=== block 1 ===
File: config.mk
export PLATFORM = sky130hd
export DESIGN_NAME = exec_hazard_ctrl
export DESIGN_NICKNAME = d
export VERILOG_FILES = /design/src/rtl/exec_hazard_ctrl.sv
export SDC_FILE = /design/constraint.sdc
export NUM_CORES = 1
export LEC_CHECK = 0
export CAP_MARGIN = 20
export CORE_MARGIN = 10
export CORE_UTILIZATION = 36
export CTS_CLUSTER_DIAMETER = 150
export CTS_CLUSTER_SIZE = 28
export DETAILED_ROUTE_END_ITERATION = 8
export GPL_TIMING_DRIVEN = 0
export PLACE_DENSITY = 0.81
export SKIP_CTS_REPAIR_TIMING = 1
export SYNTH_ARGS = -nofsm -noshare
export SYNTH_HDL_FRONTEND = slang
export SYNTH_SLANG_ARGS = --single-unit
File: constraint.sdc
create_clock -name clk -period 1.65 [get_ports clk]
set_clock_uncertainty 0.1 [all_clocks]
set_input_delay 0.165 -clock clk [delete_from_list [all_inputs] [get_ports clk]]
set_output_delay 0.165 -clock clk [all_outputs]
set_load 0.03 [all_outputs]
File: src/rtl/exec_hazard_ctrl.sv
// EX-stage hazard controller: issue/stall/bubble/flush decisions at the ID->EX
// boundary, registered forwarding selects and the multi-cycle EX hold.
module exec_hazard_ctrl #(
  parameter int unsigned RA_W      = 4,
  parameter int unsigned MULTI_LAT = 4
) (
  input  logic            clk,
  input  logic            rst,
  input  logic            id_valid,
  input  logic [RA_W-1:0] id_ra,
  input  logic [RA_W-1:0] id_rb,
  input  logic [RA_W-1:0] id_rd3,
  input  logic [2:0]      id_use,
  input  logic            id_mode,
  input  logic            id_regwrite,
  input  logic [RA_W-1:0] id_rc,
  input  logic            id_memtoreg,
  input  logic            id_multi,
  input  logic            ex_branch,
  output logic            stall_id,
  output logic            flush_id,
  output logic            bubble_ex,
  output logic            ex_en,
  output logic            fa,
  output logic            fb,
  output logic            fc,
  output logic            ex_busy
);

  localparam int unsigned CNT_W = (MULTI_LAT > 2) ? $clog2(MULTI_LAT - 1) : 1;

  typedef enum logic {
    IDLE,
    BUSY
  } state_t;

  typedef struct packed {
    logic            v;
    logic            mode;
    logic            wr;
    logic [RA_W-1:0] rc;
    logic            load;
    logic            multi;
  } ex_rec_t;

  state_t           state, state_n;
  logic [CNT_W-1:0] cnt, cnt_n;
  ex_rec_t          rec;
  ex_rec_t          id_rec;

  logic match_a, match_b, match_c;
  logic load_use;
  logic hold;
  logic issue;

  // Producer in EX matches an in-use source of the same register namespace.
  assign match_a = id_use[0] & rec.v & rec.wr & (rec.mode == id_mode) & (rec.rc == id_ra);
  assign match_b = id_use[1] & rec.v & rec.wr & (rec.mode == id_mode) & (rec.rc == id_rb);
  assign match_c = id_use[2] & rec.v & rec.wr & (rec.mode == id_mode) & (rec.rc == id_rd3);

  assign load_use = rec.load & (match_a | match_b | match_c);

  assign id_rec = '{
    v:     1'b1,
    mode:  id_mode,
    wr:    id_regwrite,
    rc:    id_rc,
    load:  id_memtoreg,
    multi: id_multi
  };

  // The freeze starts in the first EX cycle of a multi op (still IDLE) and
  // releases in the last BUSY cycle (cnt==0) so the op leaves EX after
  // exactly MULTI_LAT cycles.
  always_comb begin
    state_n = state;
    cnt_n   = cnt;
    hold    = 1'b0;
    unique case (state)
      IDLE: begin
        if (rec.v & rec.multi) begin
          state_n = BUSY;
          cnt_n   = CNT_W'(MULTI_LAT - 2);
          hold    = 1'b1;
        end
      end
      BUSY: begin
        if (cnt == '0) begin
          state_n = IDLE;
        end else begin
          cnt_n = cnt - CNT_W'(1);
          hold  = 1'b1;
        end
      end
      default: begin
        state_n = IDLE;
        cnt_n   = '0;
      end
    endcase
  end

  // Hold outranks branch and load-use; branch outranks load-use.
  always_comb begin
    ex_en     = ~hold;
    stall_id  = 1'b0;
    flush_id  = 1'b0;
    bubble_ex = 1'b0;
    if (hold) begin
      stall_id = 1'b1;
    end else if (ex_branch) begin
      flush_id  = 1'b1;
      bubble_ex = 1'b1;
    end else if (load_use) begin
      stall_id  = 1'b1;
      bubble_ex = 1'b1;
    end
  end

  assign issue = id_valid & ~stall_id & ~flush_id;

  always_ff @(posedge clk or negedge rst) begin
    if (!rst) begin
      state <= IDLE;
      cnt   <= '0;
      rec   <= '0;
      fa    <= 1'b0;
      fb    <= 1'b0;
      fc    <= 1'b0;
    end else begin
      state <= state_n;
      cnt   <= cnt_n;
      if (ex_en) begin
        rec <= issue ? id_rec : '0;
        fa  <= issue & match_a & ~rec.load;
        fb  <= issue & match_b & ~rec.load;
        fc  <= issue & match_c & ~rec.load;
      end
    end
  end

  assign ex_busy = (state == BUSY);

endmodule

Fig. 1: block 1, sizing map
The bar under the picture is 20 um long.
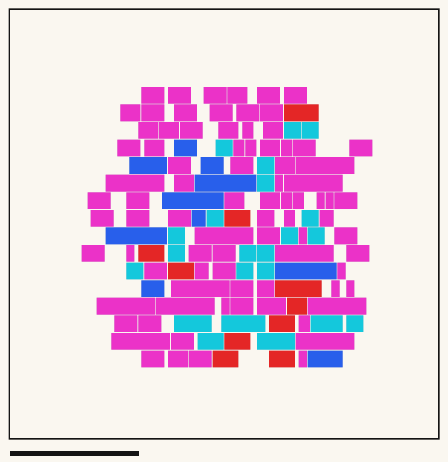
| size | color | cells | most used |
|---|---|---|---|
| _6 and larger | red | 10 | buf_6 |
| _0 and _1 cells | magenta | 84 | clkdlybuf4s50_1 |
| _2 cells | blue | 10 | dfrtp_2 |
| _3 and _4 cells | cyan | 22 | buf_4 |

==> CHANGELOG.md <==
### Changed

- Syn. warnings: 0
- Dominant comb cell: AND-OR/OR-AND gates
- RSZ-0062 raised after global routing: true
- Seq/total area: 27.0%
- Power Total: 1.64 mW
- Most common cell on crit path: buf_6
- Failing checks: setup timing
- Reg-to-Reg End: rec[4]
- Commonest Layout Cell: clkdlybuf4s50_1
- Pint: 1.02 mW
- Routability cong.: 0.695
- Final setup fails: 11
- Fin worst setup slack: -0.488 ns
- FF+latch area: 380 sq um
- Top cells excl fill/tap: 29 x clkdlybuf4s50_1, 14 x buf_4, 11 x dfrtp_1, 8 x xor2_1, 8 x a32o_1
- CTS tree: yes
- Reg2Reg Launch Point: rec[3]
- Leakage: 0.616 nW
- Via count: 763
- Worst min-delay path class: input pin to asynchronous set/reset pin
- Complex Gates by Area: 17.6%
- Core area: 2000 sq um
- Clock sinks: 15
- Req. time, crit path: 1.38 ns
- I/O Buffers: 34
- CTS Buf Count: 3
- Max-Cap Viols: 0
- Reg2reg path depth: 7
- Worst Setup SP: rec[3]
- Die Ht: 66.2 um
- Vias in the first global route: 717
- F_max: 0.468 GHz
- Sw Ratio: 38.2%
- Initial DRC count: 24
- Top cell type's share of synthesized area: 48.8%
- Top cell category: buffers
- Vias per cell: 4.99
- First-pass GRT wire length: 3300 um
- # IOs: 35
- DP Worst Slack: -0.871 ns
- DRT antenna net count: 0
- CP cell instances: xor2_1, nor3_1, nand3_1, a31o_1, buf_6, a21oi_4, buf_6
- Clock network share of area: 1.86%
- Total wire length: 2460 um
- Post-synthesis simple-gate area fraction: 13.3%
- # fillers: 146
- Outcome: complete, but fails checks
- Relative slew slack: 54.7%
- Setup tns final: -2.80 ns
- N_taps: 27
- Diode count: 0
- Post-synth top area cell: dfrtp_1
- Logic inverters: 4
- Yosys reg bits: 15
## layer usage
layer	vias to the layer above	global-route usage (%)	routed length [um]
met5	-	0	0
met4	0	3.93	27
met3	2	3.73	104
met2	15	17.0	1370
met1	379	9.56	956
li1	367	-	-
## critical path: cells and delay by family, from the launching register on
kind | cells | cell delay, ns
flip-flops | 1 | 0.45
AND-OR/OR-AND | 2 | 0.38
AND/OR/NAND/NOR | 2 | 0.32
buffers and inverters | 2 | 0.29
XOR/XNOR | 1 | 0.15
## sequential cells by signal (all words and copies together) (netlist names)
register	count
cnt	2
fc	1
fb	1
rec	9
fa	1
ex_busy	1

=== block 2 ===
<file path="config.mk">
export PLATFORM = sky130hd
export DESIGN_NAME = hazard_ctrl
export DESIGN_NICKNAME = d
export VERILOG_FILES = /design/src/rtl/hazard_ctrl.sv
export SDC_FILE = /design/constraint.sdc
export NUM_CORES = 1
export LEC_CHECK = 0
export ABC_AREA = 1
export ABC_CLOCK_PERIOD_IN_PS = 1500
export CAP_MARGIN = 20
export CORE_MARGIN = 2
export CORE_UTILIZATION = 31
export CTS_BUF_LIST = sky130_fd_sc_hd__clkbuf_4 sky130_fd_sc_hd__clkbuf_8
export CTS_CLUSTER_SIZE = 16
export DETAILED_ROUTE_END_ITERATION = 16
export GPL_ROUTABILITY_DRIVEN = 0
export PLACE_DENSITY = 0.81
export SLEW_MARGIN = 40
export SYNTH_ARGS = -nofsm -noshare
export SYNTH_HDL_FRONTEND = slang
export SYNTH_SLANG_ARGS = --single-unit
</file>
<file path="constraint.sdc">
create_clock -name clk -period 1.5 [get_ports clk]
set_input_delay 0.3 -clock clk [delete_from_list [all_inputs] [get_ports clk]]
set_output_delay 0.3 -clock clk [all_outputs]
set_load 0.1 [all_outputs]
</file>
<file path="src/rtl/hazard_ctrl.sv">
// Pipeline hazard/stall controller: load-use, ID-branch operand and HI/LO-busy interlocks, plus mul/div busy counter.
// Optional performance counters are enabled by defining HAZARD_PERF_CNT_EN.
module hazard_ctrl #(
    parameter int unsigned MUL_CYCLES = 4,
    parameter int unsigned DIV_CYCLES = 32,
    parameter int unsigned CNT_W      = 6
) (
    input  logic        clk,
    input  logic        rst,
    input  logic [4:0]  reg_rs_ID,
    input  logic [4:0]  reg_rt_ID,
    input  logic        use_rs_ID,
    input  logic        use_rt_ID,
    input  logic        branch_ID,
    input  logic        taken_ID,
    input  logic        hilo_read_ID,
    input  logic        muldiv_ID,
    input  logic [4:0]  reg_rd_EX,
    input  logic        regwrite_EX,
    input  logic        memread_EX,
    input  logic        muldiv_start_EX,
    input  logic        div_EX,
    input  logic [4:0]  reg_rd_MEM,
    input  logic        memread_MEM,
    output logic        pc_write,
    output logic        ifid_write,
    output logic        idex_flush,
    output logic        ifid_flush,
    output logic        muldiv_busy,
    output logic [31:0] stall_cycles,
    output logic [31:0] flush_count
);

    localparam int unsigned      REG_W       = 5;
    localparam logic [CNT_W-1:0] MUL_LOAD    = CNT_W'(MUL_CYCLES - 1);
    localparam logic [CNT_W-1:0] DIV_LOAD    = CNT_W'(DIV_CYCLES - 1);
    localparam logic [31:0]      PERF_MAX    = 32'hFFFF_FFFF;

    logic [CNT_W-1:0] r_cnt;
    logic [CNT_W-1:0] w_load;
    logic             w_match_ex;
    logic             w_match_mem;
    logic             w_load_use;
    logic             w_br_haz;
    logic             w_busy;
    logic             w_hilo_haz;
    logic             w_stall;
    logic             w_flush;

    // A source match ignores $0, which is hard-wired and never a real dependency.
    assign w_match_ex  = (reg_rd_EX != REG_W'(0)) &&
                         ((use_rs_ID && (reg_rd_EX == reg_rs_ID)) ||
                          (use_rt_ID && (reg_rd_EX == reg_rt_ID)));
    assign w_match_mem = (reg_rd_MEM != REG_W'(0)) &&
                         ((use_rs_ID && (reg_rd_MEM == reg_rs_ID)) ||
                          (use_rt_ID && (reg_rd_MEM == reg_rt_ID)));

    assign w_load_use  = memread_EX && w_match_ex;
    assign w_br_haz    = branch_ID &&
                         ((regwrite_EX && w_match_ex) || (memread_MEM && w_match_mem));

    assign w_load      = div_EX ? DIV_LOAD : MUL_LOAD;
    // Busy covers the start cycle itself unless the op is single-cycle.
    assign w_busy      = !rst && ((r_cnt != '0) || (muldiv_start_EX && (w_load != '0)));
    assign w_hilo_haz  = (hilo_read_ID || muldiv_ID) && w_busy;

    // Reset forces the free-running (non-stalling) output state without a clock.
    assign w_stall     = !rst && (w_load_use || w_br_haz || w_hilo_haz);
    assign w_flush     = !rst && taken_ID && !w_stall;

    assign pc_write    = !w_stall;
    assign ifid_write  = !w_stall;
    assign idex_flush  = w_stall;
    assign ifid_flush  = w_flush;
    assign muldiv_busy = w_busy;

    // Remaining busy cycles after the current one; a new start always reloads.
    always_ff @(posedge clk or posedge rst) begin
        if (rst) begin
            r_cnt <= '0;
        end else if (muldiv_start_EX) begin
            r_cnt <= w_load;
        end else if (r_cnt != '0) begin
            r_cnt <= r_cnt - CNT_W'(1);
        end
    end

`ifdef HAZARD_PERF_CNT_EN
    logic [31:0] r_stall_cycles;
    logic [31:0] r_flush_count;

    // Saturating event counters.
    always_ff @(posedge clk or posedge rst) begin
        if (rst) begin
            r_stall_cycles <= '0;
            r_flush_count  <= '0;
        end else begin
            if (w_stall && (r_stall_cycles != PERF_MAX)) begin
                r_stall_cycles <= r_stall_cycles + 32'd1;
            end
            if (w_flush && (r_flush_count != PERF_MAX)) begin
                r_flush_count <= r_flush_count + 32'd1;
            end
        end
    end

    assign stall_cycles = r_stall_cycles;
    assign flush_count  = r_flush_count;
`else
    assign stall_cycles = 32'd0;
    assign flush_count  = 32'd0;
`endif

endmodule

</file>
==> CHANGELOG.md <==
### Changed

- Die Ht: 68.8 um
- Fp util: 32.3%
- Insertion Delay late pin: 0.23 ns
- Worst Setup SP: r_cnt[1]
- CTS Buf Count: 3
- Fin worst setup slack: -0.450 ns
- Final setup fails: 10
- Total wire length: 2870 um
- Largest regs: r_cnt (6)
- DP Worst Slack: -0.601 ns
- Initial DRC count: 23
- F_max: 0.513 GHz
- Tot GR Track Use: 11.2%
- Async set or reset register ratio after synthesis: 100%
- FF-to-FF setup slack: -0.10 ns
- Power Total: 1.90 mW
- Failing checks: setup timing
- Number of sequential cells: 6
- Met3 Track Usage GR: 2.11%
- Outcome: complete, but fails checks
[critical path, delay by kind of cell, from the launching register on]
kind                     cells  cell delay (ns)
adder cells (fa/ha/maj)      1             0.15
flip-flops                   1             0.38
buffers and inverters        3             0.28
AND/OR/NAND/NOR              5             0.52
AND-OR/OR-AND                1             0.09
[power breakdown]
group          total, mW  leakage [nW]  switching, mW  internal, mW
logic               1.41          1.00           1.05         0.354
registers          0.238        0.0717         0.0301         0.207
clock network      0.253        0.0216         0.0794         0.173
total               1.90          1.09           1.16         0.734
Fig. 2: block 2, clock distribution
The bar under the picture is 20 um long.
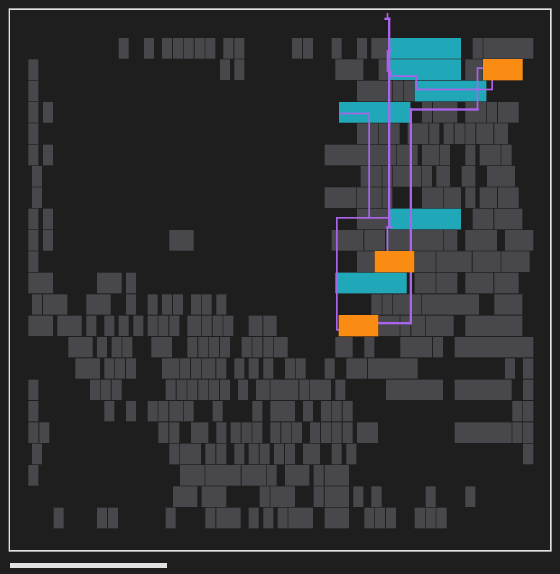
[flip-flops] cyan | count: 6
[clock wires] purple | length: 152 um
[clock drivers] orange | count: 3
routed clock nets: 4
flops lie: top right

Fig. 3: block 2, gate families picked out
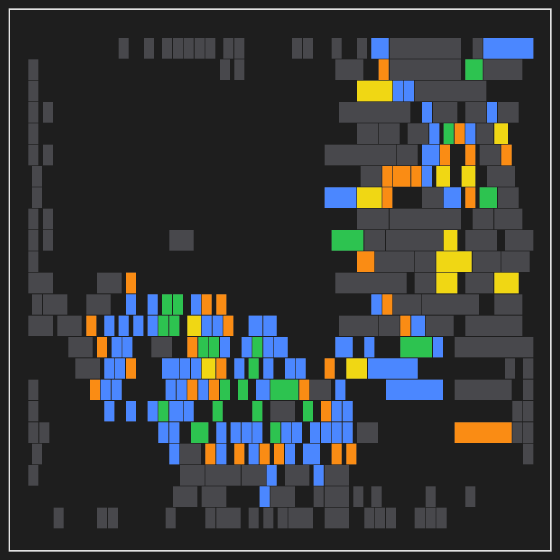
| family | color | cells |
|---|---|---|
| nor cells | green | 22 |
| nand cells | blue | 79 |
| inv cells | orange | 35 |
| aoi and oai cells | yellow | 12 |


=== block 3 ===
$ cat src/rtl/incdec_pkg.sv
// Shared op encoding for incdec_reg and the control-unit decoder.
package incdec_pkg;

    typedef logic [1:0] op_t;

    localparam op_t OP_HOLD = 2'b00;
    localparam op_t OP_INC  = 2'b01;
    localparam op_t OP_DEC  = 2'b10;
    localparam op_t OP_LOAD = 2'b11;

endpackage

$ cat src/rtl/incdec_core.sv
// Combinational WIDTH+1-bit add/subtract of a step, reporting carry/borrow.
// With INCDEC_SAT_EN defined, overflowing results clamp to max/zero instead of wrapping.
module incdec_core #(
    parameter int WIDTH = 8
) (
    input  logic [WIDTH-1:0] q_in,
    input  logic [WIDTH-1:0] s,
    input  logic             dec,
    output logic [WIDTH-1:0] nxt,
    output logic             flow
);

    logic [WIDTH:0] wide;

    always_comb begin
        if (dec) begin
            wide = {1'b0, q_in} - {1'b0, s};
        end else begin
            wide = {1'b0, q_in} + {1'b0, s};
        end
        flow = wide[WIDTH];
`ifdef INCDEC_SAT_EN
        if (wide[WIDTH]) begin
            nxt = dec ? '0 : '1;
        end else begin
            nxt = wide[WIDTH-1:0];
        end
`else
        nxt = wide[WIDTH-1:0];
`endif
    end

endmodule

$ cat src/rtl/incdec_reg.sv
// Register with step increment/decrement/load and registered carry, borrow and zero flags.
// Saturating arithmetic is selected by defining INCDEC_SAT_EN (default: wrap-around).
module incdec_reg
    import incdec_pkg::*;
#(
    parameter int               WIDTH     = 8,
    parameter int               STEP_W    = 1,
    parameter logic [WIDTH-1:0] RESET_VAL = '0
) (
    input  logic              clk,
    input  logic              rst,
    input  logic              en,
    input  op_t               op,
    input  logic [STEP_W-1:0] step,
    input  logic [WIDTH-1:0]  din,
    output logic [WIDTH-1:0]  q,
    output logic              cout,
    output logic              bout,
    output logic              zero
);

    logic [WIDTH-1:0] val_q, val_d;
    logic             cout_q, cout_d;
    logic             bout_q, bout_d;
    logic             zero_q, zero_d;
    logic [WIDTH-1:0] s;
    logic [WIDTH-1:0] core_nxt;
    logic             core_flow;

    // A zero step is promoted to one so INC/DEC always move.
    assign s = (step == '0) ? WIDTH'(1) : WIDTH'(step);

    incdec_core #(.WIDTH(WIDTH)) u_core (
        .q_in (val_q),
        .s    (s),
        .dec  (op == OP_DEC),
        .nxt  (core_nxt),
        .flow (core_flow)
    );

    always_comb begin
        val_d  = val_q;
        cout_d = 1'b0;
        bout_d = 1'b0;
        if (en) begin
            case (op)
                OP_INC: begin
                    val_d  = core_nxt;
                    cout_d = core_flow;
                end
                OP_DEC: begin
                    val_d  = core_nxt;
                    bout_d = core_flow;
                end
                OP_LOAD: val_d = din;
                default: val_d = val_q;
            endcase
        end
        zero_d = (val_d == '0);
    end

    always_ff @(posedge clk) begin
        if (rst) begin
            val_q  <= RESET_VAL;
            cout_q <= 1'b0;
            bout_q <= 1'b0;
            zero_q <= (RESET_VAL == '0);
        end else begin
            val_q  <= val_d;
            cout_q <= cout_d;
            bout_q <= bout_d;
            zero_q <= zero_d;
        end
    end

    assign q    = val_q;
    assign cout = cout_q;
    assign bout = bout_q;
    assign zero = zero_q;

endmodule

$ cat config.mk
export PLATFORM = sky130hd
export DESIGN_NAME = incdec_reg
export DESIGN_NICKNAME = d
export VERILOG_FILES = /design/src/rtl/incdec_pkg.sv /design/src/rtl/incdec_core.sv /design/src/rtl/incdec_reg.sv
export SDC_FILE = /design/constraint.sdc
export NUM_CORES = 1
export LEC_CHECK = 0
export ABC_AREA = 1
export CAP_MARGIN = 10
export CORE_MARGIN = 5
export CORE_UTILIZATION = 40
export CTS_BUF_LIST = sky130_fd_sc_hd__clkbuf_8
export DETAILED_ROUTE_END_ITERATION = 8
export PLACE_DENSITY = 0.67
export SLEW_MARGIN = 10
export SYNTH_ARGS = -nofsm -noshare
export SYNTH_HDL_FRONTEND = slang
export SYNTH_SLANG_ARGS = --single-unit
$ cat constraint.sdc
create_clock -name clk -period 2.55 [get_ports clk]
set_clock_uncertainty 0.1 [all_clocks]
set_input_delay 0.3825 -clock clk [delete_from_list [all_inputs] [get_ports clk]]
set_output_delay 0.3825 -clock clk [all_outputs]
set_load 0.02 [all_outputs]
Fig. 4: block 3, placed cells, one color a class
Fill, decap, tap and diode cells in gray.
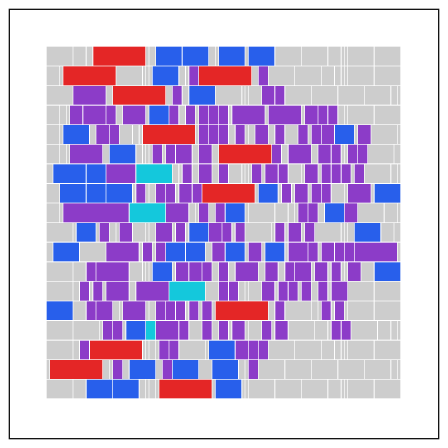
| class | color | cells | share of their area |
|---|---|---|---|
| sequential cells | red | 11 | 16% |
| clock drivers and dummy loads | cyan | 4 | 3.3% |
| combinational and other logic | purple | 149 | 55% |
| remaining buffers and delay cells | blue | 38 | 25% |

==> CHANGELOG.md <==
### Changed

- Outcome: completed
- Drt pass-1 iters: 4
- Relative slew slack: 74.2%
- Initial antenna violation count: 0
- Setup tns final: 0 ns
- F_max: 0.429 GHz
- Family with the most delay on the worst path: AND-OR/OR-AND gates
- Die Ht: 59.5 um
- FF+latch area: 220 sq um
- Reg-to-Reg End: zero
- Reg2reg path depth: 12
- Largest cells by area: dfxtp_1 23%, nand2_1 17%, ha_1 10%
- Setup crit end kind: register
- Final Non-Filler Cells: 232
- Tot GR Track Use: 17.4%
- Critical Path Stages: 14
- Hold path endpoint: q[7]
- Fin worst setup slack: 0.218 ns
- CTS root buffer: clkbuf_8
- Via count: 1127
- Post-cts sizing count: 1
- Maximum fanout along the worst path: 4
- Met1 WL: 1180 um
- Met2 WL: 1340 um
- Logic inverters: 27
- Main power group: combinational cells
- Yosys reg bits: 11
- Total Nets Final: 225
- Fp util: 40.6%
- Top cell type's share of synthesized area: 22.5%
- Hold Path Stages: 4
- Most common cell on crit path: nand2_1
- Top cells excl fill/tap: 45 x nand2_1, 23 x inv_1, 22 x nor2_1, 22 x clkdlybuf4s50_1, 17 x nand3_1
- Cell Area, Synth: 978 sq um
- CTS tree: yes
- Dpl hpwl: 2260 um
Fig. 5: block 3, clock nets
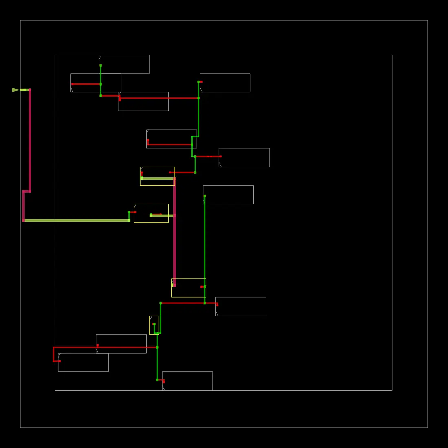
number of sequential cells: 11
layout clock buffer count: 3
clock sinks: 11

[synth_stat cells (all sizes together) (2+ instances only)]
| cell | count |
|---|---|
| nand2 | 45 |
| clkbuf | 2 |
| nand3 | 17 |
| o21ai | 6 |
| dfxtp | 11 |
| inv | 27 |
| buf | 2 |
| ha | 8 |
| nor2 | 26 |
| xor2 | 2 |
| a21oi | 12 |
[cell families (layout without fill, tap and decap cells)]
kind of cell	count (synthesis)	after routing	synth area share, %
compound gates	20	20	11.9
xor+xnor	3	3	3.45
fa+ha+maj	8	8	10.2
buf+inv	31	69	12.8
flops	11	11	22.5
simple gates	91	91	39.1

=== block 4 ===
Fig. 6: block 4, sizing map
The bar under the picture is 20 um long.
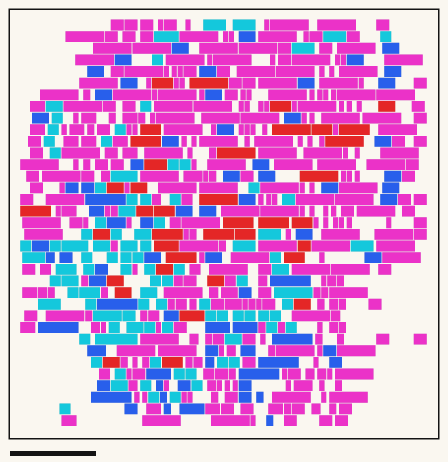
Fig. 7: block 4, clock nets
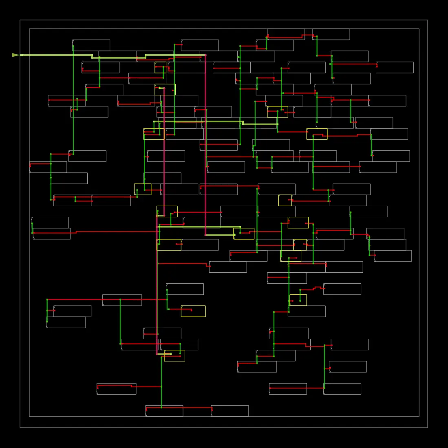
**src/rtl/prog_loader.sv**
```systemverilog
// Framed byte-stream loader: assembles big-endian words into main RAM and holds the core in reset until the checksum passes.
// Optional inter-byte timeout: define LOADER_TIMEOUT_EN.
module prog_loader #(
  parameter int unsigned addWidth = 8,
  parameter logic [7:0]  MAGIC    = 8'hA5,
  parameter int unsigned TIMEOUT  = 1000
) (
  input  logic                clk,
  input  logic                rst,
  input  logic [7:0]          byteIn,
  input  logic                byteValid,
  output logic                byteReady,
  output logic                wEnable,
  output logic [addWidth-1:0] WSelect,
  output logic [31:0]         writeDB,
  output logic                cpuRst,
  output logic                done,
  output logic                err,
  output logic [8:0]          wordCount
);

  typedef enum logic [2:0] {IDLE, LEN, DATA, WRITE, CSUM, DONE} state_t;

  state_t              state_q;
  logic [8:0]          n_q;
  logic [1:0]          idx_q;
  logic [23:0]         asm_q;
  logic [7:0]          csum_q;
  logic                we_q;
  logic [addWidth-1:0] wsel_q;
  logic [31:0]         wdat_q;
  logic                cpu_rst_q;
  logic                done_q;
  logic                err_q;
  logic [8:0]          wcnt_q;

  logic                accept_d;
  logic [8:0]          wcnt_d;
  logic                tmo_hit_d;

  assign byteReady = (state_q != WRITE);
  assign accept_d  = byteValid & byteReady;
  assign wcnt_d    = wcnt_q + 9'd1;

`ifdef LOADER_TIMEOUT_EN
  localparam int unsigned TW = $clog2(TIMEOUT + 1);
  logic [TW-1:0] tmo_q;
  logic          tmo_run_d;

  assign tmo_run_d = ((state_q == LEN) || (state_q == DATA) || (state_q == CSUM)) && !accept_d;
  // Hit on the idle cycle that brings the count up to TIMEOUT.
  assign tmo_hit_d = tmo_run_d && (tmo_q == TW'(TIMEOUT - 1));

  always_ff @(posedge clk or negedge rst) begin
    if (!rst) begin
      tmo_q <= '0;
    end else if (accept_d) begin
      tmo_q <= '0;
    end else if (tmo_run_d) begin
      tmo_q <= tmo_q + TW'(1);
    end
  end
`else
  logic unused_timeout;
  assign tmo_hit_d      = 1'b0;
  assign unused_timeout = (TIMEOUT == 0);
`endif

  always_ff @(posedge clk or negedge rst) begin
    if (!rst) begin
      state_q   <= IDLE;
      n_q       <= '0;
      idx_q     <= '0;
      asm_q     <= '0;
      csum_q    <= '0;
      we_q      <= 1'b0;
      wsel_q    <= '0;
      wdat_q    <= '0;
      cpu_rst_q <= 1'b1;
      done_q    <= 1'b0;
      err_q     <= 1'b0;
      wcnt_q    <= '0;
    end else begin
      we_q <= 1'b0;
      if (tmo_hit_d) begin
        state_q   <= IDLE;
        err_q     <= 1'b1;
        cpu_rst_q <= 1'b1;
        done_q    <= 1'b0;
      end else begin
        case (state_q)
          IDLE, DONE: begin
            if (accept_d && byteIn == MAGIC) begin
              state_q   <= LEN;
              err_q     <= 1'b0;
              wcnt_q    <= '0;
              wsel_q    <= '0;
              csum_q    <= '0;
              cpu_rst_q <= 1'b1;
              done_q    <= 1'b0;
            end
          end
          LEN: begin
            if (accept_d) begin
              n_q     <= (byteIn == 8'd0) ? 9'd256 : {1'b0, byteIn};
              idx_q   <= '0;
              state_q <= DATA;
            end
          end
          DATA: begin
            if (accept_d) begin
              asm_q  <= {asm_q[15:0], byteIn};
              csum_q <= csum_q ^ byteIn;
              idx_q  <= idx_q + 2'd1;
              if (idx_q == 2'd3) begin
                we_q    <= 1'b1;
                wdat_q  <= {asm_q, byteIn};
                state_q <= WRITE;
              end
            end
          end
          WRITE: begin
            wsel_q  <= wsel_q + addWidth'(1);
            wcnt_q  <= wcnt_d;
            state_q <= (wcnt_d == n_q) ? CSUM : DATA;
          end
          CSUM: begin
            if (accept_d) begin
              if (byteIn == csum_q) begin
                state_q   <= DONE;
                done_q    <= 1'b1;
                cpu_rst_q <= 1'b0;
              end else begin
                state_q   <= IDLE;
                err_q     <= 1'b1;
                done_q    <= 1'b0;
                cpu_rst_q <= 1'b1;
              end
            end
          end
          default: state_q <= IDLE;
        endcase
      end
    end
  end

  assign wEnable   = we_q;
  assign WSelect   = wsel_q;
  assign writeDB   = wdat_q;
  assign cpuRst    = cpu_rst_q;
  assign done      = done_q;
  assign err       = err_q;
  assign wordCount = wcnt_q;

endmodule

```
**config.mk**
```make
export PLATFORM = sky130hd
export DESIGN_NAME = prog_loader
export DESIGN_NICKNAME = d
export VERILOG_FILES = /design/src/rtl/prog_loader.sv
export SDC_FILE = /design/constraint.sdc
export NUM_CORES = 1
export LEC_CHECK = 0
export CAP_MARGIN = 20
export CORE_MARGIN = 2
export CORE_UTILIZATION = 49
export CTS_BUF_LIST = sky130_fd_sc_hd__clkbuf_8 sky130_fd_sc_hd__clkbuf_16
export CTS_CLUSTER_SIZE = 10
export DETAILED_ROUTE_END_ITERATION = 7
export GPL_ROUTABILITY_DRIVEN = 0
export PLACE_DENSITY = 0.76
export SLEW_MARGIN = 20
export SYNTH_ARGS = -nofsm -noshare
export SYNTH_HDL_FRONTEND = slang
export SYNTH_SLANG_ARGS = --single-unit
```
**constraint.sdc**
```tcl
create_clock -name clk -period 1.6 [get_ports clk]
set_input_delay 0.32 -clock clk [delete_from_list [all_inputs] [get_ports clk]]
set_output_delay 0.32 -clock clk [all_outputs]
set_load 0.02 [all_outputs]
```
==> CHANGELOG.md <==
### Changed

- Outcome: complete, but fails checks
- Failing checks: setup timing
- Top layer in use: met4
- DR WL/cell: 18.5 um
- Number of cells in Yosys stat: 428
- Commonest Layout Cell: dfrtp_1
- Fin worst setup slack: -0.211 ns
- Vias in the first global route: 3677
- GRT overflow: 0
- Total wire length: 12700 um
- FF-to-FF setup slack: -0.21 ns
- Yosys reg bits: 99
- VDD IR max: 0.417 mV
- Insertion Delay late pin: 0.38 ns
- F_max: 0.552 GHz
- Final Hold Viols: 0
- Net Switching: 1.66 mW
- Post-synth top area cell: dfrtp_1
- Maximum fanout along the worst path: 3
- Final setup fails: 68
- Top cell type's share of synthesized area: 54.2%
- Pint: 3.70 mW
- Most used flip-flop cell: dfrtp_1
- Seq share, synth: 54.8%
- Clk pwr share: 30.8%
- FF+latch area: 2490 sq um
## Picture notes: Fig. 6
| size | color | cells |
|---|---|---|
| _3 and _4 cells | cyan | 96 |
| _6 and larger | red | 38 |
| _0 and _1 cells | magenta | 365 |
| _2 cells | blue | 73 |

## Picture notes: Fig. 7
Final Skew: 0.0125 ns
layout clock buffer count: 9

==> through the flow <==
stage	worst slack, ns	cell area, sq um	std cells	total power [mW]	hold slack, ns
after floorplan	-0.142	4610	428	3.29	0.0244
after global placement	-0.573	5760	638	3.63	0.304
after detailed placement	-0.656	5760	638	3.68	0.308
after CTS	-0.217	6000	660	5.27	0.411
after global routing	-0.312	6480	683	5.59	0.438
final	-0.211	6480	683	5.37	0.403
==> cell type report <==
type                       count  area share, %
multi-input combinational    301           33.8
inverter                       4          0.232
tap                          111           2.14
timing repair buffer         152           22.3
sequential                    99           38.4
clock buffer                   9           1.91
clock inverter                 7           1.23

=== block 5 ===
===== src/rtl/cgr_count_if.sv =====
// Bus bundle for cgr_count: generator strobe and commands in, histogram bin stream out.
// Handshake: a beat transfers on a rising CLK edge where dout_valid & dout_ready are both
// high; while dout_valid is high and dout_ready low, dout_data/dout_bin/dout_last hold.
interface cgr_count_if #(
    parameter int COUNT_W = 16
);
    logic [5:0]         addr;
    logic               wen_cgr;
    logic               clear_start;
    logic               dump_start;
    logic [COUNT_W-1:0] dout_data;
    logic [5:0]         dout_bin;
    logic               dout_valid;
    logic               dout_ready;
    logic               dout_last;
    logic               busy;
    logic               sat_flag;
    logic               drop_flag;
    logic [1:0]         state_dbg;

    modport master (
        output addr, wen_cgr, clear_start, dump_start, dout_ready,
        input  dout_data, dout_bin, dout_valid, dout_last, busy, sat_flag, drop_flag, state_dbg
    );

    modport slave (
        input  addr, wen_cgr, clear_start, dump_start, dout_ready,
        output dout_data, dout_bin, dout_valid, dout_last, busy, sat_flag, drop_flag, state_dbg
    );
endinterface


===== src/rtl/cgr_count.sv =====
// CGR histogram: 64-bin read-modify-write counter with forwarding, self-clear and bin dump.
// Optional macro CGR_COUNT_SAT_EN makes bins saturate instead of wrapping.
module cgr_count #(
    parameter int COUNT_W = 16,
    parameter int SKIP    = 3
) (
    input  logic        CLK,
    input  logic        RST,
    cgr_count_if.slave  bus
);
    localparam int SKW = (SKIP < 1) ? 1 : $clog2(SKIP + 1);

    typedef enum logic [1:0] {S_CLEAR, S_ACCUM, S_DRAIN, S_DUMP} state_t;

    state_t             r_state;
    logic [5:0]         r_clr_idx;
    logic [SKW-1:0]     r_skip;
    logic               r_s1_valid;
    logic [5:0]         r_s1_addr;
    logic [COUNT_W-1:0] r_s1_data;
    logic [COUNT_W-1:0] r_mem [64];
    logic               r_dout_valid;
    logic               r_dout_last;
    logic [5:0]         r_dout_bin;
    logic [COUNT_W-1:0] r_dout_data;
    logic               r_busy;
    logic               r_sat;
    logic               r_drop;

    logic [COUNT_W-1:0] w_inc;
    logic               w_sat_hit;
    logic               w_skip_done;
    logic               w_count;
    logic [COUNT_W-1:0] w_s1_rd;
    logic [5:0]         w_next_bin;
    logic [5:0]         w_dump_idx;
    logic [COUNT_W-1:0] w_dump_rd;

    // Stage-2 result; the same value is forwarded to any read of the bin being written.
    always_comb begin
        w_inc     = r_s1_data + COUNT_W'(1);
        w_sat_hit = 1'b0;
`ifdef CGR_COUNT_SAT_EN
        if (&r_s1_data) begin
            w_inc     = r_s1_data;
            w_sat_hit = 1'b1;
        end
`endif
    end

    always_comb begin
        w_skip_done = (r_skip == SKW'(SKIP));
        w_count     = (r_state == S_ACCUM) && bus.wen_cgr && w_skip_done;
        w_s1_rd     = (r_s1_valid && (r_s1_addr == bus.addr)) ? w_inc : r_mem[bus.addr];
        w_next_bin  = r_dout_bin + 6'd1;
        w_dump_idx  = (r_state == S_DRAIN) ? 6'd0 : w_next_bin;
        w_dump_rd   = (r_s1_valid && (r_s1_addr == w_dump_idx)) ? w_inc : r_mem[w_dump_idx];
    end

    // A write still in flight when a clear starts is dropped; that bin is zeroed anyway.
    always_ff @(posedge CLK) begin
        if (r_state == S_CLEAR)
            r_mem[r_clr_idx] <= '0;
        else if (r_s1_valid)
            r_mem[r_s1_addr] <= w_inc;
    end

    always_ff @(posedge CLK or posedge RST) begin
        if (RST) begin
            r_state      <= S_CLEAR;
            r_clr_idx    <= 6'd0;
            r_skip       <= '0;
            r_s1_valid   <= 1'b0;
            r_s1_addr    <= 6'd0;
            r_s1_data    <= '0;
            r_dout_valid <= 1'b0;
            r_dout_last  <= 1'b0;
            r_dout_bin   <= 6'd0;
            r_dout_data  <= '0;
            r_busy       <= 1'b1;
            r_sat        <= 1'b0;
            r_drop       <= 1'b0;
        end else begin
            r_s1_valid <= w_count;
            r_s1_addr  <= bus.addr;
            r_s1_data  <= w_s1_rd;
            if ((r_state != S_ACCUM) && bus.wen_cgr)
                r_drop <= 1'b1;
            if (w_sat_hit && r_s1_valid && (r_state != S_CLEAR))
                r_sat <= 1'b1;

            case (r_state)
                S_CLEAR: begin
                    r_clr_idx <= r_clr_idx + 6'd1;
                    if (r_clr_idx == 6'd63) begin
                        r_state <= S_ACCUM;
                        r_busy  <= 1'b0;
                        r_skip  <= '0;
                        r_sat   <= 1'b0;
                        r_drop  <= 1'b0;
                    end
                end
                S_ACCUM: begin
                    if (bus.wen_cgr && !w_skip_done)
                        r_skip <= r_skip + SKW'(1);
                    if (bus.clear_start) begin
                        r_state   <= S_CLEAR;
                        r_clr_idx <= 6'd0;
                        r_busy    <= 1'b1;
                    end else if (bus.dump_start) begin
                        r_state <= S_DRAIN;
                        r_busy  <= 1'b1;
                    end
                end
                S_DRAIN: begin
                    r_state      <= S_DUMP;
                    r_dout_valid <= 1'b1;
                    r_dout_bin   <= 6'd0;
                    r_dout_last  <= 1'b0;
                    r_dout_data  <= w_dump_rd;
                end
                S_DUMP: begin
                    if (r_dout_valid && bus.dout_ready) begin
                        if (r_dout_last) begin
                            r_dout_valid <= 1'b0;
                            r_dout_last  <= 1'b0;
                            r_state      <= S_ACCUM;
                            r_busy       <= 1'b0;
                        end else begin
                            r_dout_bin  <= w_next_bin;
                            r_dout_data <= w_dump_rd;
                            r_dout_last <= (w_next_bin == 6'd63);
                        end
                    end
                end
                default: begin
                    r_state   <= S_CLEAR;
                    r_clr_idx <= 6'd0;
                    r_busy    <= 1'b1;
                end
            endcase
        end
    end

    assign bus.dout_data  = r_dout_data;
    assign bus.dout_bin   = r_dout_bin;
    assign bus.dout_valid = r_dout_valid;
    assign bus.dout_last  = r_dout_last;
    assign bus.busy       = r_busy;
    assign bus.sat_flag   = r_sat;
    assign bus.drop_flag  = r_drop;
    assign bus.state_dbg  = r_state;
endmodule

===== src/flat_wrapper.sv =====
// flat-port wrapper written by rule: the top's interface ports become plain ports
module cgr_count_flat 
#(
    parameter int COUNT_W = 16,
    parameter int SKIP    = 3
)
  (CLK, RST, bus_addr, bus_wen_cgr, bus_clear_start, bus_dump_start, bus_dout_ready, bus_dout_data, bus_dout_bin, bus_dout_valid, bus_dout_last, bus_busy, bus_sat_flag, bus_drop_flag, bus_state_dbg);
  cgr_count_if #(.COUNT_W(COUNT_W)) bus_i ();
  input  logic CLK;
  input  logic RST;
  input wire logic [$bits(bus_i.addr)-1:0] bus_addr;
  input wire logic [$bits(bus_i.wen_cgr)-1:0] bus_wen_cgr;
  input wire logic [$bits(bus_i.clear_start)-1:0] bus_clear_start;
  input wire logic [$bits(bus_i.dump_start)-1:0] bus_dump_start;
  input wire logic [$bits(bus_i.dout_ready)-1:0] bus_dout_ready;
  output wire logic [$bits(bus_i.dout_data)-1:0] bus_dout_data;
  output wire logic [$bits(bus_i.dout_bin)-1:0] bus_dout_bin;
  output wire logic [$bits(bus_i.dout_valid)-1:0] bus_dout_valid;
  output wire logic [$bits(bus_i.dout_last)-1:0] bus_dout_last;
  output wire logic [$bits(bus_i.busy)-1:0] bus_busy;
  output wire logic [$bits(bus_i.sat_flag)-1:0] bus_sat_flag;
  output wire logic [$bits(bus_i.drop_flag)-1:0] bus_drop_flag;
  output wire logic [$bits(bus_i.state_dbg)-1:0] bus_state_dbg;
  assign bus_i.addr = bus_addr;
  assign bus_i.wen_cgr = bus_wen_cgr;
  assign bus_i.clear_start = bus_clear_start;
  assign bus_i.dump_start = bus_dump_start;
  assign bus_i.dout_ready = bus_dout_ready;
  assign bus_dout_data = bus_i.dout_data;
  assign bus_dout_bin = bus_i.dout_bin;
  assign bus_dout_valid = bus_i.dout_valid;
  assign bus_dout_last = bus_i.dout_last;
  assign bus_busy = bus_i.busy;
  assign bus_sat_flag = bus_i.sat_flag;
  assign bus_drop_flag = bus_i.drop_flag;
  assign bus_state_dbg = bus_i.state_dbg;
  cgr_count #(.COUNT_W(COUNT_W), .SKIP(SKIP)) u_core (.CLK(CLK), .RST(RST), .bus(bus_i));
endmodule

===== config.mk =====
export PLATFORM = sky130hd
export DESIGN_NAME = cgr_count_flat
export DESIGN_NICKNAME = d
export VERILOG_FILES = /design/src/rtl/cgr_count_if.sv /design/src/rtl/cgr_count.sv /design/src/flat_wrapper.sv
export SDC_FILE = /design/constraint.sdc
export NUM_CORES = 2
export LEC_CHECK = 0
export CAP_MARGIN = 20
export CELL_PAD_IN_SITES_DETAIL_PLACEMENT = 1
export CELL_PAD_IN_SITES_GLOBAL_PLACEMENT = 1
export CORE_ASPECT_RATIO = 0.8
export CORE_UTILIZATION = 61
export CTS_BUF_LIST = sky130_fd_sc_hd__clkbuf_2 sky130_fd_sc_hd__clkbuf_4 sky130_fd_sc_hd__clkbuf_8
export CTS_CLUSTER_DIAMETER = 40
export DETAILED_ROUTE_END_ITERATION = 6
export PLACE_DENSITY = 0.85
export SETUP_SLACK_MARGIN = 0.2
export SLEW_MARGIN = 20
export SYNTH_ARGS = -nofsm -noshare
export SYNTH_HDL_FRONTEND = slang
export SYNTH_SLANG_ARGS = --single-unit

===== constraint.sdc =====
create_clock -name CLK -period 11 [get_ports CLK]
set_input_delay 2.2 -clock CLK [delete_from_list [all_inputs] [get_ports CLK]]
set_output_delay 2.2 -clock CLK [all_outputs]
set_load 0.005 [all_outputs]

Fig. 8: block 5, the metal 4 layer
Supply wires on this layer in gray.
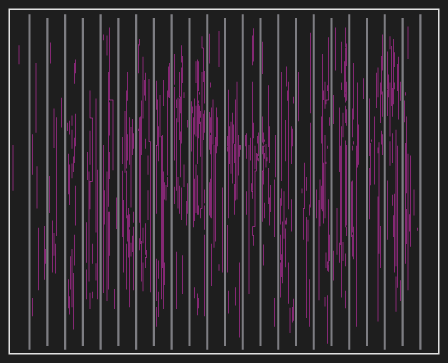
nets with wire on the layer: 263
share of all routed wire: 6.3%
longest straight run: 138 um

-- report_power, final --
| group | leakage (nW) | total (mW) | switching (mW) | internal, mW |
|---|---|---|---|---|
| clock | 1.72 | 3.41 | 1.66 | 1.75 |
| sequential | 12.5 | 4.70 | 0.145 | 4.56 |
| combinational | 6.35 | 2.19 | 1.54 | 0.650 |
| total | 20.6 | 10.3 | 3.34 | 6.96 |
-- tightest hold or removal path, cell delays in order, from the launching register on --
cell     delay, ns
dfstp_2       0.37
o21ai_0       0.07
o31ai_1       0.09
==> CHANGELOG.md <==
### Changed

- Crit path DAT: 7.22 ns
- Leakage: 20.6 nW
- Sum of buffers and inverters on the critical path: 2
- Die Ht: 262 um
- Post-synth top area cell: edfxtp_1
- Power Total: 10.3 mW
- Fin worst setup slack: 4.49 ns
- Met1 WL: 63800 um
- Yosys reg bits: 1083
- Diode count: 8
- Failing checks: DRC
- Outcome: complete, but fails checks
- First-pass GRT wire length: 270000 um
- Tool Warnings: 49
- Residual DRC: 1
- Initial DRC count: 7056
- Setup tns final: 0 ns
- FF-to-FF setup slack: 4.49 ns
- Yosys stat area: 51500 sq um
- Netlist cell types: 72
- CP Class: register to register
- Clk buf depth: 3
- Clock transition at the registers of the reported paths: 0.06 ns
- Count leader, synth: edfxtp_1

=== block 6 ===
Fig. 9: block 6, clock nets
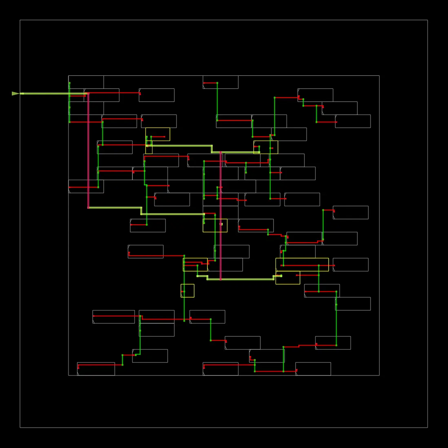
Fig. 10: block 6, sizing map
The bar under the picture is 20 um long.
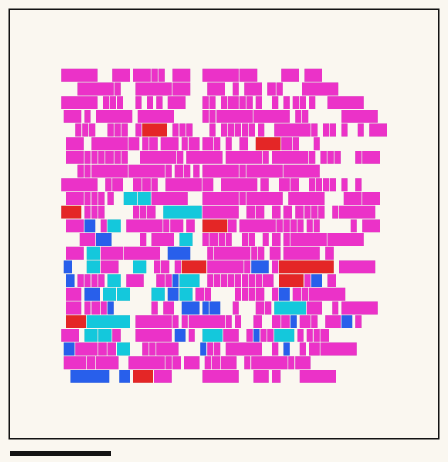
Fig. 11: block 6, where the registers sit
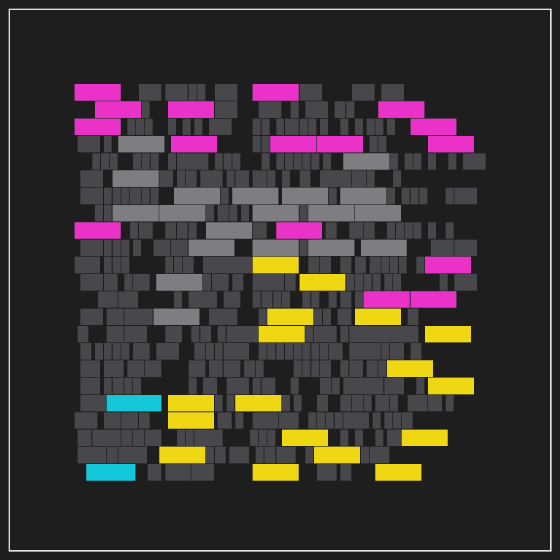
## config.mk

```make
export PLATFORM = sky130hd
export DESIGN_NAME = scan_controller
export DESIGN_NICKNAME = d
export VERILOG_FILES = /design/src/rtl/scan_pkg.sv /design/src/rtl/tick_gen.sv /design/src/rtl/scan_controller.sv
export SDC_FILE = /design/constraint.sdc
export NUM_CORES = 1
export LEC_CHECK = 0
export ABC_AREA = 1
export CAP_MARGIN = 20
export CORE_MARGIN = 10
export CORE_UTILIZATION = 56
export CTS_BUF_LIST = sky130_fd_sc_hd__clkbuf_8
export DETAILED_ROUTE_END_ITERATION = 12
export PLACE_DENSITY = 0.82
export SLEW_MARGIN = 10
export SYNTH_ARGS = -nofsm -noshare
export SYNTH_HDL_FRONTEND = slang
export SYNTH_SLANG_ARGS = --single-unit
```

## constraint.sdc

```tcl
create_clock -name clk -period 1.86 [get_ports clk]
set_input_delay 0.372 -clock clk [delete_from_list [all_inputs] [get_ports clk]]
set_output_delay 0.372 -clock clk [all_outputs]
set_load 0.02 [all_outputs]
```

## src/rtl/scan_pkg.sv

```systemverilog
`timescale 1ns/1ps
`default_nettype none
// ============================================================================
//  Module      : scan_pkg
//  Description : Shared types and constants for the four-digit scan
//                controller (load FSM states, digit/nibble geometry, anode-off
//                pattern).
//  Revision    : 1.0 - initial release
// ============================================================================
package scan_pkg;

  localparam int NIBBLES = 4;
  localparam int SEL_W   = 2;
  localparam int NIB_W   = 4;

  // All anodes dark (anodes are active-low).
  localparam logic [NIBBLES-1:0] C_AN_OFF = 4'b1111;

  // FILL: collecting nibbles into the shadow; PEND: full word waits for a
  // frame boundary before it is committed to the display.
  typedef enum logic [0:0] {
    FILL = 1'b0,
    PEND = 1'b1
  } state_t;

endpackage : scan_pkg
`default_nettype wire

```

## src/rtl/tick_gen.sv

```systemverilog
`timescale 1ns/1ps
`default_nettype none
// ============================================================================
//  Module      : tick_gen
//  Description : Digit-slot prescaler. Counts 0..DIV-1 and wraps; flags the
//                last cycle of a slot (tick) and the first cycle (first).
//  Revision    : 1.0 - initial release
// ============================================================================
module tick_gen #(
  parameter int DIV = 100000
) (
  input  logic clk,
  input  logic reset,
  output logic tick,
  output logic first
);

  localparam int            PW     = (DIV > 1) ? $clog2(DIV) : 1;
  localparam logic [PW-1:0] C_LAST = PW'(DIV - 1);

  logic [PW-1:0] r_presc;

  // Free-running slot counter, wraps after DIV cycles.
  always_ff @(posedge clk) begin
    if (reset) begin
      r_presc <= '0;
    end else if (r_presc == C_LAST) begin
      r_presc <= '0;
    end else begin
      r_presc <= r_presc + PW'(1);
    end
  end

  assign tick  = (r_presc == C_LAST);
  assign first = (r_presc == '0);

endmodule : tick_gen
`default_nettype wire

```

## src/rtl/scan_controller.sv

```systemverilog
`timescale 1ns/1ps
`default_nettype none
// ============================================================================
//  Module      : scan_controller
//  Description : Four-digit display front end. Collects a 16-bit word as four
//                nibbles over valid/ready into a shadow register, commits it
//                to the display word only at frame boundaries, and drives the
//                digit select, mux enable and active-low anodes.
//                Optional build macro SCAN_BLANK_EN blanks the first cycle of
//                every digit slot (anti-ghosting).
//  Revision    : 1.0 - initial release
// ============================================================================
module scan_controller
  import scan_pkg::*;
#(
  parameter int DIV = 100000
) (
  input  logic        clk,
  input  logic        reset,
  input  logic [3:0]  load_data,
  input  logic        load_valid,
  output logic        load_ready,
  input  logic [3:0]  digit_en,
  output logic [15:0] data,
  output logic [1:0]  sel,
  output logic        Enable,
  output logic [3:0]  an
);

`ifdef SCAN_BLANK_EN
  localparam logic C_BLANK = 1'b1;
`else
  localparam logic C_BLANK = 1'b0;
`endif

  state_t                     r_state;
  state_t                     w_next;
  logic [NIBBLES*NIB_W-1:0]   r_shadow;
  logic [NIBBLES*NIB_W-1:0]   r_data;
  logic [SEL_W-1:0]           r_nib_cnt;
  logic [SEL_W-1:0]           r_sel;
  logic                       w_tick;
  logic                       w_first;
  logic                       w_accept;
  logic                       w_last_nib;
  logic                       w_boundary;
  logic                       w_enable;

  tick_gen #(
    .DIV   (DIV)
  ) u_tick_gen (
    .clk   (clk),
    .reset (reset),
    .tick  (w_tick),
    .first (w_first)
  );

  assign load_ready = !reset && (r_state == FILL);
  assign w_accept   = load_valid && load_ready;
  assign w_last_nib = (r_nib_cnt == SEL_W'(NIBBLES - 1));
  assign w_boundary = w_tick && (r_sel == SEL_W'(NIBBLES - 1));

  // Load FSM state register.
  always_ff @(posedge clk) begin
    if (reset) begin
      r_state <= FILL;
    end else begin
      r_state <= w_next;
    end
  end

  // Next state: a word completes in FILL; the commit happens only in PEND,
  // so a 4th nibble landing on a boundary edge waits for the next boundary.
  always_comb begin
    w_next = r_state;
    case (r_state)
      FILL:    if (w_accept && w_last_nib) w_next = PEND;
      PEND:    if (w_boundary)             w_next = FILL;
      default: w_next = FILL;
    endcase
  end

  // Shadow fill, digit scan and frame-synchronous commit of the display word.
  always_ff @(posedge clk) begin
    if (reset) begin
      r_shadow  <= '0;
      r_nib_cnt <= '0;
      r_sel     <= '0;
      r_data    <= '0;
    end else begin
      if (w_accept) begin
        r_shadow  <= {load_data, r_shadow[NIBBLES*NIB_W-1:NIB_W]};
        r_nib_cnt <= w_last_nib ? '0 : r_nib_cnt + SEL_W'(1);
      end
      if (w_tick) begin
        r_sel <= r_sel + SEL_W'(1);
      end
      if ((r_state == PEND) && w_boundary) begin
        r_data <= r_shadow;
      end
    end
  end

  assign data     = r_data;
  assign sel      = r_sel;
  assign w_enable = !reset && digit_en[r_sel] && !(C_BLANK && w_first);
  assign Enable   = w_enable;

  // One-hot active-low anode for the current slot, dark when disabled.
  always_comb begin
    an = C_AN_OFF;
    for (int i = 0; i < NIBBLES; i++) begin
      an[i] = !((r_sel == SEL_W'(i)) && w_enable);
    end
  end

endmodule : scan_controller
`default_nettype wire

```

==> CHANGELOG.md <==
### Changed

- Outcome: completed
- Combinational share of cell area: 36.1%
- Reg2reg path depth: 9
- DP Worst Slack: -0.480 ns
- Family with the most delay on the worst path: buffers and inverters
- Yosys stat area: 2370 sq um
- DRT antenna net count: 0
- Total wire length: 5020 um
- Seq share, synth: 45.6%
- Cts hold-fix bufs: 0
- Reg2Reg Launch Point: u_tick_gen.r_presc[0]
- Post-Syn Instances: 321
- Net Switching: 0.463 mW
- GR Util met1: 17.2%
- Worst-Margin Slew: 0.392 ns
- Worst min-delay path class: register to register
- Total Nets Final: 385
- Most used flip-flop cell: dfxtp_1
- DR WL/cell: 12.0 um
- Clock-net power: 0.780 mW
- Syn avg cell area: 7.38 sq um
- Area post-placement: 2820 sq um
- Inst Count DP: 409
- Synth Area in Adders: 3.17%
- Crit-path max cell delay: 0.47 ns
- Drt pass-1 iters: 4
- Top layer in use: met4
- Setup crit end kind: primary output
- Yosys reg bits: 54
- Layout non-clock buf frac: 14.8%
- Async set or reset register ratio after synthesis: 0%
- Cell Area, Synth: 2370 sq um
- Mux contribution to synthesized area: 0%
- GRT overflow: 0
- CP Class: input pin to primary output
- EDFF count, synth: 0
- Crit path DAT: 1.44 ns
- Power Total: 2.09 mW
- Seq. pwr: 1.19 mW
- Met2 WL: 2430 um
- Htree depth: 2
- Multi-Input Combinational: 209
- Tot GR Track Use: 14.9%
- Max-Cap Viols: 0
- Setup tns final: 0 ns
- Post-cts sizing count: 27
- First-pass GRT wire length: 9200 um
- Combinational power: 0.115 mW
- Final Slew Violations: 0
- Number of sequential cells: 54
- Core area: 4060 sq um
- Largest net degree at the start of global routing: 20
- Top cell category: sequential cells
- Via count: 2056
- Netlist cell types: 30
- Area delta synth->final: 24.3%
- Global routing's busiest layer: met2
- Initial antenna violation count: 0
- Worst Setup Start Kind: input pin
- Vias in the first global route: 2085
- HP Start: u_tick_gen.r_presc[0]
- Tool Warnings: 30
- Top cell type's share of synthesized area: 45.6%
- Dominant comb cell: simple AND/OR/NAND/NOR gates
- Fin worst setup slack: 0.0447 ns
- Final setup fails: 0
- Leakage: 1.31 nW
- Final instance area: 2950 sq um
- Seq/total area: 36.9%
- RSZ-0062 raised after global routing: true
Notes on Fig. 9 above:
CTS Buf Count: 5
clock sinks: 54
Final Skew: 0.00520 ns

Notes on Fig. 10 above:
| size | color | cells | most used |
|---|---|---|---|
| _0 and _1 cells | magenta | 315 | nand2_1 |
| _3 and _4 cells | cyan | 21 | buf_4 |
| _2 cells | blue | 24 | inv_2 |
| _6 and larger | red | 9 | clkbuf_8 |

Notes on Fig. 11 above:
| name in the netlist | color | sequential cells |
|---|---|---|
| `sel` | cyan | 2 |
| `u_tick_gen.r_presc` | yellow | 17 |
| `data` | magenta | 16 |
not colored: 19

-- layout by cell type (no fill, tap or decap), types with 2 or more instances in the layout --
cell,Yosys,routed
a21oi_1,9,8
buf_4,1,14
buf_6,2,3
clkbuf_8,0,5
clkdlybuf4s50_1,0,26
dfxtp_1,54,52
dlygate4sd2_1,0,3
ha_1,6,6
inv_1,44,44
inv_2,6,7
nand2_1,71,68
nand2_2,2,5
nand3_1,13,13
nand4_1,2,2
nor2_1,56,56
nor2_2,3,3
nor2_4,3,3
nor3_1,4,4
nor3_2,2,2
o21ai_0,15,13
o22ai_1,8,8
xnor2_1,2,2
xor2_1,5,5

=== block 7 ===
Fig. 12: block 7, placed cells, one color a class
Fill, decap, tap and diode cells in gray.
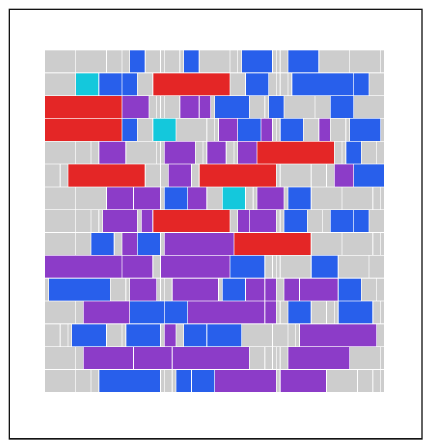
Fig. 13: block 7, clock nets
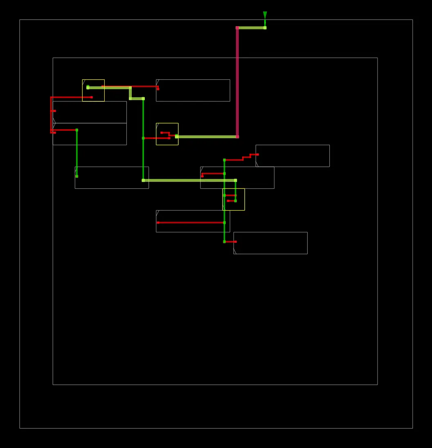
Fig. 14: block 7, gate families picked out
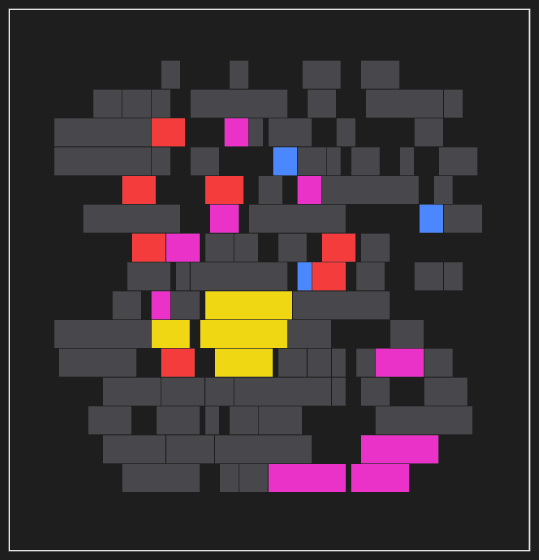
[config.mk]
export PLATFORM = sky130hd
export DESIGN_NAME = dec7seg_flat
export DESIGN_NICKNAME = d
export VERILOG_FILES = /design/src/rtl/dec7seg_if.sv /design/src/rtl/dec7seg.sv /design/src/flat_wrapper.sv
export SDC_FILE = /design/constraint.sdc
export NUM_CORES = 1
export LEC_CHECK = 0
export CAP_MARGIN = 20
export CORE_AREA = 4 4 45 47
export DETAILED_ROUTE_END_ITERATION = 7
export DIE_AREA = 0 0 49 51
export HOLD_SLACK_MARGIN = 0.1
export PLACE_DENSITY_LB_ADDON = 0.08
export SYNTH_ARGS = -nofsm -noshare
export SYNTH_HDL_FRONTEND = slang
export SYNTH_SLANG_ARGS = --single-unit
[constraint.sdc]
create_clock -name clk -period 0.9 [get_ports clk]
set_input_delay 0.18 -clock clk [delete_from_list [all_inputs] [get_ports clk]]
set_output_delay 0.18 -clock clk [all_outputs]
set_load 0.01 [all_outputs]
[src/rtl/dec7seg_if.sv]
// dec7seg_if: segment-decoder bus (update enable, nibble, display controls, segment drive).
// When DEC7SEG_RBLANK_EN is defined the bus also carries the ripple-blank pair rbi/rbo.
interface dec7seg_if;
    logic       en;
    logic [3:0] hex;
    logic       dp;
    logic       blank;
    logic       lamp_test;
    logic [7:0] led;
`ifdef DEC7SEG_RBLANK_EN
    logic       rbi;
    logic       rbo;

    modport master (
        output en, hex, dp, blank, lamp_test, rbi,
        input  led, rbo
    );

    modport slave (
        input  en, hex, dp, blank, lamp_test, rbi,
        output led, rbo
    );
`else
    modport master (
        output en, hex, dp, blank, lamp_test,
        input  led
    );

    modport slave (
        input  en, hex, dp, blank, lamp_test,
        output led
    );
`endif
endinterface

[src/rtl/dec7seg.sv]
// dec7seg: hex nibble to seven-segment decoder with one registered output stage.
// Bit map of led: [7]=a [6]=b [5]=c [4]=d [3]=e [2]=f [1]=g [0]=dp.
// Priority: lamp_test (all lit) > blank (all dark) > glyph|dp.
// Optional ripple leading-zero blanking is built when DEC7SEG_RBLANK_EN is defined.
module dec7seg #(
    parameter bit         ACTIVE_LOW    = 1'b0,
    parameter logic [7:0] RESET_PATTERN = 8'h00
) (
    input logic      clk,
    input logic      rst_n,
    dec7seg_if.slave bus
);

    // Polarity is folded into the register input so the pins come straight from flops.
    localparam logic [7:0] POL_MASK = {8{ACTIVE_LOW}};

    logic [6:0] glyph;
    logic [7:0] raw_d;
    logic [7:0] led_d;
    logic [7:0] led_q;
`ifdef DEC7SEG_RBLANK_EN
    logic       rbo_d;
    logic       rbo_q;
`endif

    // Active-high a..g pattern for the current nibble.
    always_comb begin
        glyph = '0;
        case (bus.hex)
            4'h0: glyph = 7'b1111110;
            4'h1: glyph = 7'b0110000;
            4'h2: glyph = 7'b1101101;
            4'h3: glyph = 7'b1111001;
            4'h4: glyph = 7'b0110011;
            4'h5: glyph = 7'b1011011;
            4'h6: glyph = 7'b1011111;
            4'h7: glyph = 7'b1110000;
            4'h8: glyph = 7'b1111111;
            4'h9: glyph = 7'b1111011;
            4'hA: glyph = 7'b1110111;
            4'hB: glyph = 7'b0011111;
            4'hC: glyph = 7'b0001101;
            4'hD: glyph = 7'b0111101;
            4'hE: glyph = 7'b1001111;
            4'hF: glyph = 7'b1000111;
            default: glyph = '0;
        endcase
    end

`ifdef DEC7SEG_RBLANK_EN
    // A zero without dp under a blanked higher digit is a leading zero; lamp test overrides it.
    always_comb begin
        rbo_d = bus.rbi & (bus.hex == 4'h0) & ~bus.dp & ~bus.lamp_test;
    end
`endif

    // Priority select of the raw (active-high) segment pattern.
    always_comb begin
        raw_d = {glyph, bus.dp};
        if (bus.lamp_test) begin
            raw_d = '1;
        end else if (bus.blank) begin
            raw_d = '0;
        end
`ifdef DEC7SEG_RBLANK_EN
        else if (rbo_d) begin
            raw_d = '0;
        end
`endif
    end

    assign led_d = raw_d ^ POL_MASK;

    // Output register: async reset to the polarity-adjusted reset pattern, loads only when enabled.
    always_ff @(posedge clk or negedge rst_n) begin
        if (!rst_n) begin
            led_q <= RESET_PATTERN ^ POL_MASK;
        end else if (bus.en) begin
            led_q <= led_d;
        end
    end

    assign bus.led = led_q;

`ifdef DEC7SEG_RBLANK_EN
    // Ripple-blank output follows the same enable and latency as the segment register.
    always_ff @(posedge clk or negedge rst_n) begin
        if (!rst_n) begin
            rbo_q <= 1'b0;
        end else if (bus.en) begin
            rbo_q <= rbo_d;
        end
    end

    assign bus.rbo = rbo_q;
`endif

endmodule

[src/flat_wrapper.sv]
// flat-port wrapper written by rule: the top's interface ports become plain ports
module dec7seg_flat 
#(
    parameter bit         ACTIVE_LOW    = 1'b0,
    parameter logic [7:0] RESET_PATTERN = 8'h00
)
  (clk, rst_n, bus_en, bus_hex, bus_dp, bus_blank, bus_lamp_test, bus_led);
  dec7seg_if bus_i ();
  input logic clk;
  input logic rst_n;
  input wire logic [$bits(bus_i.en)-1:0] bus_en;
  input wire logic [$bits(bus_i.hex)-1:0] bus_hex;
  input wire logic [$bits(bus_i.dp)-1:0] bus_dp;
  input wire logic [$bits(bus_i.blank)-1:0] bus_blank;
  input wire logic [$bits(bus_i.lamp_test)-1:0] bus_lamp_test;
  output wire logic [$bits(bus_i.led)-1:0] bus_led;
  assign bus_i.en = bus_en;
  assign bus_i.hex = bus_hex;
  assign bus_i.dp = bus_dp;
  assign bus_i.blank = bus_blank;
  assign bus_i.lamp_test = bus_lamp_test;
  assign bus_led = bus_i.led;
  dec7seg #(.ACTIVE_LOW(ACTIVE_LOW), .RESET_PATTERN(RESET_PATTERN)) u_core (.clk(clk), .rst_n(rst_n), .bus(bus_i));
endmodule
==> CHANGELOG.md <==
### Changed

- Critical Path Stages: 6
- Yosys stat area: 553 sq um
- CP cell instances: buf_12, buf_6, ha_4, mux4_2, nor2_2, o22a_1
- Sw Ratio: 28.8%
- Chip width: 49 um
- Reg2Reg Launch Point: u_core.bus.led[2]
- Via count: 551
- Final core utilization: 64.2%
- Site Rows: 15
- Seq/total area: 18.9%
- Outcome: complete, but fails checks
- Final Skew: 0 ns
- Fin worst setup slack: -0.213 ns
- Sum of buffers and inverters on the critical path: 2
- Final Non-Filler Cells: 111
- Clk pwr share: 23.8%
- CTS root buffer: clkbuf_4
- Leakage: 0.454 nW
- Top cell category: combinational gates
- FF+latch area: 200 sq um
- Pint: 0.808 mW
- Layout cell share with drive strength beyond 1: 66.0%
- CTS tree: yes
- Logic inverters: 5
- Seq. pwr: 0.413 mW
- Netlist cell types: 22
- Clock sinks: 8
- Top cell type's share of synthesized area: 36.2%
- Final instance area: 1060 sq um
- Final setup fails: 11
- Drt pass-1 iters: 4
- FF-to-FF setup slack: 0 ns
- Initial antenna violation count: 0
- Failing checks: setup timing
- Die Ht: 51 um
- Largest cells by area: dfrtp_1 36%, ha_1 14%, o22a_1 7.9%
## Picture notes: Fig. 12
| class | color | cells | share of their area |
|---|---|---|---|
| remaining buffers and delay cells | blue | 41 | 35% |
| clock drivers | cyan | 3 | 2.2% |
| combinational and other logic | purple | 42 | 44% |
| sequential cells | red | 8 | 19% |

## Picture notes: Fig. 13
layout clock buffer count: 3
Insertion Delay late pin: 0.25 ns
clock-net power: 0.270 mW

## Picture notes: Fig. 14
| family | color | cells |
|---|---|---|
| nand cells | blue | 3 |
| non-inverting ao/oa cells | red | 7 |
| aoi and oai cells | magenta | 9 |
| mux cells | yellow | 4 |

-- routing by layer --
layer	GRT usage (%)	vias up	wire, um
met5	0	-	0
li1	-	275	-
met3	4.96	2	103
met4	5.83	0	13
met2	20.9	17	751
met1	17.6	257	696
-- cells by family (layout without fill, tap and decap cells) --
family	after synthesis	in the layout	share of synthesized area, %
compound gates	16	16	22.4
simple gates	11	11	8.15
fa+ha+maj	6	6	13.6
buf+inv	8	49	7.01
mux	4	4	12.7
flops	8	8	36.2

=== block 8 ===
Fig. 15: block 8, where the registers sit
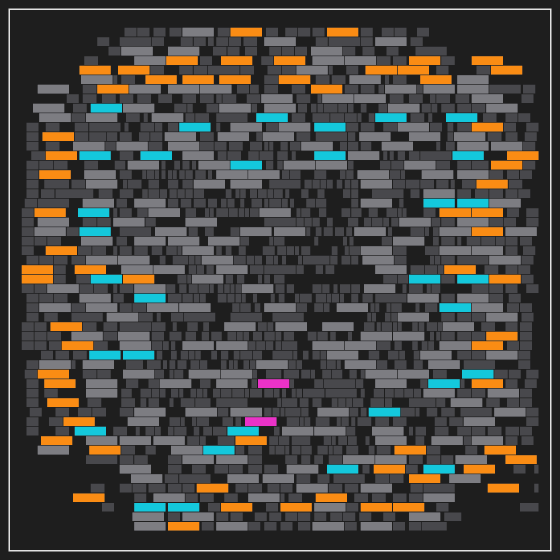
Fig. 16: block 8, sizing map
The bar under the picture is 50 um long.
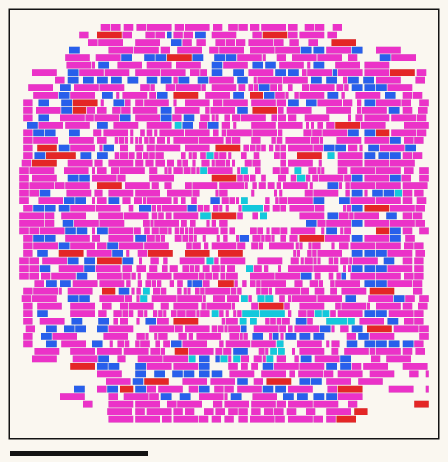
Fig. 17: block 8, clock distribution
The bar under the picture is 50 um long.
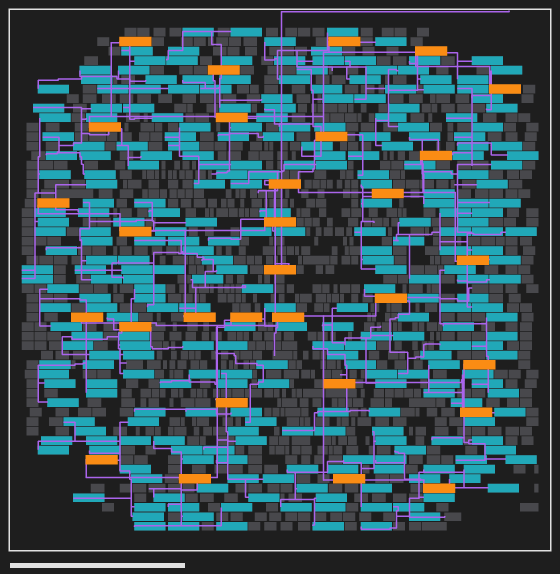
**src/rtl/hls_kernel_sched_pkg.sv**
```systemverilog
// Shared types and CSR map for the HLS kernel scheduler.
package hls_sched_pkg;

  typedef enum logic [1:0] {IDLE, ISSUE, RUN, FIN} state_e;

  localparam logic [2:0] ADDR_CTRL   = 3'd0;
  localparam logic [2:0] ADDR_STATUS = 3'd1;
  localparam logic [2:0] ADDR_PTR_LO = 3'd2;
  localparam logic [2:0] ADDR_PTR_HI = 3'd3;
  localparam logic [2:0] ADDR_LEN    = 3'd4;
  localparam logic [2:0] ADDR_CYCLES = 3'd5;
  localparam logic [2:0] ADDR_JOBS   = 3'd6;
  localparam logic [2:0] ADDR_ID     = 3'd7;

  localparam int unsigned CTRL_START  = 0;
  localparam int unsigned CTRL_IRQ_EN = 1;

  localparam int unsigned STAT_BUSY      = 0;
  localparam int unsigned STAT_DONE      = 1;
  localparam int unsigned STAT_TIMEOUT   = 2;
  localparam int unsigned STAT_START_ERR = 3;

endpackage

```
**src/rtl/hls_kernel_sched_if.sv**
```systemverilog
// Avalon-MM CSR slave bus between host interconnect and the scheduler.
interface hls_kernel_sched_if;
  logic [2:0]  slv_address;
  logic [31:0] slv_writedata;
  logic        slv_write;
  logic        slv_read;
  logic [31:0] slv_readdata;
  logic        slv_readdata_valid;
  logic        slv_waitrequest;

  modport master (
    output slv_address, slv_writedata, slv_write, slv_read,
    input  slv_readdata, slv_readdata_valid, slv_waitrequest
  );

  modport slave (
    input  slv_address, slv_writedata, slv_write, slv_read,
    output slv_readdata, slv_readdata_valid, slv_waitrequest
  );
endinterface

```
**src/rtl/hls_kernel_sched_csr.sv**
```systemverilog
// CSR file for the kernel scheduler: staging args, CTRL/STATUS bits, registered read mux.
module hls_sched_csr
  import hls_sched_pkg::*;
#(
  parameter logic [31:0] BLOCK_ID = 32'hAC00_0001
) (
  input  logic                     clk_i,
  input  logic                     rst_n_i,
  hls_kernel_sched_if.slave        slv,
  input  logic                     busy_i,
  input  logic                     done_set_i,
  input  logic                     timeout_set_i,
  input  logic                     start_err_set_i,
  input  logic [31:0]              cycles_i,
  input  logic [31:0]              jobs_i,
  output logic                     start_req_o,
  output logic [63:0]              ptr_stage_o,
  output logic [31:0]              len_stage_o,
  output logic                     irq_o
);

  logic        irq_en_q, irq_en_d;
  logic        done_q, done_d;
  logic        timeout_q, timeout_d;
  logic        start_err_q, start_err_d;
  logic [31:0] ptr_lo_q, ptr_lo_d;
  logic [31:0] ptr_hi_q, ptr_hi_d;
  logic [31:0] len_q, len_d;
  logic        irq_q, irq_d;
  logic [31:0] rdata_q, rdata_d;
  logic        rvalid_q;
  logic [31:0] rd_mux;
  logic        wr_ctrl, wr_status;
  logic [31:0] wd;

  always_comb begin
    wd          = slv.slv_writedata;
    wr_ctrl     = slv.slv_write && (slv.slv_address == ADDR_CTRL);
    wr_status   = slv.slv_write && (slv.slv_address == ADDR_STATUS);
    start_req_o = wr_ctrl && wd[CTRL_START];

    irq_en_d = wr_ctrl ? wd[CTRL_IRQ_EN] : irq_en_q;
    // Sets from the sequencer override a same-cycle W1C.
    done_d      = done_set_i      | (done_q      & ~(wr_status & wd[STAT_DONE]));
    timeout_d   = timeout_set_i   | (timeout_q   & ~(wr_status & wd[STAT_TIMEOUT]));
    start_err_d = start_err_set_i | (start_err_q & ~(wr_status & wd[STAT_START_ERR]));

    ptr_lo_d = (slv.slv_write && slv.slv_address == ADDR_PTR_LO) ? wd : ptr_lo_q;
    ptr_hi_d = (slv.slv_write && slv.slv_address == ADDR_PTR_HI) ? wd : ptr_hi_q;
    len_d    = (slv.slv_write && slv.slv_address == ADDR_LEN)    ? wd : len_q;

    irq_d = irq_en_d & (done_d | timeout_d);

    rd_mux = '0;
    case (slv.slv_address)
      ADDR_CTRL:   rd_mux = {30'd0, irq_en_q, 1'b0};
      ADDR_STATUS: rd_mux = {28'd0, start_err_q, timeout_q, done_q, busy_i};
      ADDR_PTR_LO: rd_mux = ptr_lo_q;
      ADDR_PTR_HI: rd_mux = ptr_hi_q;
      ADDR_LEN:    rd_mux = len_q;
      ADDR_CYCLES: rd_mux = cycles_i;
      ADDR_JOBS:   rd_mux = jobs_i;
      ADDR_ID:     rd_mux = BLOCK_ID;
      default:     rd_mux = '0;
    endcase
    rdata_d = slv.slv_read ? rd_mux : '0;
  end

  always_ff @(posedge clk_i or negedge rst_n_i) begin
    if (!rst_n_i) begin
      irq_en_q    <= 1'b0;
      done_q      <= 1'b0;
      timeout_q   <= 1'b0;
      start_err_q <= 1'b0;
      ptr_lo_q    <= '0;
      ptr_hi_q    <= '0;
      len_q       <= '0;
      irq_q       <= 1'b0;
      rdata_q     <= '0;
      rvalid_q    <= 1'b0;
    end else begin
      irq_en_q    <= irq_en_d;
      done_q      <= done_d;
      timeout_q   <= timeout_d;
      start_err_q <= start_err_d;
      ptr_lo_q    <= ptr_lo_d;
      ptr_hi_q    <= ptr_hi_d;
      len_q       <= len_d;
      irq_q       <= irq_d;
      rdata_q     <= rdata_d;
      rvalid_q    <= slv.slv_read;
    end
  end

  assign ptr_stage_o            = {ptr_hi_q, ptr_lo_q};
  assign len_stage_o            = len_q;
  assign irq_o                  = irq_q;
  assign slv.slv_readdata       = rdata_q;
  assign slv.slv_readdata_valid = rvalid_q;
  assign slv.slv_waitrequest    = 1'b0;

endmodule

```
**src/rtl/hls_kernel_sched.sv**
```systemverilog
// Sequences one HLS kernel invocation: shadow args, start handshake, run/timeout, completion.
module hls_kernel_sched
  import hls_sched_pkg::*;
#(
  parameter logic [31:0] TIMEOUT_CYC = 32'd0,
  parameter logic [31:0] BLOCK_ID    = 32'hAC00_0001
) (
  input  logic              clk_i,
  input  logic              rst_n_i,
  hls_kernel_sched_if.slave slv,
  output logic              kern_start_o,
  input  logic              kern_busy_i,
  input  logic              kern_done_i,
  output logic              kern_stall_o,
  output logic [63:0]       ptr_o,
  output logic [31:0]       len_o,
  output logic              irq_o
);

  state_e      state_q, state_d;
  logic [31:0] cycles_q, cycles_d;
  logic [31:0] jobs_q, jobs_d;
  logic [63:0] ptr_q, ptr_d;
  logic [31:0] len_q, len_d;
  logic        start_req, done_set, timeout_set, start_err_set;
  logic [63:0] ptr_stage;
  logic [31:0] len_stage;

  always_comb begin
    state_d       = state_q;
    cycles_d      = cycles_q;
    jobs_d        = jobs_q;
    ptr_d         = ptr_q;
    len_d         = len_q;
    done_set      = 1'b0;
    timeout_set   = 1'b0;
    start_err_set = start_req && (state_q != IDLE);

    case (state_q)
      IDLE: begin
        if (start_req) begin
          ptr_d    = ptr_stage;
          len_d    = len_stage;
          cycles_d = '0;
          state_d  = ISSUE;
        end
      end
      ISSUE: begin
        if (!kern_busy_i) state_d = RUN;
      end
      RUN: begin
        if (cycles_q != '1) cycles_d = cycles_q + 32'd1;
        // A done on the limit cycle still completes the job normally.
        if (kern_done_i) begin
          state_d = FIN;
        end else if ((TIMEOUT_CYC != '0) && (cycles_d == TIMEOUT_CYC)) begin
          timeout_set = 1'b1;
          state_d     = IDLE;
        end
      end
      FIN: begin
        done_set = 1'b1;
        jobs_d   = jobs_q + 32'd1;
        state_d  = IDLE;
      end
      default: state_d = IDLE;
    endcase
  end

  always_ff @(posedge clk_i or negedge rst_n_i) begin
    if (!rst_n_i) begin
      state_q  <= IDLE;
      cycles_q <= '0;
      jobs_q   <= '0;
      ptr_q    <= '0;
      len_q    <= '0;
    end else begin
      state_q  <= state_d;
      cycles_q <= cycles_d;
      jobs_q   <= jobs_d;
      ptr_q    <= ptr_d;
      len_q    <= len_d;
    end
  end

  hls_sched_csr #(
    .BLOCK_ID(BLOCK_ID)
  ) u_csr (
    .clk_i           (clk_i),
    .rst_n_i         (rst_n_i),
    .slv             (slv),
    .busy_i          (state_q != IDLE),
    .done_set_i      (done_set),
    .timeout_set_i   (timeout_set),
    .start_err_set_i (start_err_set),
    .cycles_i        (cycles_q),
    .jobs_i          (jobs_q),
    .start_req_o     (start_req),
    .ptr_stage_o     (ptr_stage),
    .len_stage_o     (len_stage),
    .irq_o           (irq_o)
  );

  assign kern_start_o = (state_q == ISSUE);
  assign kern_stall_o = 1'b0;
  assign ptr_o        = ptr_q;
  assign len_o        = len_q;

endmodule

```
**src/flat_wrapper.sv**
```systemverilog
// flat-port wrapper written by rule: the top's interface ports become plain ports
module hls_kernel_sched_flat import hls_sched_pkg::*;
#(
  parameter logic [31:0] TIMEOUT_CYC = 32'd0,
  parameter logic [31:0] BLOCK_ID    = 32'hAC00_0001
)
  (clk_i, rst_n_i, kern_start_o, kern_busy_i, kern_done_i, kern_stall_o, ptr_o, len_o, irq_o, slv_slv_address, slv_slv_writedata, slv_slv_write, slv_slv_read, slv_slv_readdata, slv_slv_readdata_valid, slv_slv_waitrequest);
  hls_kernel_sched_if slv_i ();
  input  logic clk_i;
  input  logic rst_n_i;
  output logic kern_start_o;
  input  logic kern_busy_i;
  input  logic kern_done_i;
  output logic kern_stall_o;
  output logic [63:0] ptr_o;
  output logic [31:0] len_o;
  output logic irq_o;
  input wire logic [$bits(slv_i.slv_address)-1:0] slv_slv_address;
  input wire logic [$bits(slv_i.slv_writedata)-1:0] slv_slv_writedata;
  input wire logic [$bits(slv_i.slv_write)-1:0] slv_slv_write;
  input wire logic [$bits(slv_i.slv_read)-1:0] slv_slv_read;
  output wire logic [$bits(slv_i.slv_readdata)-1:0] slv_slv_readdata;
  output wire logic [$bits(slv_i.slv_readdata_valid)-1:0] slv_slv_readdata_valid;
  output wire logic [$bits(slv_i.slv_waitrequest)-1:0] slv_slv_waitrequest;
  assign slv_i.slv_address = slv_slv_address;
  assign slv_i.slv_writedata = slv_slv_writedata;
  assign slv_i.slv_write = slv_slv_write;
  assign slv_i.slv_read = slv_slv_read;
  assign slv_slv_readdata = slv_i.slv_readdata;
  assign slv_slv_readdata_valid = slv_i.slv_readdata_valid;
  assign slv_slv_waitrequest = slv_i.slv_waitrequest;
  hls_kernel_sched #(.TIMEOUT_CYC(TIMEOUT_CYC), .BLOCK_ID(BLOCK_ID)) u_core (.clk_i(clk_i), .rst_n_i(rst_n_i), .slv(slv_i), .kern_start_o(kern_start_o), .kern_busy_i(kern_busy_i), .kern_done_i(kern_done_i), .kern_stall_o(kern_stall_o), .ptr_o(ptr_o), .len_o(len_o), .irq_o(irq_o));
endmodule
```
**config.mk**
```make
export PLATFORM = sky130hd
export DESIGN_NAME = hls_kernel_sched_flat
export DESIGN_NICKNAME = d
export VERILOG_FILES = /design/src/rtl/hls_kernel_sched_pkg.sv /design/src/rtl/hls_kernel_sched_if.sv /design/src/rtl/hls_kernel_sched_csr.sv /design/src/rtl/hls_kernel_sched.sv /design/src/flat_wrapper.sv
export SDC_FILE = /design/constraint.sdc
export NUM_CORES = 1
export LEC_CHECK = 0
export CAP_MARGIN = 20
export CORE_MARGIN = 3
export CORE_UTILIZATION = 59
export CTS_CLUSTER_DIAMETER = 50
export DETAILED_ROUTE_END_ITERATION = 10
export GPL_TIMING_DRIVEN = 1
export MAX_ROUTING_LAYER = met4
export PLACE_DENSITY = 0.85
export SYNTH_ARGS = -nofsm -noshare
export SYNTH_HDL_FRONTEND = slang
export SYNTH_SLANG_ARGS = --single-unit
```
**constraint.sdc**
```tcl
create_clock -name clk_i -period 4.1 [get_ports clk_i]
set_input_delay 0.41 -clock clk_i [delete_from_list [all_inputs] [get_ports clk_i]]
set_output_delay 0.41 -clock clk_i [all_outputs]
set_load 0.01 [all_outputs]
```
==> CHANGELOG.md <==
### Changed

- Outcome: complete, but fails checks
- Failing checks: hold timing
- Yosys reg bits: 296
- Postcts setup bufs: 0
- Max reg flops: 64
- Top cell category: sequential cells
- Final hold slack: -0.0443 ns
- Grt met2 use: 43.1%
- Req. time, crit path: 4.46 ns
- Yosys stat area: 13000 sq um
- Drt pass-1 iters: 6
- Final instance area: 16100 sq um
- F_max: 0.357 GHz
- Slowest CP cell: or4_4
- Combinational share of cell area: 33.1%
- Reg power frac: 44.7%
- Cell Area, Synth: 13000 sq um
- Number of cells in Yosys stat: 1036
- Residual DRC: 0
- Pwr per Cell Area: 599 nW/um^2
- Seq share, synth: 56.9%
- Die ar.: 23900 sq um
- Sum of buffers and inverters on the critical path: 0
- Main power group: sequential cells
- Final Critical Period: 2.80 ns
- Post-cts sizing count: 0
- Layout non-clock buf frac: 12.1%
- Multi-Input Combinational: 659
- XORs/XNORs by Area: 2.09%
- Relative slew slack: 35.1%
- Largest cells by area: dfrtp_1 57%, mux2_2 18%, mux2i_1 1.8%
- Final Hold Viols: 43
- Top cell type's share of synthesized area: 56.9%
- Vias in the first global route: 9529
- DRT antenna net count: 0
- Worst Setup Start Kind: register
- N_taps: 275
- Max-Cap Viols: 0
- Clk pwr share: 28.0%
- Reg2Reg Launch Point: u_core.cycles_q[0]
- Seq/total area: 46.1%
- Clock sinks: 296
- Htree depth: 1
- DP Worst Slack: 1.07 ns
- Crit-path max cell delay: 0.62 ns
- Largest net degree at the start of global routing: 127
- Worst Setup SP: u_core.cycles_q[0]
- Chip width: 155 um
- Combinational power: 2.63 mW
- Crit path DAT: 3.17 ns
- Final core utilization: 75.2%
- Total wire length: 32300 um
- Complex Gates by Area: 9.19%
- Total Nets Final: 1250
- CP Class: register to register
- FF+latch area: 7410 sq um
- CTS Buf Count: 30
- Sw Ratio: 29.8%
- Core area: 21400 sq um
- EDFF count, synth: 0
- Most used flip-flop cell: dfrtp_1
- Cycle use final: 68.3%
- Gate Area: 5310 sq um
- Critical Path Stages: 6
- Mux contribution to synthesized area: 19.7%
- Clock network share of area: 6.11%
- Diode count: 0
- Setup tns final: 0 ns
## Picture notes: Fig. 15
| name in the netlist | color | sequential cells |
|---|---|---|
| `u_core.u_csr.len_stage_o` | cyan | 32 |
| `u_core.state_q` | magenta | 2 |
| `u_core.ptr_o` | orange | 64 |
not colored: 198

## Picture notes: Fig. 16
| size | color | cells | most used |
|---|---|---|---|
| _2 cells | blue | 220 | mux2_2 |
| _6 and larger | red | 43 | clkbuf_16 |
| _0 and _1 cells | magenta | 928 | dfrtp_1 |
| _3 and _4 cells | cyan | 35 | buf_4 |

## Picture notes: Fig. 17
[flip-flops] cyan | count: 296
[clock drivers] orange | count: 30
[clock wires] purple | length: 3400 um
routed clock nets: 31
flops lie: all over the die

-- per-layer routing --
metal  vias up  routed length (um)
met5         -                   0
met4         0                 766
met3        63                2260
met2       389               15300
met1      4704               14000
li1       4152                   -
-- placed cells by master (no fill, tap or decap), drive strengths merged, types with 17 or more instances in the layout --
cell,n
dfrtp,296
mux2,207
clkdlybuf4s50,168
nor2,56
clkbuf,47
nand2,39
a21oi,35
nand3,35
buf,32
o21ai,26
mux2i,23
xnor2,17

=== block 9 ===
Fig. 18: block 9, where the registers sit
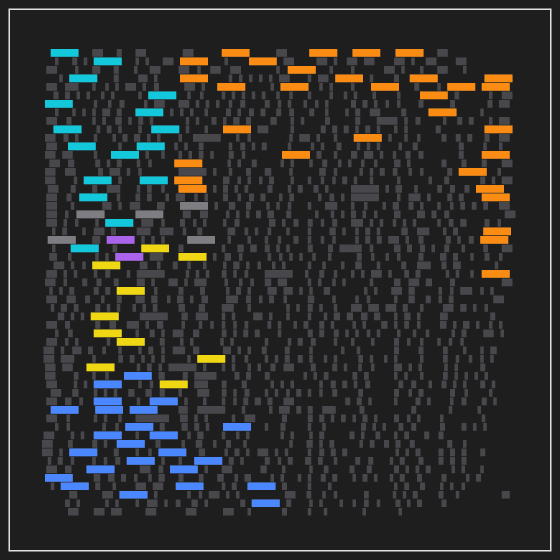
==> config.mk <==
export PLATFORM = sky130hd
export DESIGN_NAME = spu_pre
export DESIGN_NICKNAME = d
export VERILOG_FILES = /design/src/rtl/spu_pre.sv
export SDC_FILE = /design/constraint.sdc
export NUM_CORES = 1
export LEC_CHECK = 0
export ABC_AREA = 1
export CAP_MARGIN = 10
export CELL_PAD_IN_SITES_DETAIL_PLACEMENT = 2
export CELL_PAD_IN_SITES_GLOBAL_PLACEMENT = 2
export CORE_MARGIN = 10
export CORE_UTILIZATION = 33
export CTS_CLUSTER_DIAMETER = 30
export CTS_CLUSTER_SIZE = 30
export DETAILED_ROUTE_END_ITERATION = 10
export PLACE_DENSITY_LB_ADDON = 0.1
export SYNTH_ARGS = -nofsm -noshare
export SYNTH_HDL_FRONTEND = slang
export SYNTH_SLANG_ARGS = --single-unit
==> constraint.sdc <==
create_clock -name clk -period 7.3 [get_ports clk]
set_input_delay 0.73 -clock clk [delete_from_list [all_inputs] [get_ports clk]]
set_output_delay 0.73 -clock clk [all_outputs]
set_load 0.01 [all_outputs]
==> src/rtl/spu_pre.sv <==
// Float-to-fixed input stage of the sigmoid unit: IEEE-754 single -> signed Q(31-FRAC_BITS).FRAC_BITS.
// Latency: 2 clocks (decode register, then shift/saturate output register); one word per clock.
// Backpressure: out_ready low holds the output register and stalls decode; in_ready drops only when both stages are full.
module spu_pre #(
    parameter int FRAC_BITS = 24,
    parameter int CNT_W     = 16
) (
    input  logic             clk,
    input  logic             rst_n,
    input  logic [31:0]      in_float,
    input  logic             in_valid,
    output logic             in_ready,
    output logic [31:0]      out_fixed,
    output logic             out_sat,
    output logic             out_nan,
    output logic             out_valid,
    input  logic             out_ready,
    input  logic             cnt_clr,
    output logic [CNT_W-1:0] sat_count
);

    typedef enum logic [1:0] {CL_ZERO, CL_NORM, CL_INF, CL_NAN} cls_t;

    // sh = exp - 127 + FRAC_BITS - 23, folded into a single 10-bit bias
    localparam logic [9:0]  SH_BIAS = 10'(FRAC_BITS - 150);
    localparam logic [31:0] POS_MAX = 32'h7FFF_FFFF;
    localparam logic [31:0] NEG_MAX = 32'h8000_0000;

    logic              r_s1_vld;
    logic              r_s1_sign;
    logic [23:0]       r_s1_mag;
    cls_t              r_s1_cls;
    logic signed [9:0] r_s1_sh;

    logic              r_out_vld;
    logic [31:0]       r_out_fixed;
    logic              r_out_sat;
    logic              r_out_nan;
    logic [CNT_W-1:0]  r_sat_cnt;

    logic              w_s2_adv;
    logic              w_s1_adv;
    logic [7:0]        w_exp;
    logic [22:0]       w_mant;
    cls_t              w_in_cls;

    logic [9:0]        w_nsh;
    logic [31:0]       w_lsh;
    logic [31:0]       w_rsh;
    logic [31:0]       w_mag;
    logic [31:0]       w_fix;
    logic              w_sat;
    logic              w_nan;

    assign w_s2_adv = !r_out_vld || out_ready;
    assign w_s1_adv = w_s2_adv || !r_s1_vld;
    assign in_ready = w_s1_adv;

    assign w_exp  = in_float[30:23];
    assign w_mant = in_float[22:0];

    always_comb begin
        w_in_cls = CL_NORM;
        if (w_exp == 8'h00)
            w_in_cls = CL_ZERO;
        else if (w_exp == 8'hFF)
            w_in_cls = (w_mant == 23'd0) ? CL_INF : CL_NAN;
    end

    always_ff @(posedge clk or negedge rst_n) begin
        if (!rst_n) begin
            r_s1_vld  <= 1'b0;
            r_s1_sign <= 1'b0;
            r_s1_mag  <= '0;
            r_s1_cls  <= CL_ZERO;
            r_s1_sh   <= '0;
        end else if (w_s1_adv) begin
            r_s1_vld <= in_valid;
            if (in_valid) begin
                r_s1_sign <= in_float[31];
                r_s1_mag  <= {1'b1, w_mant};
                r_s1_cls  <= w_in_cls;
                r_s1_sh   <= signed'({2'b00, w_exp} + SH_BIAS);
            end
        end
    end

    // Leading one sits at bit 23+sh, so sh >= 8 always reaches 2^31; smaller left shifts fit in 31 bits
    assign w_nsh = 10'(-r_s1_sh);
    assign w_lsh = {8'd0, r_s1_mag} << r_s1_sh[2:0];
    assign w_rsh = (w_nsh >= 10'd24) ? 32'd0 : ({8'd0, r_s1_mag} >> w_nsh[4:0]);
    assign w_mag = r_s1_sh[9] ? w_rsh : w_lsh;

    always_comb begin
        w_fix = 32'd0;
        w_sat = 1'b0;
        w_nan = 1'b0;
        case (r_s1_cls)
            CL_NAN: w_nan = 1'b1;
            CL_INF: begin
                w_sat = 1'b1;
                w_fix = r_s1_sign ? NEG_MAX : POS_MAX;
            end
            CL_NORM: begin
                if (r_s1_sh >= 10'sd8) begin
                    // -2^31 exactly is representable and is not a clamp
                    if (r_s1_sign && r_s1_sh == 10'sd8 && r_s1_mag[22:0] == 23'd0) begin
                        w_fix = NEG_MAX;
                    end else begin
                        w_sat = 1'b1;
                        w_fix = r_s1_sign ? NEG_MAX : POS_MAX;
                    end
                end else begin
                    w_fix = r_s1_sign ? (32'd0 - w_mag) : w_mag;
                end
            end
            default: w_fix = 32'd0;
        endcase
    end

    always_ff @(posedge clk or negedge rst_n) begin
        if (!rst_n) begin
            r_out_vld   <= 1'b0;
            r_out_fixed <= '0;
            r_out_sat   <= 1'b0;
            r_out_nan   <= 1'b0;
        end else if (w_s2_adv) begin
            r_out_vld <= r_s1_vld;
            if (r_s1_vld) begin
                r_out_fixed <= w_fix;
                r_out_sat   <= w_sat;
                r_out_nan   <= w_nan;
            end
        end
    end

    always_ff @(posedge clk or negedge rst_n) begin
        if (!rst_n)
            r_sat_cnt <= '0;
        else if (cnt_clr)
            r_sat_cnt <= '0;
        else if (r_out_vld && out_ready && r_out_sat && !(&r_sat_cnt))
            r_sat_cnt <= r_sat_cnt + {{(CNT_W-1){1'b0}}, 1'b1};
    end

    assign out_valid = r_out_vld;
    assign out_fixed = r_out_fixed;
    assign out_sat   = r_out_sat;
    assign out_nan   = r_out_nan;
    assign sat_count = r_sat_cnt;

endmodule

==> CHANGELOG.md <==
### Changed

- Outcome: completed
- Critical Path Stages: 23
- Cycle use final: 62.2%
- Yosys stat area: 7710 sq um
- Total Nets Final: 1348
- Cell Area, Synth: 7710 sq um
- Die Ht: 173 um
- First-pass GRT wire length: 52300 um
- Initial antenna violation count: 0
- Chip width: 173 um
- Final core utilization: 39.5%
- Pint: 1.31 mW
- Synth Area in Adders: 1.30%
- # fillers: 2872
- Syn nets: 1297
- I/O Buffers: 88
- Combinational share of cell area: 52.1%
- Diode count: 0
- Final instance area: 9030 sq um
- Insertion Delay late pin: 0.36 ns
- Net Switching: 1.25 mW
- Reg2reg path depth: 23
- Most common cell on crit path: nand2_1
- CTS tree: yes
- Fp util: 33.8%
- RSZ-0062 raised after global routing: false
- Seq/total area: 24.7%
- Vias in the first global route: 9391
- Maximum fanout along the worst path: 23
- Post-synth top area cell: dfrtp_1
- Top cell type's share of synthesized area: 28.9%
- XORs/XNORs by Area: 0.114%
- Setup crit end: out_fixed[28]
- CP Class: register to register
- Reg2Reg Launch Point: r_s1_sh[1]
- Complex Gates by Area: 12.4%
- Syn avg cell area: 6.16 sq um
- Final Non-Filler Cells: 1621
- Final Critical Period: 4.54 ns
- Netlist cell types: 48
- Reg power frac: 26.5%
- Syn. warnings: 0
- Vias per cell: 5.34
- Seq. pwr: 0.679 mW
- CTS root buffer: clkbuf_16
- GRT overflow: 0
- Setup crit end kind: register
- Grt met2 use: 36.3%
- Via count: 8653
- Max-Cap Viols: 0
- Inst Count DP: 1605
- Met2 WL: 15400 um
- Fin worst setup slack: 2.76 ns
- Commonest Layout Cell: nand2_1
- DR WL/cell: 19.7 um
- Post-cts sizing count: 0
- DRT antenna net count: 0
- Largest cells by area: dfrtp_1 29%, nand2_1 21%, nand3_1 10%
- Clock-net power: 0.495 mW
- Number of sequential cells: 89
- Largest net degree at the start of global routing: 54
## Picture notes: Fig. 18
| name in the netlist | color | sequential cells |
|---|---|---|
| `r_s1_sh` | yellow | 10 |
| `sat_count` | cyan | 16 |
| `out_fixed` | orange | 32 |
| `r_s1_mag` | blue | 24 |
| `r_s1_cls` | purple | 2 |
not colored: 5

==> logic make-up (layout without fill, tap and decap cells) <==
logic type,Yosys count,count (layout)
compound gates,176,176
xor+xnor,1,1
fa+ha+maj,8,8
buf+inv,178,234
flops,89,89
mux,7,7
simple gates,793,793
==> worst register-to-register path: cells and delay by family, from the launching register on <==
family,cells,cell delay [ns]
adder cells (fa/ha/maj),2,0.74
buffers and inverters,3,0.83
AND-OR/OR-AND,1,0.24
flip-flops,1,0.35
AND/OR/NAND/NOR,17,2.27

=== block 10 ===
Fig. 19: block 10, where the registers sit
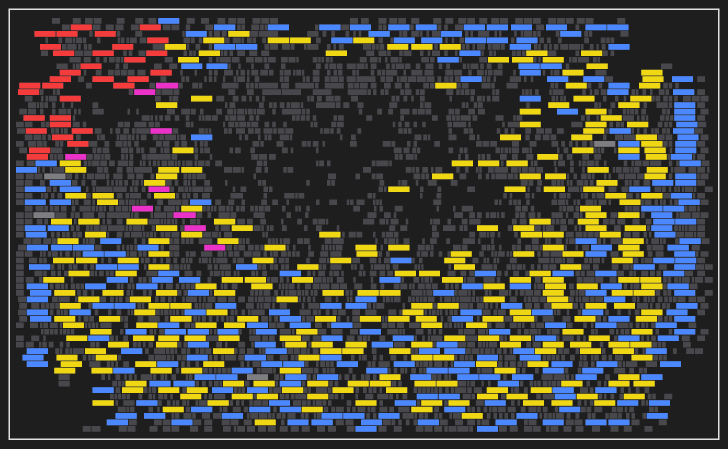
Fig. 20: block 10, clock nets
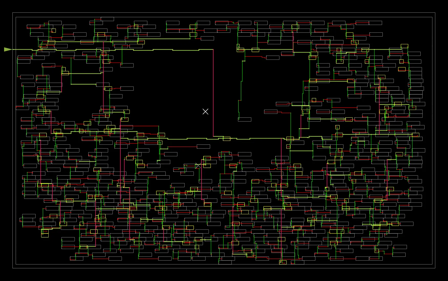
--- src/rtl/pack_stream_pkg.sv ---
// pack_stream_pkg
// Shared definitions for the pixel-to-word packer.
//   state_e      : packer control states (RUN accepts pixels, FLUSH drains the
//                  residual left behind by a final pixel that straddled a word)
//   byte_lane_en : byte-count-to-mask function, evaluated one byte lane at a
//                  time so it works for any output word width
package pack_stream_pkg;

    typedef enum logic {
        RUN   = 1'b0,
        FLUSH = 1'b1
    } state_e;

    // Lane 'lane' of a byte mask is enabled when that whole byte lies below
    // validBits. All widths in this design are byte multiples, so partial
    // bytes never occur.
    function automatic logic byte_lane_en(input int unsigned validBits,
                                          input int unsigned lane);
        return (lane * 32'd8) < validBits;
    endfunction

endpackage

--- src/rtl/pack_stream_if.sv ---
// pack_stream_if
// Streaming bus between a pixel producer / word consumer and pack_stream.
//   master : drives pixels (iwr_en, idata, ialign, ilast) and oready,
//            receives iready and the packed word signals
//   slave  : pack_stream side; receives pixels and oready, drives iready,
//            owr_en, odata, omask, olast_en and odrop
interface pack_stream_if
    import pack_stream_pkg::*;
#(
    parameter int ISIZE = 24,
    parameter int OSIZE = 256
);

    logic               iwr_en;
    logic               iready;
    logic [ISIZE-1:0]   idata;
    logic               ialign;
    logic               ilast;
    logic               owr_en;
    logic               oready;
    logic [OSIZE-1:0]   odata;
    logic [OSIZE/8-1:0] omask;
    logic               olast_en;
    logic               odrop;

    modport master (
        output iwr_en, idata, ialign, ilast, oready,
        input  iready, owr_en, odata, omask, olast_en, odrop
    );

    modport slave (
        input  iwr_en, idata, ialign, ilast, oready,
        output iready, owr_en, odata, omask, olast_en, odrop
    );

endinterface

--- src/rtl/pack_stream_byte_mask_gen.sv ---
// byte_mask_gen
// Turns a count of valid bits (always a byte multiple) into a byte-enable mask
// with the low count/8 lanes set.
//   bits_i : number of valid bits in the word
//   mask_o : byte enables, bit n covers byte n of the word
module byte_mask_gen
    import pack_stream_pkg::*;
#(
    parameter int NBYTES = 32,
    parameter int BITS_W = 9
) (
    input  logic [BITS_W-1:0] bits_i,
    output logic [NBYTES-1:0] mask_o
);

    // Each lane is decided independently against the shared count.
    always_comb begin
        mask_o = '0;
        for (int unsigned n = 0; n < NBYTES; n++) begin
            mask_o[n] = byte_lane_en(32'(bits_i), n);
        end
    end

endmodule

--- src/rtl/pack_stream.sv ---
// pack_stream
// Packs ISIZE-bit pixels little-endian into OSIZE-bit words with byte enables.
//   clock : sole clock, rising edge
//   rst   : asynchronous active-high reset
//   bus   : pack_stream_if slave modport
//           iwr_en/iready/idata/ialign/ilast : pixel input handshake
//           owr_en/oready/odata/omask        : packed word output handshake
//           olast_en                         : final word of a burst
//           odrop                            : partial word discarded by ialign
module pack_stream
    import pack_stream_pkg::*;
#(
    parameter int ISIZE = 24,
    parameter int OSIZE = 256
) (
    input  logic         clock,
    input  logic         rst,
    pack_stream_if.slave bus
);

    localparam int ACC_W  = OSIZE + ISIZE;
    localparam int FILL_W = $clog2(ACC_W + 1);
    localparam int NBYTES = OSIZE / 8;

    localparam logic [FILL_W-1:0] OSIZE_F = FILL_W'(OSIZE);
    localparam logic [FILL_W-1:0] ISIZE_F = FILL_W'(ISIZE);

    state_e              state_q, state_d;
    logic [ACC_W-1:0]    acc_q, acc_d;
    logic [FILL_W-1:0]   fill_q, fill_d;
    logic [OSIZE-1:0]    odata_q, odata_d;
    logic [NBYTES-1:0]   omask_q, omask_d;
    logic                owr_en_q, owr_en_d;
    logic                olast_q, olast_d;
    logic                odrop_q, odrop_d;

    logic [ACC_W-1:0]    baseAcc, newAcc;
    logic [FILL_W-1:0]   baseFill, newFill, emitBits;
    logic [NBYTES-1:0]   emitMask;
    logic                emit;
    logic                outFree;
    logic                accept;

    // The output register can take a new word when it is empty or its
    // current word leaves this cycle; pixels are only taken in RUN.
    assign outFree    = ~owr_en_q | bus.oready;
    assign bus.iready = outFree & (state_q == RUN);
    assign accept     = bus.iwr_en & bus.iready;

    assign bus.owr_en   = owr_en_q;
    assign bus.odata    = odata_q;
    assign bus.omask    = omask_q;
    assign bus.olast_en = olast_q;
    assign bus.odrop    = odrop_q;

    byte_mask_gen #(
        .NBYTES (NBYTES),
        .BITS_W (FILL_W)
    ) u_mask (
        .bits_i (emitBits),
        .mask_o (emitMask)
    );

    // Next-state logic for the accumulator, fill count, control state and
    // the registered output word. Bits of the accumulator above fill are
    // kept at zero at all times, so a partial word needs no extra masking.
    always_comb begin
        state_d  = state_q;
        acc_d    = acc_q;
        fill_d   = fill_q;
        odata_d  = odata_q;
        omask_d  = omask_q;
        owr_en_d = owr_en_q & ~bus.oready;
        olast_d  = olast_q;
        odrop_d  = 1'b0;
        emit     = 1'b0;
        emitBits = OSIZE_F;

        // ialign restarts the line before the same-cycle pixel is placed.
        baseAcc  = acc_q;
        baseFill = fill_q;
        if (state_q == RUN && bus.ialign) begin
            baseAcc  = '0;
            baseFill = '0;
            acc_d    = '0;
            fill_d   = '0;
            odrop_d  = (fill_q != '0);
        end

        newAcc  = baseAcc | (ACC_W'(bus.idata) << baseFill);
        newFill = baseFill + ISIZE_F;

        if (state_q == RUN) begin
            if (accept) begin
                if (bus.ilast && newFill <= OSIZE_F) begin
                    // Whole burst tail fits in one word.
                    emit     = 1'b1;
                    emitBits = newFill;
                    odata_d  = newAcc[OSIZE-1:0];
                    olast_d  = 1'b1;
                    acc_d    = '0;
                    fill_d   = '0;
                end else if (newFill >= OSIZE_F) begin
                    // Full word out; the remainder slides down to bit 0.
                    // A final pixel that overflowed leaves a residual that
                    // FLUSH sends as the closing word.
                    emit     = 1'b1;
                    emitBits = OSIZE_F;
                    odata_d  = newAcc[OSIZE-1:0];
                    olast_d  = 1'b0;
                    acc_d    = newAcc >> OSIZE;
                    fill_d   = newFill - OSIZE_F;
                    if (bus.ilast) begin
                        state_d = FLUSH;
                    end
                end else begin
                    acc_d  = newAcc;
                    fill_d = newFill;
                end
            end
        end else begin
            if (outFree) begin
                emit     = 1'b1;
                emitBits = fill_q;
                odata_d  = acc_q[OSIZE-1:0];
                olast_d  = 1'b1;
                acc_d    = '0;
                fill_d   = '0;
                state_d  = RUN;
            end
        end

        if (emit) begin
            owr_en_d = 1'b1;
            omask_d  = emitMask;
        end
    end

    // Single register stage for all state and outputs; reset discards any
    // residual so nothing is emitted until new pixels arrive.
    always_ff @(posedge clock or posedge rst) begin
        if (rst) begin
            state_q  <= RUN;
            acc_q    <= '0;
            fill_q   <= '0;
            odata_q  <= '0;
            omask_q  <= '0;
            owr_en_q <= 1'b0;
            olast_q  <= 1'b0;
            odrop_q  <= 1'b0;
        end else begin
            state_q  <= state_d;
            acc_q    <= acc_d;
            fill_q   <= fill_d;
            odata_q  <= odata_d;
            omask_q  <= omask_d;
            owr_en_q <= owr_en_d;
            olast_q  <= olast_d;
            odrop_q  <= odrop_d;
        end
    end

endmodule

--- src/flat_wrapper.sv ---
// flat-port wrapper written by rule: the top's interface ports become plain ports
module pack_stream_flat import pack_stream_pkg::*;
#(
    parameter int ISIZE = 24,
    parameter int OSIZE = 256
)
  (clock, rst, bus_iwr_en, bus_idata, bus_ialign, bus_ilast, bus_oready, bus_iready, bus_owr_en, bus_odata, bus_omask, bus_olast_en, bus_odrop);
  pack_stream_if #(.ISIZE(ISIZE), .OSIZE(OSIZE)) bus_i ();
  input  logic clock;
  input  logic rst;
  input wire logic [$bits(bus_i.iwr_en)-1:0] bus_iwr_en;
  input wire logic [$bits(bus_i.idata)-1:0] bus_idata;
  input wire logic [$bits(bus_i.ialign)-1:0] bus_ialign;
  input wire logic [$bits(bus_i.ilast)-1:0] bus_ilast;
  input wire logic [$bits(bus_i.oready)-1:0] bus_oready;
  output wire logic [$bits(bus_i.iready)-1:0] bus_iready;
  output wire logic [$bits(bus_i.owr_en)-1:0] bus_owr_en;
  output wire logic [$bits(bus_i.odata)-1:0] bus_odata;
  output wire logic [$bits(bus_i.omask)-1:0] bus_omask;
  output wire logic [$bits(bus_i.olast_en)-1:0] bus_olast_en;
  output wire logic [$bits(bus_i.odrop)-1:0] bus_odrop;
  assign bus_i.iwr_en = bus_iwr_en;
  assign bus_i.idata = bus_idata;
  assign bus_i.ialign = bus_ialign;
  assign bus_i.ilast = bus_ilast;
  assign bus_i.oready = bus_oready;
  assign bus_iready = bus_i.iready;
  assign bus_owr_en = bus_i.owr_en;
  assign bus_odata = bus_i.odata;
  assign bus_omask = bus_i.omask;
  assign bus_olast_en = bus_i.olast_en;
  assign bus_odrop = bus_i.odrop;
  pack_stream #(.ISIZE(ISIZE), .OSIZE(OSIZE)) u_core (.clock(clock), .rst(rst), .bus(bus_i));
endmodule
--- config.mk ---
export PLATFORM = sky130hd
export DESIGN_NAME = pack_stream_flat
export DESIGN_NICKNAME = d
export VERILOG_FILES = /design/src/rtl/pack_stream_pkg.sv /design/src/rtl/pack_stream_if.sv /design/src/rtl/pack_stream_byte_mask_gen.sv /design/src/rtl/pack_stream.sv /design/src/flat_wrapper.sv
export SDC_FILE = /design/constraint.sdc
export NUM_CORES = 2
export LEC_CHECK = 0
export CORE_ASPECT_RATIO = 0.6
export CORE_MARGIN = 2
export CORE_UTILIZATION = 55
export CTS_BUF_LIST = sky130_fd_sc_hd__clkbuf_4 sky130_fd_sc_hd__clkbuf_8
export DETAILED_ROUTE_END_ITERATION = 7
export PLACE_DENSITY = 0.88
export REMOVE_ABC_BUFFERS = 1
export SETUP_SLACK_MARGIN = 0.4
export SLEW_MARGIN = 20
export SYNTH_ARGS = -nofsm -noshare
export SYNTH_HDL_FRONTEND = slang
export SYNTH_SLANG_ARGS = --single-unit
--- constraint.sdc ---
create_clock -name clock -period 57.8 [get_ports clock]
set_input_delay 11.56 -clock clock [delete_from_list [all_inputs] [get_ports clock]]
set_output_delay 11.56 -clock clock [all_outputs]
set_load 0.005 [all_outputs]
==> CHANGELOG.md <==
### Changed

- Largest net degree at the start of global routing: 220
- Fin worst setup slack: 33.26 ns
- Site Rows: 64
- DRT antenna net count: 0
- Met3 Track Usage GR: 15.9%
- Maximum fanout along the worst path: 6
- Final setup fails: 0
- Power Total: 0.942 mW
- Clock sinks: 581
- Netlist cell types: 94
- Final Hold Viols: 0
- Most used flip-flop cell: dfrtp_1
- Top cells excl fill/tap: 579 x dfrtp_1, 453 x o21ai_0, 393 x nand2_1, 321 x clkdlybuf4s50_1, 280 x a21oi_1
- Outcome: complete, but fails checks
- Grt met2 use: 54.7%
- Tool Warnings: 31
- VDD IR max: 0.0189 mV
- Critical Path Stages: 4
- Layout cell share with drive strength beyond 1: 8.98%
- Number of cells in Yosys stat: 3093
- First-pass GRT wire length: 165000 um
- Diode count: 0
- Hold path endpoint: u_core.acc_q[60]
- Total Nets Final: 3346
- Metal3 WL: 16500 um
- Syn avg cell area: 9.18 sq um
- Residual DRC: 6
- Setup tns final: 0 ns
- Combinational share of cell area: 37.6%
- F_max: 0.0408 GHz
- Layout non-clock buf frac: 11.2%
- CP Class: input pin to primary output
- Fp util: 55.7%
- # IOs: 322
- CTS tree: yes
- Logic inverters: 28
- Cycle use final: 42.5%
- Setup crit end: bus_iready
- Met2 WL: 45100 um
- Pwr per Cell Area: 27.9 nW/um^2
- Clk buf depth: 3
- Leakage: 14.6 nW
- Post-cts sizing count: 0
- N_taps: 693
- Postcts setup bufs: 0
- Top layer in use: met5
- Sum of buffers and inverters on the critical path: 2
- Final Non-Filler Cells: 4069
- DP Worst Slack: 33.31 ns
- # fillers: 3957
- DR WL/cell: 27.2 um
- Failing checks: DRC
About Fig. 19:
| name in the netlist | color | sequential cells |
|---|---|---|
| `u_core.acc_q` | yellow | 280 |
| `u_core.bus.odata` | blue | 256 |
| `u_core.bus.omask` | red | 32 |
| `u_core.fill_q` | magenta | 9 |
not colored: 4

About Fig. 20:
number of sequential cells: 581
Final Skew: 0.0560 ns

==> power breakdown <==
group | leakage [nW] | switching (mW) | internal [mW] | total (mW)
registers | 7.84 | 0.0131 | 0.426 | 0.439
logic | 5.79 | 0.0911 | 0.0557 | 0.147
clock network | 0.957 | 0.167 | 0.189 | 0.356
total | 14.6 | 0.271 | 0.671 | 0.942
==> cells by family after synthesis <==
group                     share of synthesized area (%)
buffers and inverters                              4.37
and+or+nand+nor                                    15.4
AOI/OAI and AO/OA                                  26.4
muxes                                              2.52
DFF                                                51.2
xor gates and xnor gates                         0.0881

=== block 11 ===
Fig. 21: block 11, clock nets
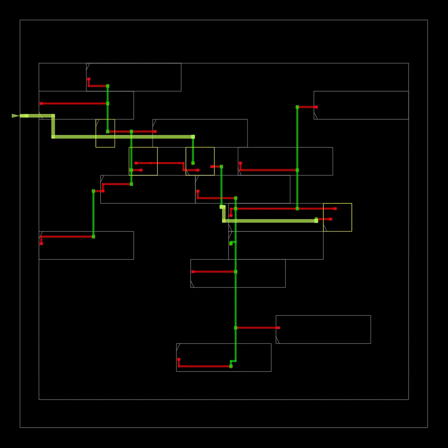
Fig. 22: block 11, clock distribution
The bar under the picture is 10 um long.
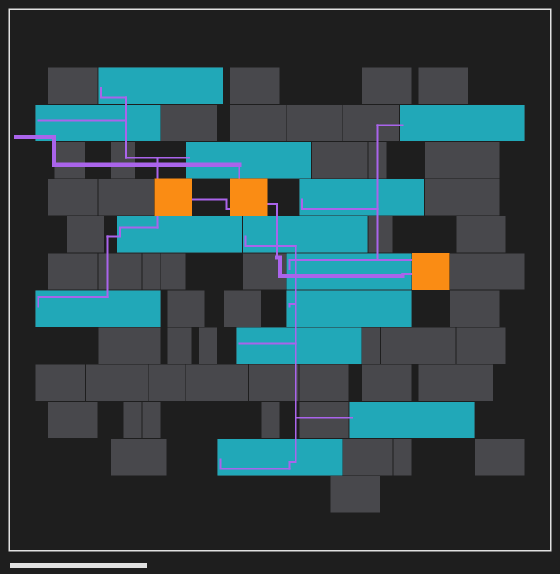
$ cat src/rtl/seq_word_serializer_pkg.sv
// seq_word_serializer_pkg: state encoding and default word width shared by the serializer slice
package seq_word_serializer_pkg;
  localparam int DEF_WIDTH = 8;
  typedef enum logic {ST_IDLE = 1'b0, ST_SHIFT = 1'b1} ser_state_e;
endpackage

$ cat src/rtl/seq_word_serializer_if.sv
// seq_word_serializer_if: word input handshake (in_data/in_valid from producer, in_ready back)
interface seq_word_serializer_if import seq_word_serializer_pkg::*; #(
  parameter int WIDTH = DEF_WIDTH
);
  logic [WIDTH-1:0] in_data;
  logic in_valid;
  logic in_ready;
  modport master(output in_data, in_valid, input in_ready);
  modport slave(input in_data, in_valid, output in_ready);
endinterface

$ cat src/rtl/seq_word_serializer.sv
// seq_word_serializer: parallel-in/serial-out stage feeding the "1001" detector
//   clk        rising-edge clock
//   reset      asynchronous reset, active-low
//   bus        slave side of the word handshake (in_data, in_valid, in_ready)
//   dout       registered serial bit (IDLE_LEVEL when no word is shifting)
//   dout_valid registered, high on every word bit
//   last       registered, high on the final bit of a word
//   busy       word in flight
module seq_word_serializer import seq_word_serializer_pkg::*; #(
  parameter int WIDTH = DEF_WIDTH,
  parameter bit MSB_FIRST = 1'b1,
  parameter bit IDLE_LEVEL = 1'b0
) (
  input  logic                  clk,
  input  logic                  reset,
  seq_word_serializer_if.slave  bus,
  output logic                  dout,
  output logic                  dout_valid,
  output logic                  last,
  output logic                  busy
);
  localparam int CW = $clog2(WIDTH);
  ser_state_e state, state_n;
  logic [WIDTH-1:0] sr, sr_n;
  logic [CW-1:0] cnt, cnt_n;
  logic dout_n, dout_valid_n, last_n, accept;
  // cnt counts bits still to come after the one on dout, so cnt==0 means the
  // last bit is showing and a new word can be taken without a bubble
  assign bus.in_ready = (state == ST_IDLE) || (cnt == '0);
  assign accept = bus.in_valid && bus.in_ready;
  assign busy = state == ST_SHIFT;
  // the first bit goes straight to the dout register on accept; sr keeps the rest
  always_comb begin
    state_n = state;
    sr_n = sr;
    cnt_n = cnt;
    dout_n = dout;
    dout_valid_n = dout_valid;
    last_n = last;
    if (accept) begin
      state_n = ST_SHIFT;
      dout_n = MSB_FIRST ? bus.in_data[WIDTH-1] : bus.in_data[0];
      sr_n = MSB_FIRST ? bus.in_data << 1 : bus.in_data >> 1;
      cnt_n = CW'(WIDTH - 1);
      dout_valid_n = 1'b1;
      last_n = 1'b0;
    end else if (state == ST_SHIFT && cnt != '0) begin
      dout_n = MSB_FIRST ? sr[WIDTH-1] : sr[0];
      sr_n = MSB_FIRST ? sr << 1 : sr >> 1;
      cnt_n = cnt - 1'b1;
      last_n = cnt == CW'(1);
    end else begin
      state_n = ST_IDLE;
      dout_n = IDLE_LEVEL;
      dout_valid_n = 1'b0;
      last_n = 1'b0;
    end
  end
  always_ff @(posedge clk or negedge reset) begin
    if (!reset) begin
      state <= ST_IDLE;
      sr <= '0;
      cnt <= '0;
      dout <= IDLE_LEVEL;
      dout_valid <= 1'b0;
      last <= 1'b0;
    end else begin
      state <= state_n;
      sr <= sr_n;
      cnt <= cnt_n;
      dout <= dout_n;
      dout_valid <= dout_valid_n;
      last <= last_n;
    end
  end
endmodule

$ cat src/flat_wrapper.sv
// flat-port wrapper written by rule: the top's interface ports become plain ports
module seq_word_serializer_flat import seq_word_serializer_pkg::*;
#(
  parameter int WIDTH = DEF_WIDTH,
  parameter bit MSB_FIRST = 1'b1,
  parameter bit IDLE_LEVEL = 1'b0
)
  (clk, reset, dout, dout_valid, last, busy, bus_in_data, bus_in_valid, bus_in_ready);
  seq_word_serializer_if #(.WIDTH(WIDTH)) bus_i ();
  input  logic clk;
  input  logic reset;
  output logic dout;
  output logic dout_valid;
  output logic last;
  output logic busy;
  input wire logic [$bits(bus_i.in_data)-1:0] bus_in_data;
  input wire logic [$bits(bus_i.in_valid)-1:0] bus_in_valid;
  output wire logic [$bits(bus_i.in_ready)-1:0] bus_in_ready;
  assign bus_i.in_data = bus_in_data;
  assign bus_i.in_valid = bus_in_valid;
  assign bus_in_ready = bus_i.in_ready;
  seq_word_serializer #(.WIDTH(WIDTH), .MSB_FIRST(MSB_FIRST), .IDLE_LEVEL(IDLE_LEVEL)) u_core (.clk(clk), .reset(reset), .bus(bus_i), .dout(dout), .dout_valid(dout_valid), .last(last), .busy(busy));
endmodule
$ cat config.mk
export PLATFORM = sky130hd
export DESIGN_NAME = seq_word_serializer_flat
export DESIGN_NICKNAME = d
export VERILOG_FILES = /design/src/rtl/seq_word_serializer_pkg.sv /design/src/rtl/seq_word_serializer_if.sv /design/src/rtl/seq_word_serializer.sv /design/src/flat_wrapper.sv
export SDC_FILE = /design/constraint.sdc
export NUM_CORES = 1
export LEC_CHECK = 0
export CORE_MARGIN = 1.5
export CORE_UTILIZATION = 50
export DETAILED_ROUTE_END_ITERATION = 16
export PLACE_DENSITY = 0.89
export SYNTH_ARGS = -nofsm -noshare
export SYNTH_HDL_FRONTEND = slang
export SYNTH_SLANG_ARGS = --single-unit
$ cat constraint.sdc
create_clock -name clk -period 2.5 [get_ports clk]
set_input_delay 0.5 -clock clk [delete_from_list [all_inputs] [get_ports clk]]
set_output_delay 0.5 -clock clk [all_outputs]
set_load 0.02 [all_outputs]
==> CHANGELOG.md <==
### Changed

- Post-cts sizing count: 0
- Synth cell count leaders: 13 x dfrtp_1, 7 x mux2_2, 5 x mux2_4, 4 x inv_1
- Fp util: 57.1%
- Async set or reset register ratio after synthesis: 100%
- Cell Area, Synth: 668 sq um
- Combinational power: 0.377 mW
- Syn avg cell area: 13.1 sq um
- N_taps: 14
- Hold path endpoint: u_core.sr[4]
- Number of cells in Yosys stat: 51
- # fillers: 77
- Leakage: 0.395 nW
- Multi-Input Combinational: 31
- Layout non-clock buf frac: 18.7%
- Power Total: 0.843 mW
- Main power group: combinational cells
- Signal buffers: 16
- Crit path DAT: 1.80 ns
- Final Slew Violations: 0
- Clock sinks: 13
- # IOs: 16
- Reg2reg path depth: 6
- Maximum fanout along the worst path: 4
- Worst min-delay path class: register to register
- Clock-net power: 0.129 mW
- Top layer in use: met3
- CTS tree: yes
- Clock network share of area: 3.27%
- Max-Cap Viols: 0
- Hold Path Stages: 1
- Outcome: completed
- DP Worst Slack: 0.416 ns
- Number of sequential cells: 13
- Gate Area: 298 sq um
- Reg-to-Reg End: u_core.sr[2]
- Most used flip-flop cell: dfrtp_1
- Cycle use final: 91.8%
- Core area: 1170 sq um
- Combinational share of cell area: 35.4%
- Seq share, synth: 48.7%
- Tot GR Track Use: 20.1%
- Chip width: 39.6 um
- EDFF count, synth: 0
- Reg power frac: 40.1%
- Cts hold-fix bufs: 0
- Final Critical Period: 2.30 ns
About Fig. 21:
Final Skew: 0.0102 ns
Insertion Delay late pin: 0.28 ns
CTS Buf Count: 3

About Fig. 22:
[clock wires] purple | length: 148 um
[clock drivers] orange | count: 3
[flip-flops] cyan | count: 13
routed clock nets: 4

-- flip-flops by register name (all words and copies together) (netlist names) --
| signal | flops |
|---|---|
| u_core.sr | 7 |
| u_core.cnt | 3 |
| u_core.dout | 1 |
| u_core.dout_valid | 1 |
| u_core.last | 1 |
-- cell families after synthesis --
kind of cell | Yosys count | synth area share, %
adder cells (fa/ha/maj) | 3 | 5.62
AND/OR/NAND/NOR | 8 | 6.37
multiplexers | 15 | 27.5
flip-flops | 13 | 48.7
buffers and inverters | 7 | 6.74
AND-OR/OR-AND | 5 | 5.06

=== block 12 ===
Fig. 23: block 12, clock nets
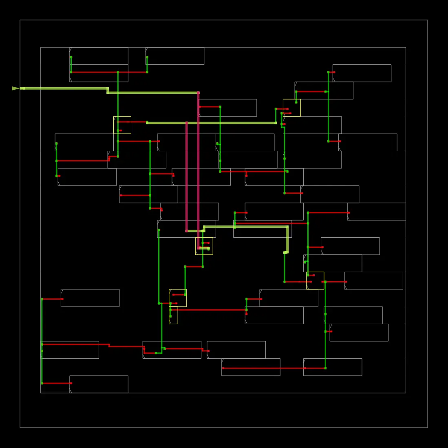
Fig. 24: block 12, gate families picked out
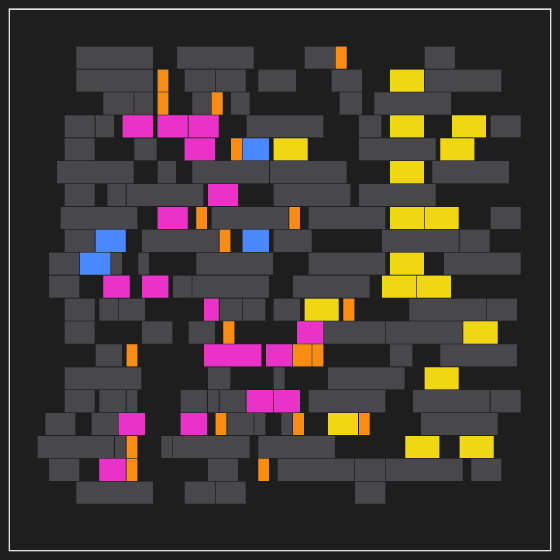
### src/rtl/serial_sub_ctrl.sv
// Bit-serial subtractor: computes a - b one bit per clock, LSB first, with a start/busy/done handshake.
// Optional `zero` result flag is built when SERIAL_SUB_ZERO_EN is defined.
module serial_sub_ctrl #(
  parameter int WIDTH = 8
) (
  input  logic             clk,
  input  logic             rst,
  input  logic             start,
  input  logic [WIDTH-1:0] a,
  input  logic [WIDTH-1:0] b,
  output logic             busy,
  output logic             done,
  output logic [WIDTH-1:0] D,
  output logic             Borr
`ifdef SERIAL_SUB_ZERO_EN
  ,
  output logic             zero
`endif
);

  localparam int CW = (WIDTH > 2) ? $clog2(WIDTH) : 1;
  localparam logic [CW-1:0] LAST = CW'(WIDTH - 1);

  typedef enum logic [1:0] {S_IDLE, S_RUN, S_DONE} state_t;

  state_t           r_state, w_next;
  logic [WIDTH-1:0] r_sa, r_sb, r_res;
  logic             r_bflop;
  logic [CW-1:0]    r_cnt;

  logic             w_x, w_b1, w_d, w_b2, w_bout, w_last;
  logic [WIDTH-1:0] w_res_nxt;

  // Two cascaded half-subtractors form the shared borrow cell.
  assign w_x       = r_sa[0] ^ r_sb[0];
  assign w_b1      = ~r_sa[0] & r_sb[0];
  assign w_d       = w_x ^ r_bflop;
  assign w_b2      = ~w_x & r_bflop;
  assign w_bout    = w_b1 | w_b2;
  assign w_res_nxt = {w_d, r_res[WIDTH-1:1]};
  assign w_last    = (r_cnt == LAST);

  assign busy = (r_state == S_RUN);
  assign done = (r_state == S_DONE);

  always_ff @(posedge clk or posedge rst) begin
    if (rst) r_state <= S_IDLE;
    else     r_state <= w_next;
  end

  always_comb begin
    w_next = r_state;
    case (r_state)
      S_IDLE:  if (start) w_next = S_RUN;
      S_RUN:   if (w_last) w_next = S_DONE;
      S_DONE:  w_next = S_IDLE;
      default: w_next = S_IDLE;
    endcase
  end

  always_ff @(posedge clk or posedge rst) begin
    if (rst) begin
      r_sa    <= '0;
      r_sb    <= '0;
      r_res   <= '0;
      r_bflop <= 1'b0;
      r_cnt   <= '0;
      D       <= '0;
      Borr    <= 1'b0;
`ifdef SERIAL_SUB_ZERO_EN
      zero    <= 1'b0;
`endif
    end else begin
      if (r_state == S_IDLE && start) begin
        r_sa    <= a;
        r_sb    <= b;
        r_bflop <= 1'b0;
        r_cnt   <= '0;
      end else if (r_state == S_RUN) begin
        r_sa    <= r_sa >> 1;
        r_sb    <= r_sb >> 1;
        r_res   <= w_res_nxt;
        r_bflop <= w_bout;
        r_cnt   <= r_cnt + CW'(1);
        // Visible result only changes on the final bit so D never shows partial values.
        if (w_last) begin
          D    <= w_res_nxt;
          Borr <= w_bout;
`ifdef SERIAL_SUB_ZERO_EN
          zero <= (w_res_nxt == '0);
`endif
        end
      end
    end
  end

endmodule
### config.mk
export PLATFORM = sky130hd
export DESIGN_NAME = serial_sub_ctrl
export DESIGN_NICKNAME = d
export VERILOG_FILES = /design/src/rtl/serial_sub_ctrl.sv
export SDC_FILE = /design/constraint.sdc
export NUM_CORES = 1
export LEC_CHECK = 0
export CORE_MARGIN = 3
export CORE_UTILIZATION = 50
export CTS_BUF_LIST = sky130_fd_sc_hd__clkbuf_4
export DETAILED_ROUTE_END_ITERATION = 8
export PLACE_DENSITY_LB_ADDON = 0.05
export SYNTH_ARGS = -nofsm -noshare
export SYNTH_HDL_FRONTEND = slang
export SYNTH_SLANG_ARGS = --single-unit
export TNS_END_PERCENT = 20
### constraint.sdc
create_clock -name clk -period 3.6 [get_ports clk]
set_clock_uncertainty 0.15 [all_clocks]
set_input_delay 0.36 -clock clk [delete_from_list [all_inputs] [get_ports clk]]
set_output_delay 0.36 -clock clk [all_outputs]
set_load 0.02 [all_outputs]
==> CHANGELOG.md <==
### Changed

- Initial DRC count: 90
- Final hold slack: 0.274 ns
- # IOs: 30
- Worst Setup Start Kind: register
- Combinational power: 0.686 mW
- Clock-net power: 0.192 mW
- Setup crit end: busy
- Layout clock buffer count: 5
- Syn nets: 155
- Outcome: completed
- Async set or reset register ratio after synthesis: 100%
- Final core utilization: 64.6%
- Met3 Track Usage GR: 4.57%
- RSZ-0062 raised after global routing: false
- Signal buffers: 30
- Top cells excl fill/tap: 38 x dfrtp_1, 29 x clkdlybuf4s50_1, 18 x inv_1
- Tot GR Track Use: 15.5%
- Post-Syn Instances: 133
- Worst-Margin Slew: 0.706 ns
- Site Rows: 20
- Pwr per Cell Area: 812 nW/um^2
- VDD IR max: 0.292 mV
- Net Switching: 0.572 mW
- Cycle use final: 74.4%
- Reg-to-Reg End: D[2]
- Clock network share of area: 2.04%
- Max-Cap Viols: 0
- F_max: 0.373 GHz
- Gate Area: 602 sq um
- Setup crit end kind: primary output
- CTS root buffer: clkbuf_4
- Total wire length: 2820 um
- Fp util: 54.0%
- Sw Ratio: 34.9%
- Vias in the first global route: 1100
- Cts hold-fix bufs: 0
- Dpl hpwl: 1960 um
- DP Worst Slack: 1.29 ns
- Metal3 WL: 194 um
- CP Class: register to primary output
- Leakage: 0.885 nW
- Reg2reg path depth: 2
- Total Nets Final: 183
- Final Hold Viols: 0
- Pint: 1.07 mW
- Final instance area: 2020 sq um
- Main power group: sequential cells
- Top cell type's share of synthesized area: 56.3%
- Crit path DAT: 2.17 ns
- Initial antenna violation count: 0
- Clk buf depth: 2
- CTS Buf Count: 5
- Slowest CP cell: dfrtp_1
- Setup tns final: 0 ns
- Seq share, synth: 56.3%
- Cell Area, Synth: 1690 sq um
- Drt pass-1 iters: 6
- Chip width: 64.1 um
- EDFF count, synth: 0
About Fig. 23:
clock sinks: 38
number of sequential cells: 38

About Fig. 24:
| family | color | cells |
|---|---|---|
| non-inverting ao/oa cells | blue | 4 |
| aoi and oai cells | magenta | 17 |
| inv cells | orange | 19 |
| mux cells | yellow | 17 |

[kinds of logic (layout without fill, tap and decap cells)]
| logic type | count (synthesis) | after routing | synth area share, % |
|---|---|---|---|
| AND-OR/OR-AND | 21 | 21 | 11.8 |
| adder cells (fa/ha/maj) | 3 | 3 | 2.66 |
| buffers and inverters | 28 | 55 | 8.14 |
| flip-flops | 38 | 38 | 56.3 |
| multiplexers | 17 | 17 | 11.3 |
| AND/OR/NAND/NOR | 26 | 26 | 9.85 |
[state kept, by name (all words and copies together), names as in the netlist]
signal	flops
r_res	7
r_sb	8
r_bflop	1
r_state	2
r_sa	8
Borr	1
D	8
r_cnt	3


==> screenshots <==
The metal 4 layer.
Supply wires on this layer in gray.
Plate I
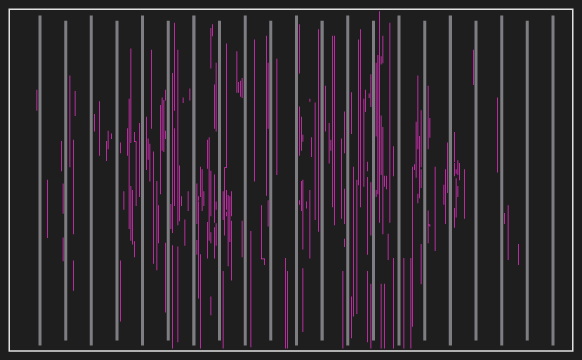
Plate II
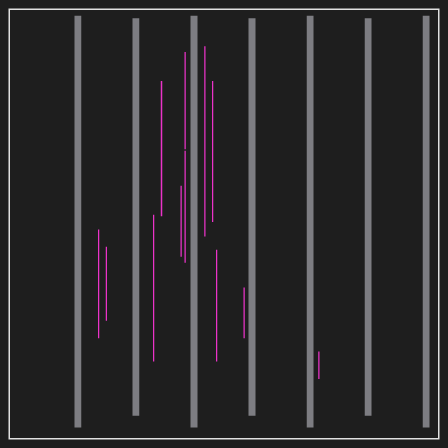
Plate III
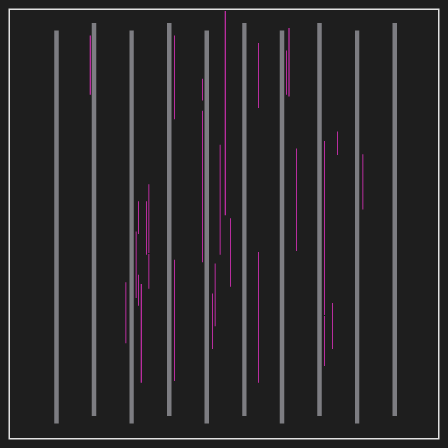
Plate IV
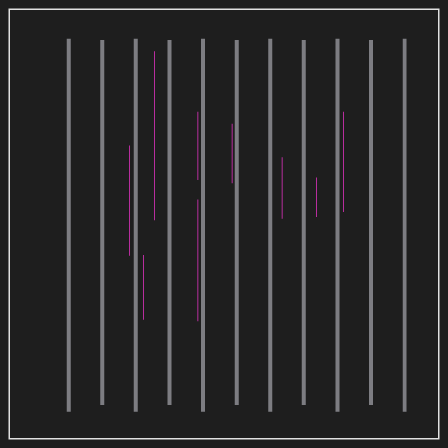
block 4: Plate II
block 10: Plate I
block 8: Plate III
block 9: Plate IV


## Gallery

Clock nets.
(a)
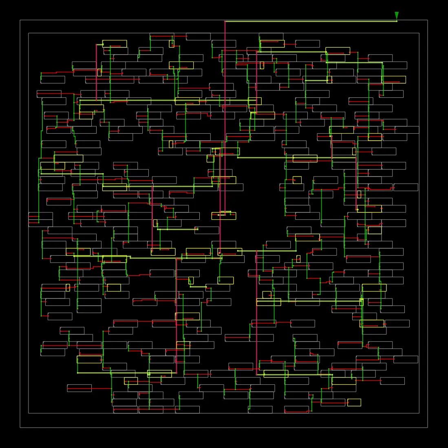
(b)
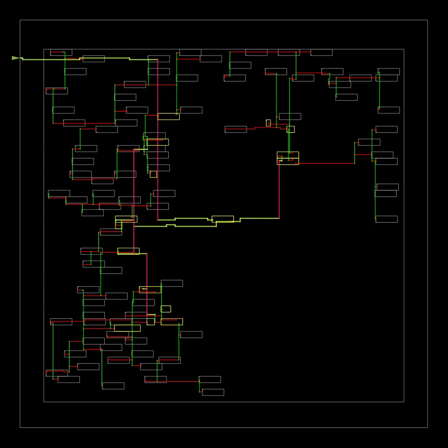
(c)
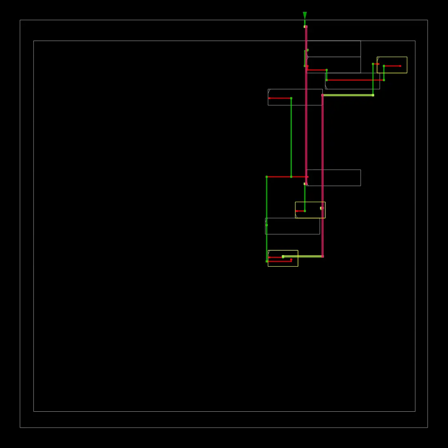
(d)
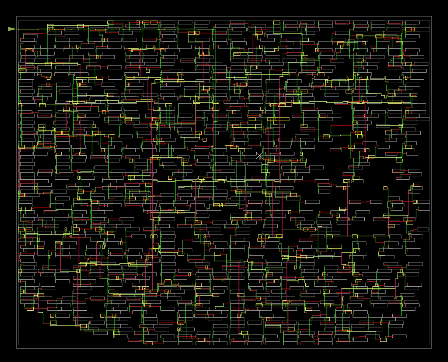
(e)
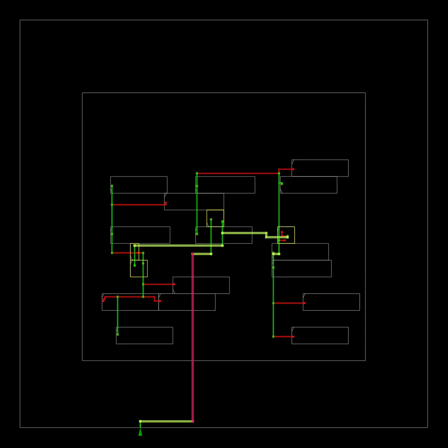
block 9 -> (b)
block 8 -> (a)
block 1 -> (e)
block 2 -> (c)
block 5 -> (d)
Of these, most sequential cells: (d)

Power is estimated from default activity; no workload was simulated.
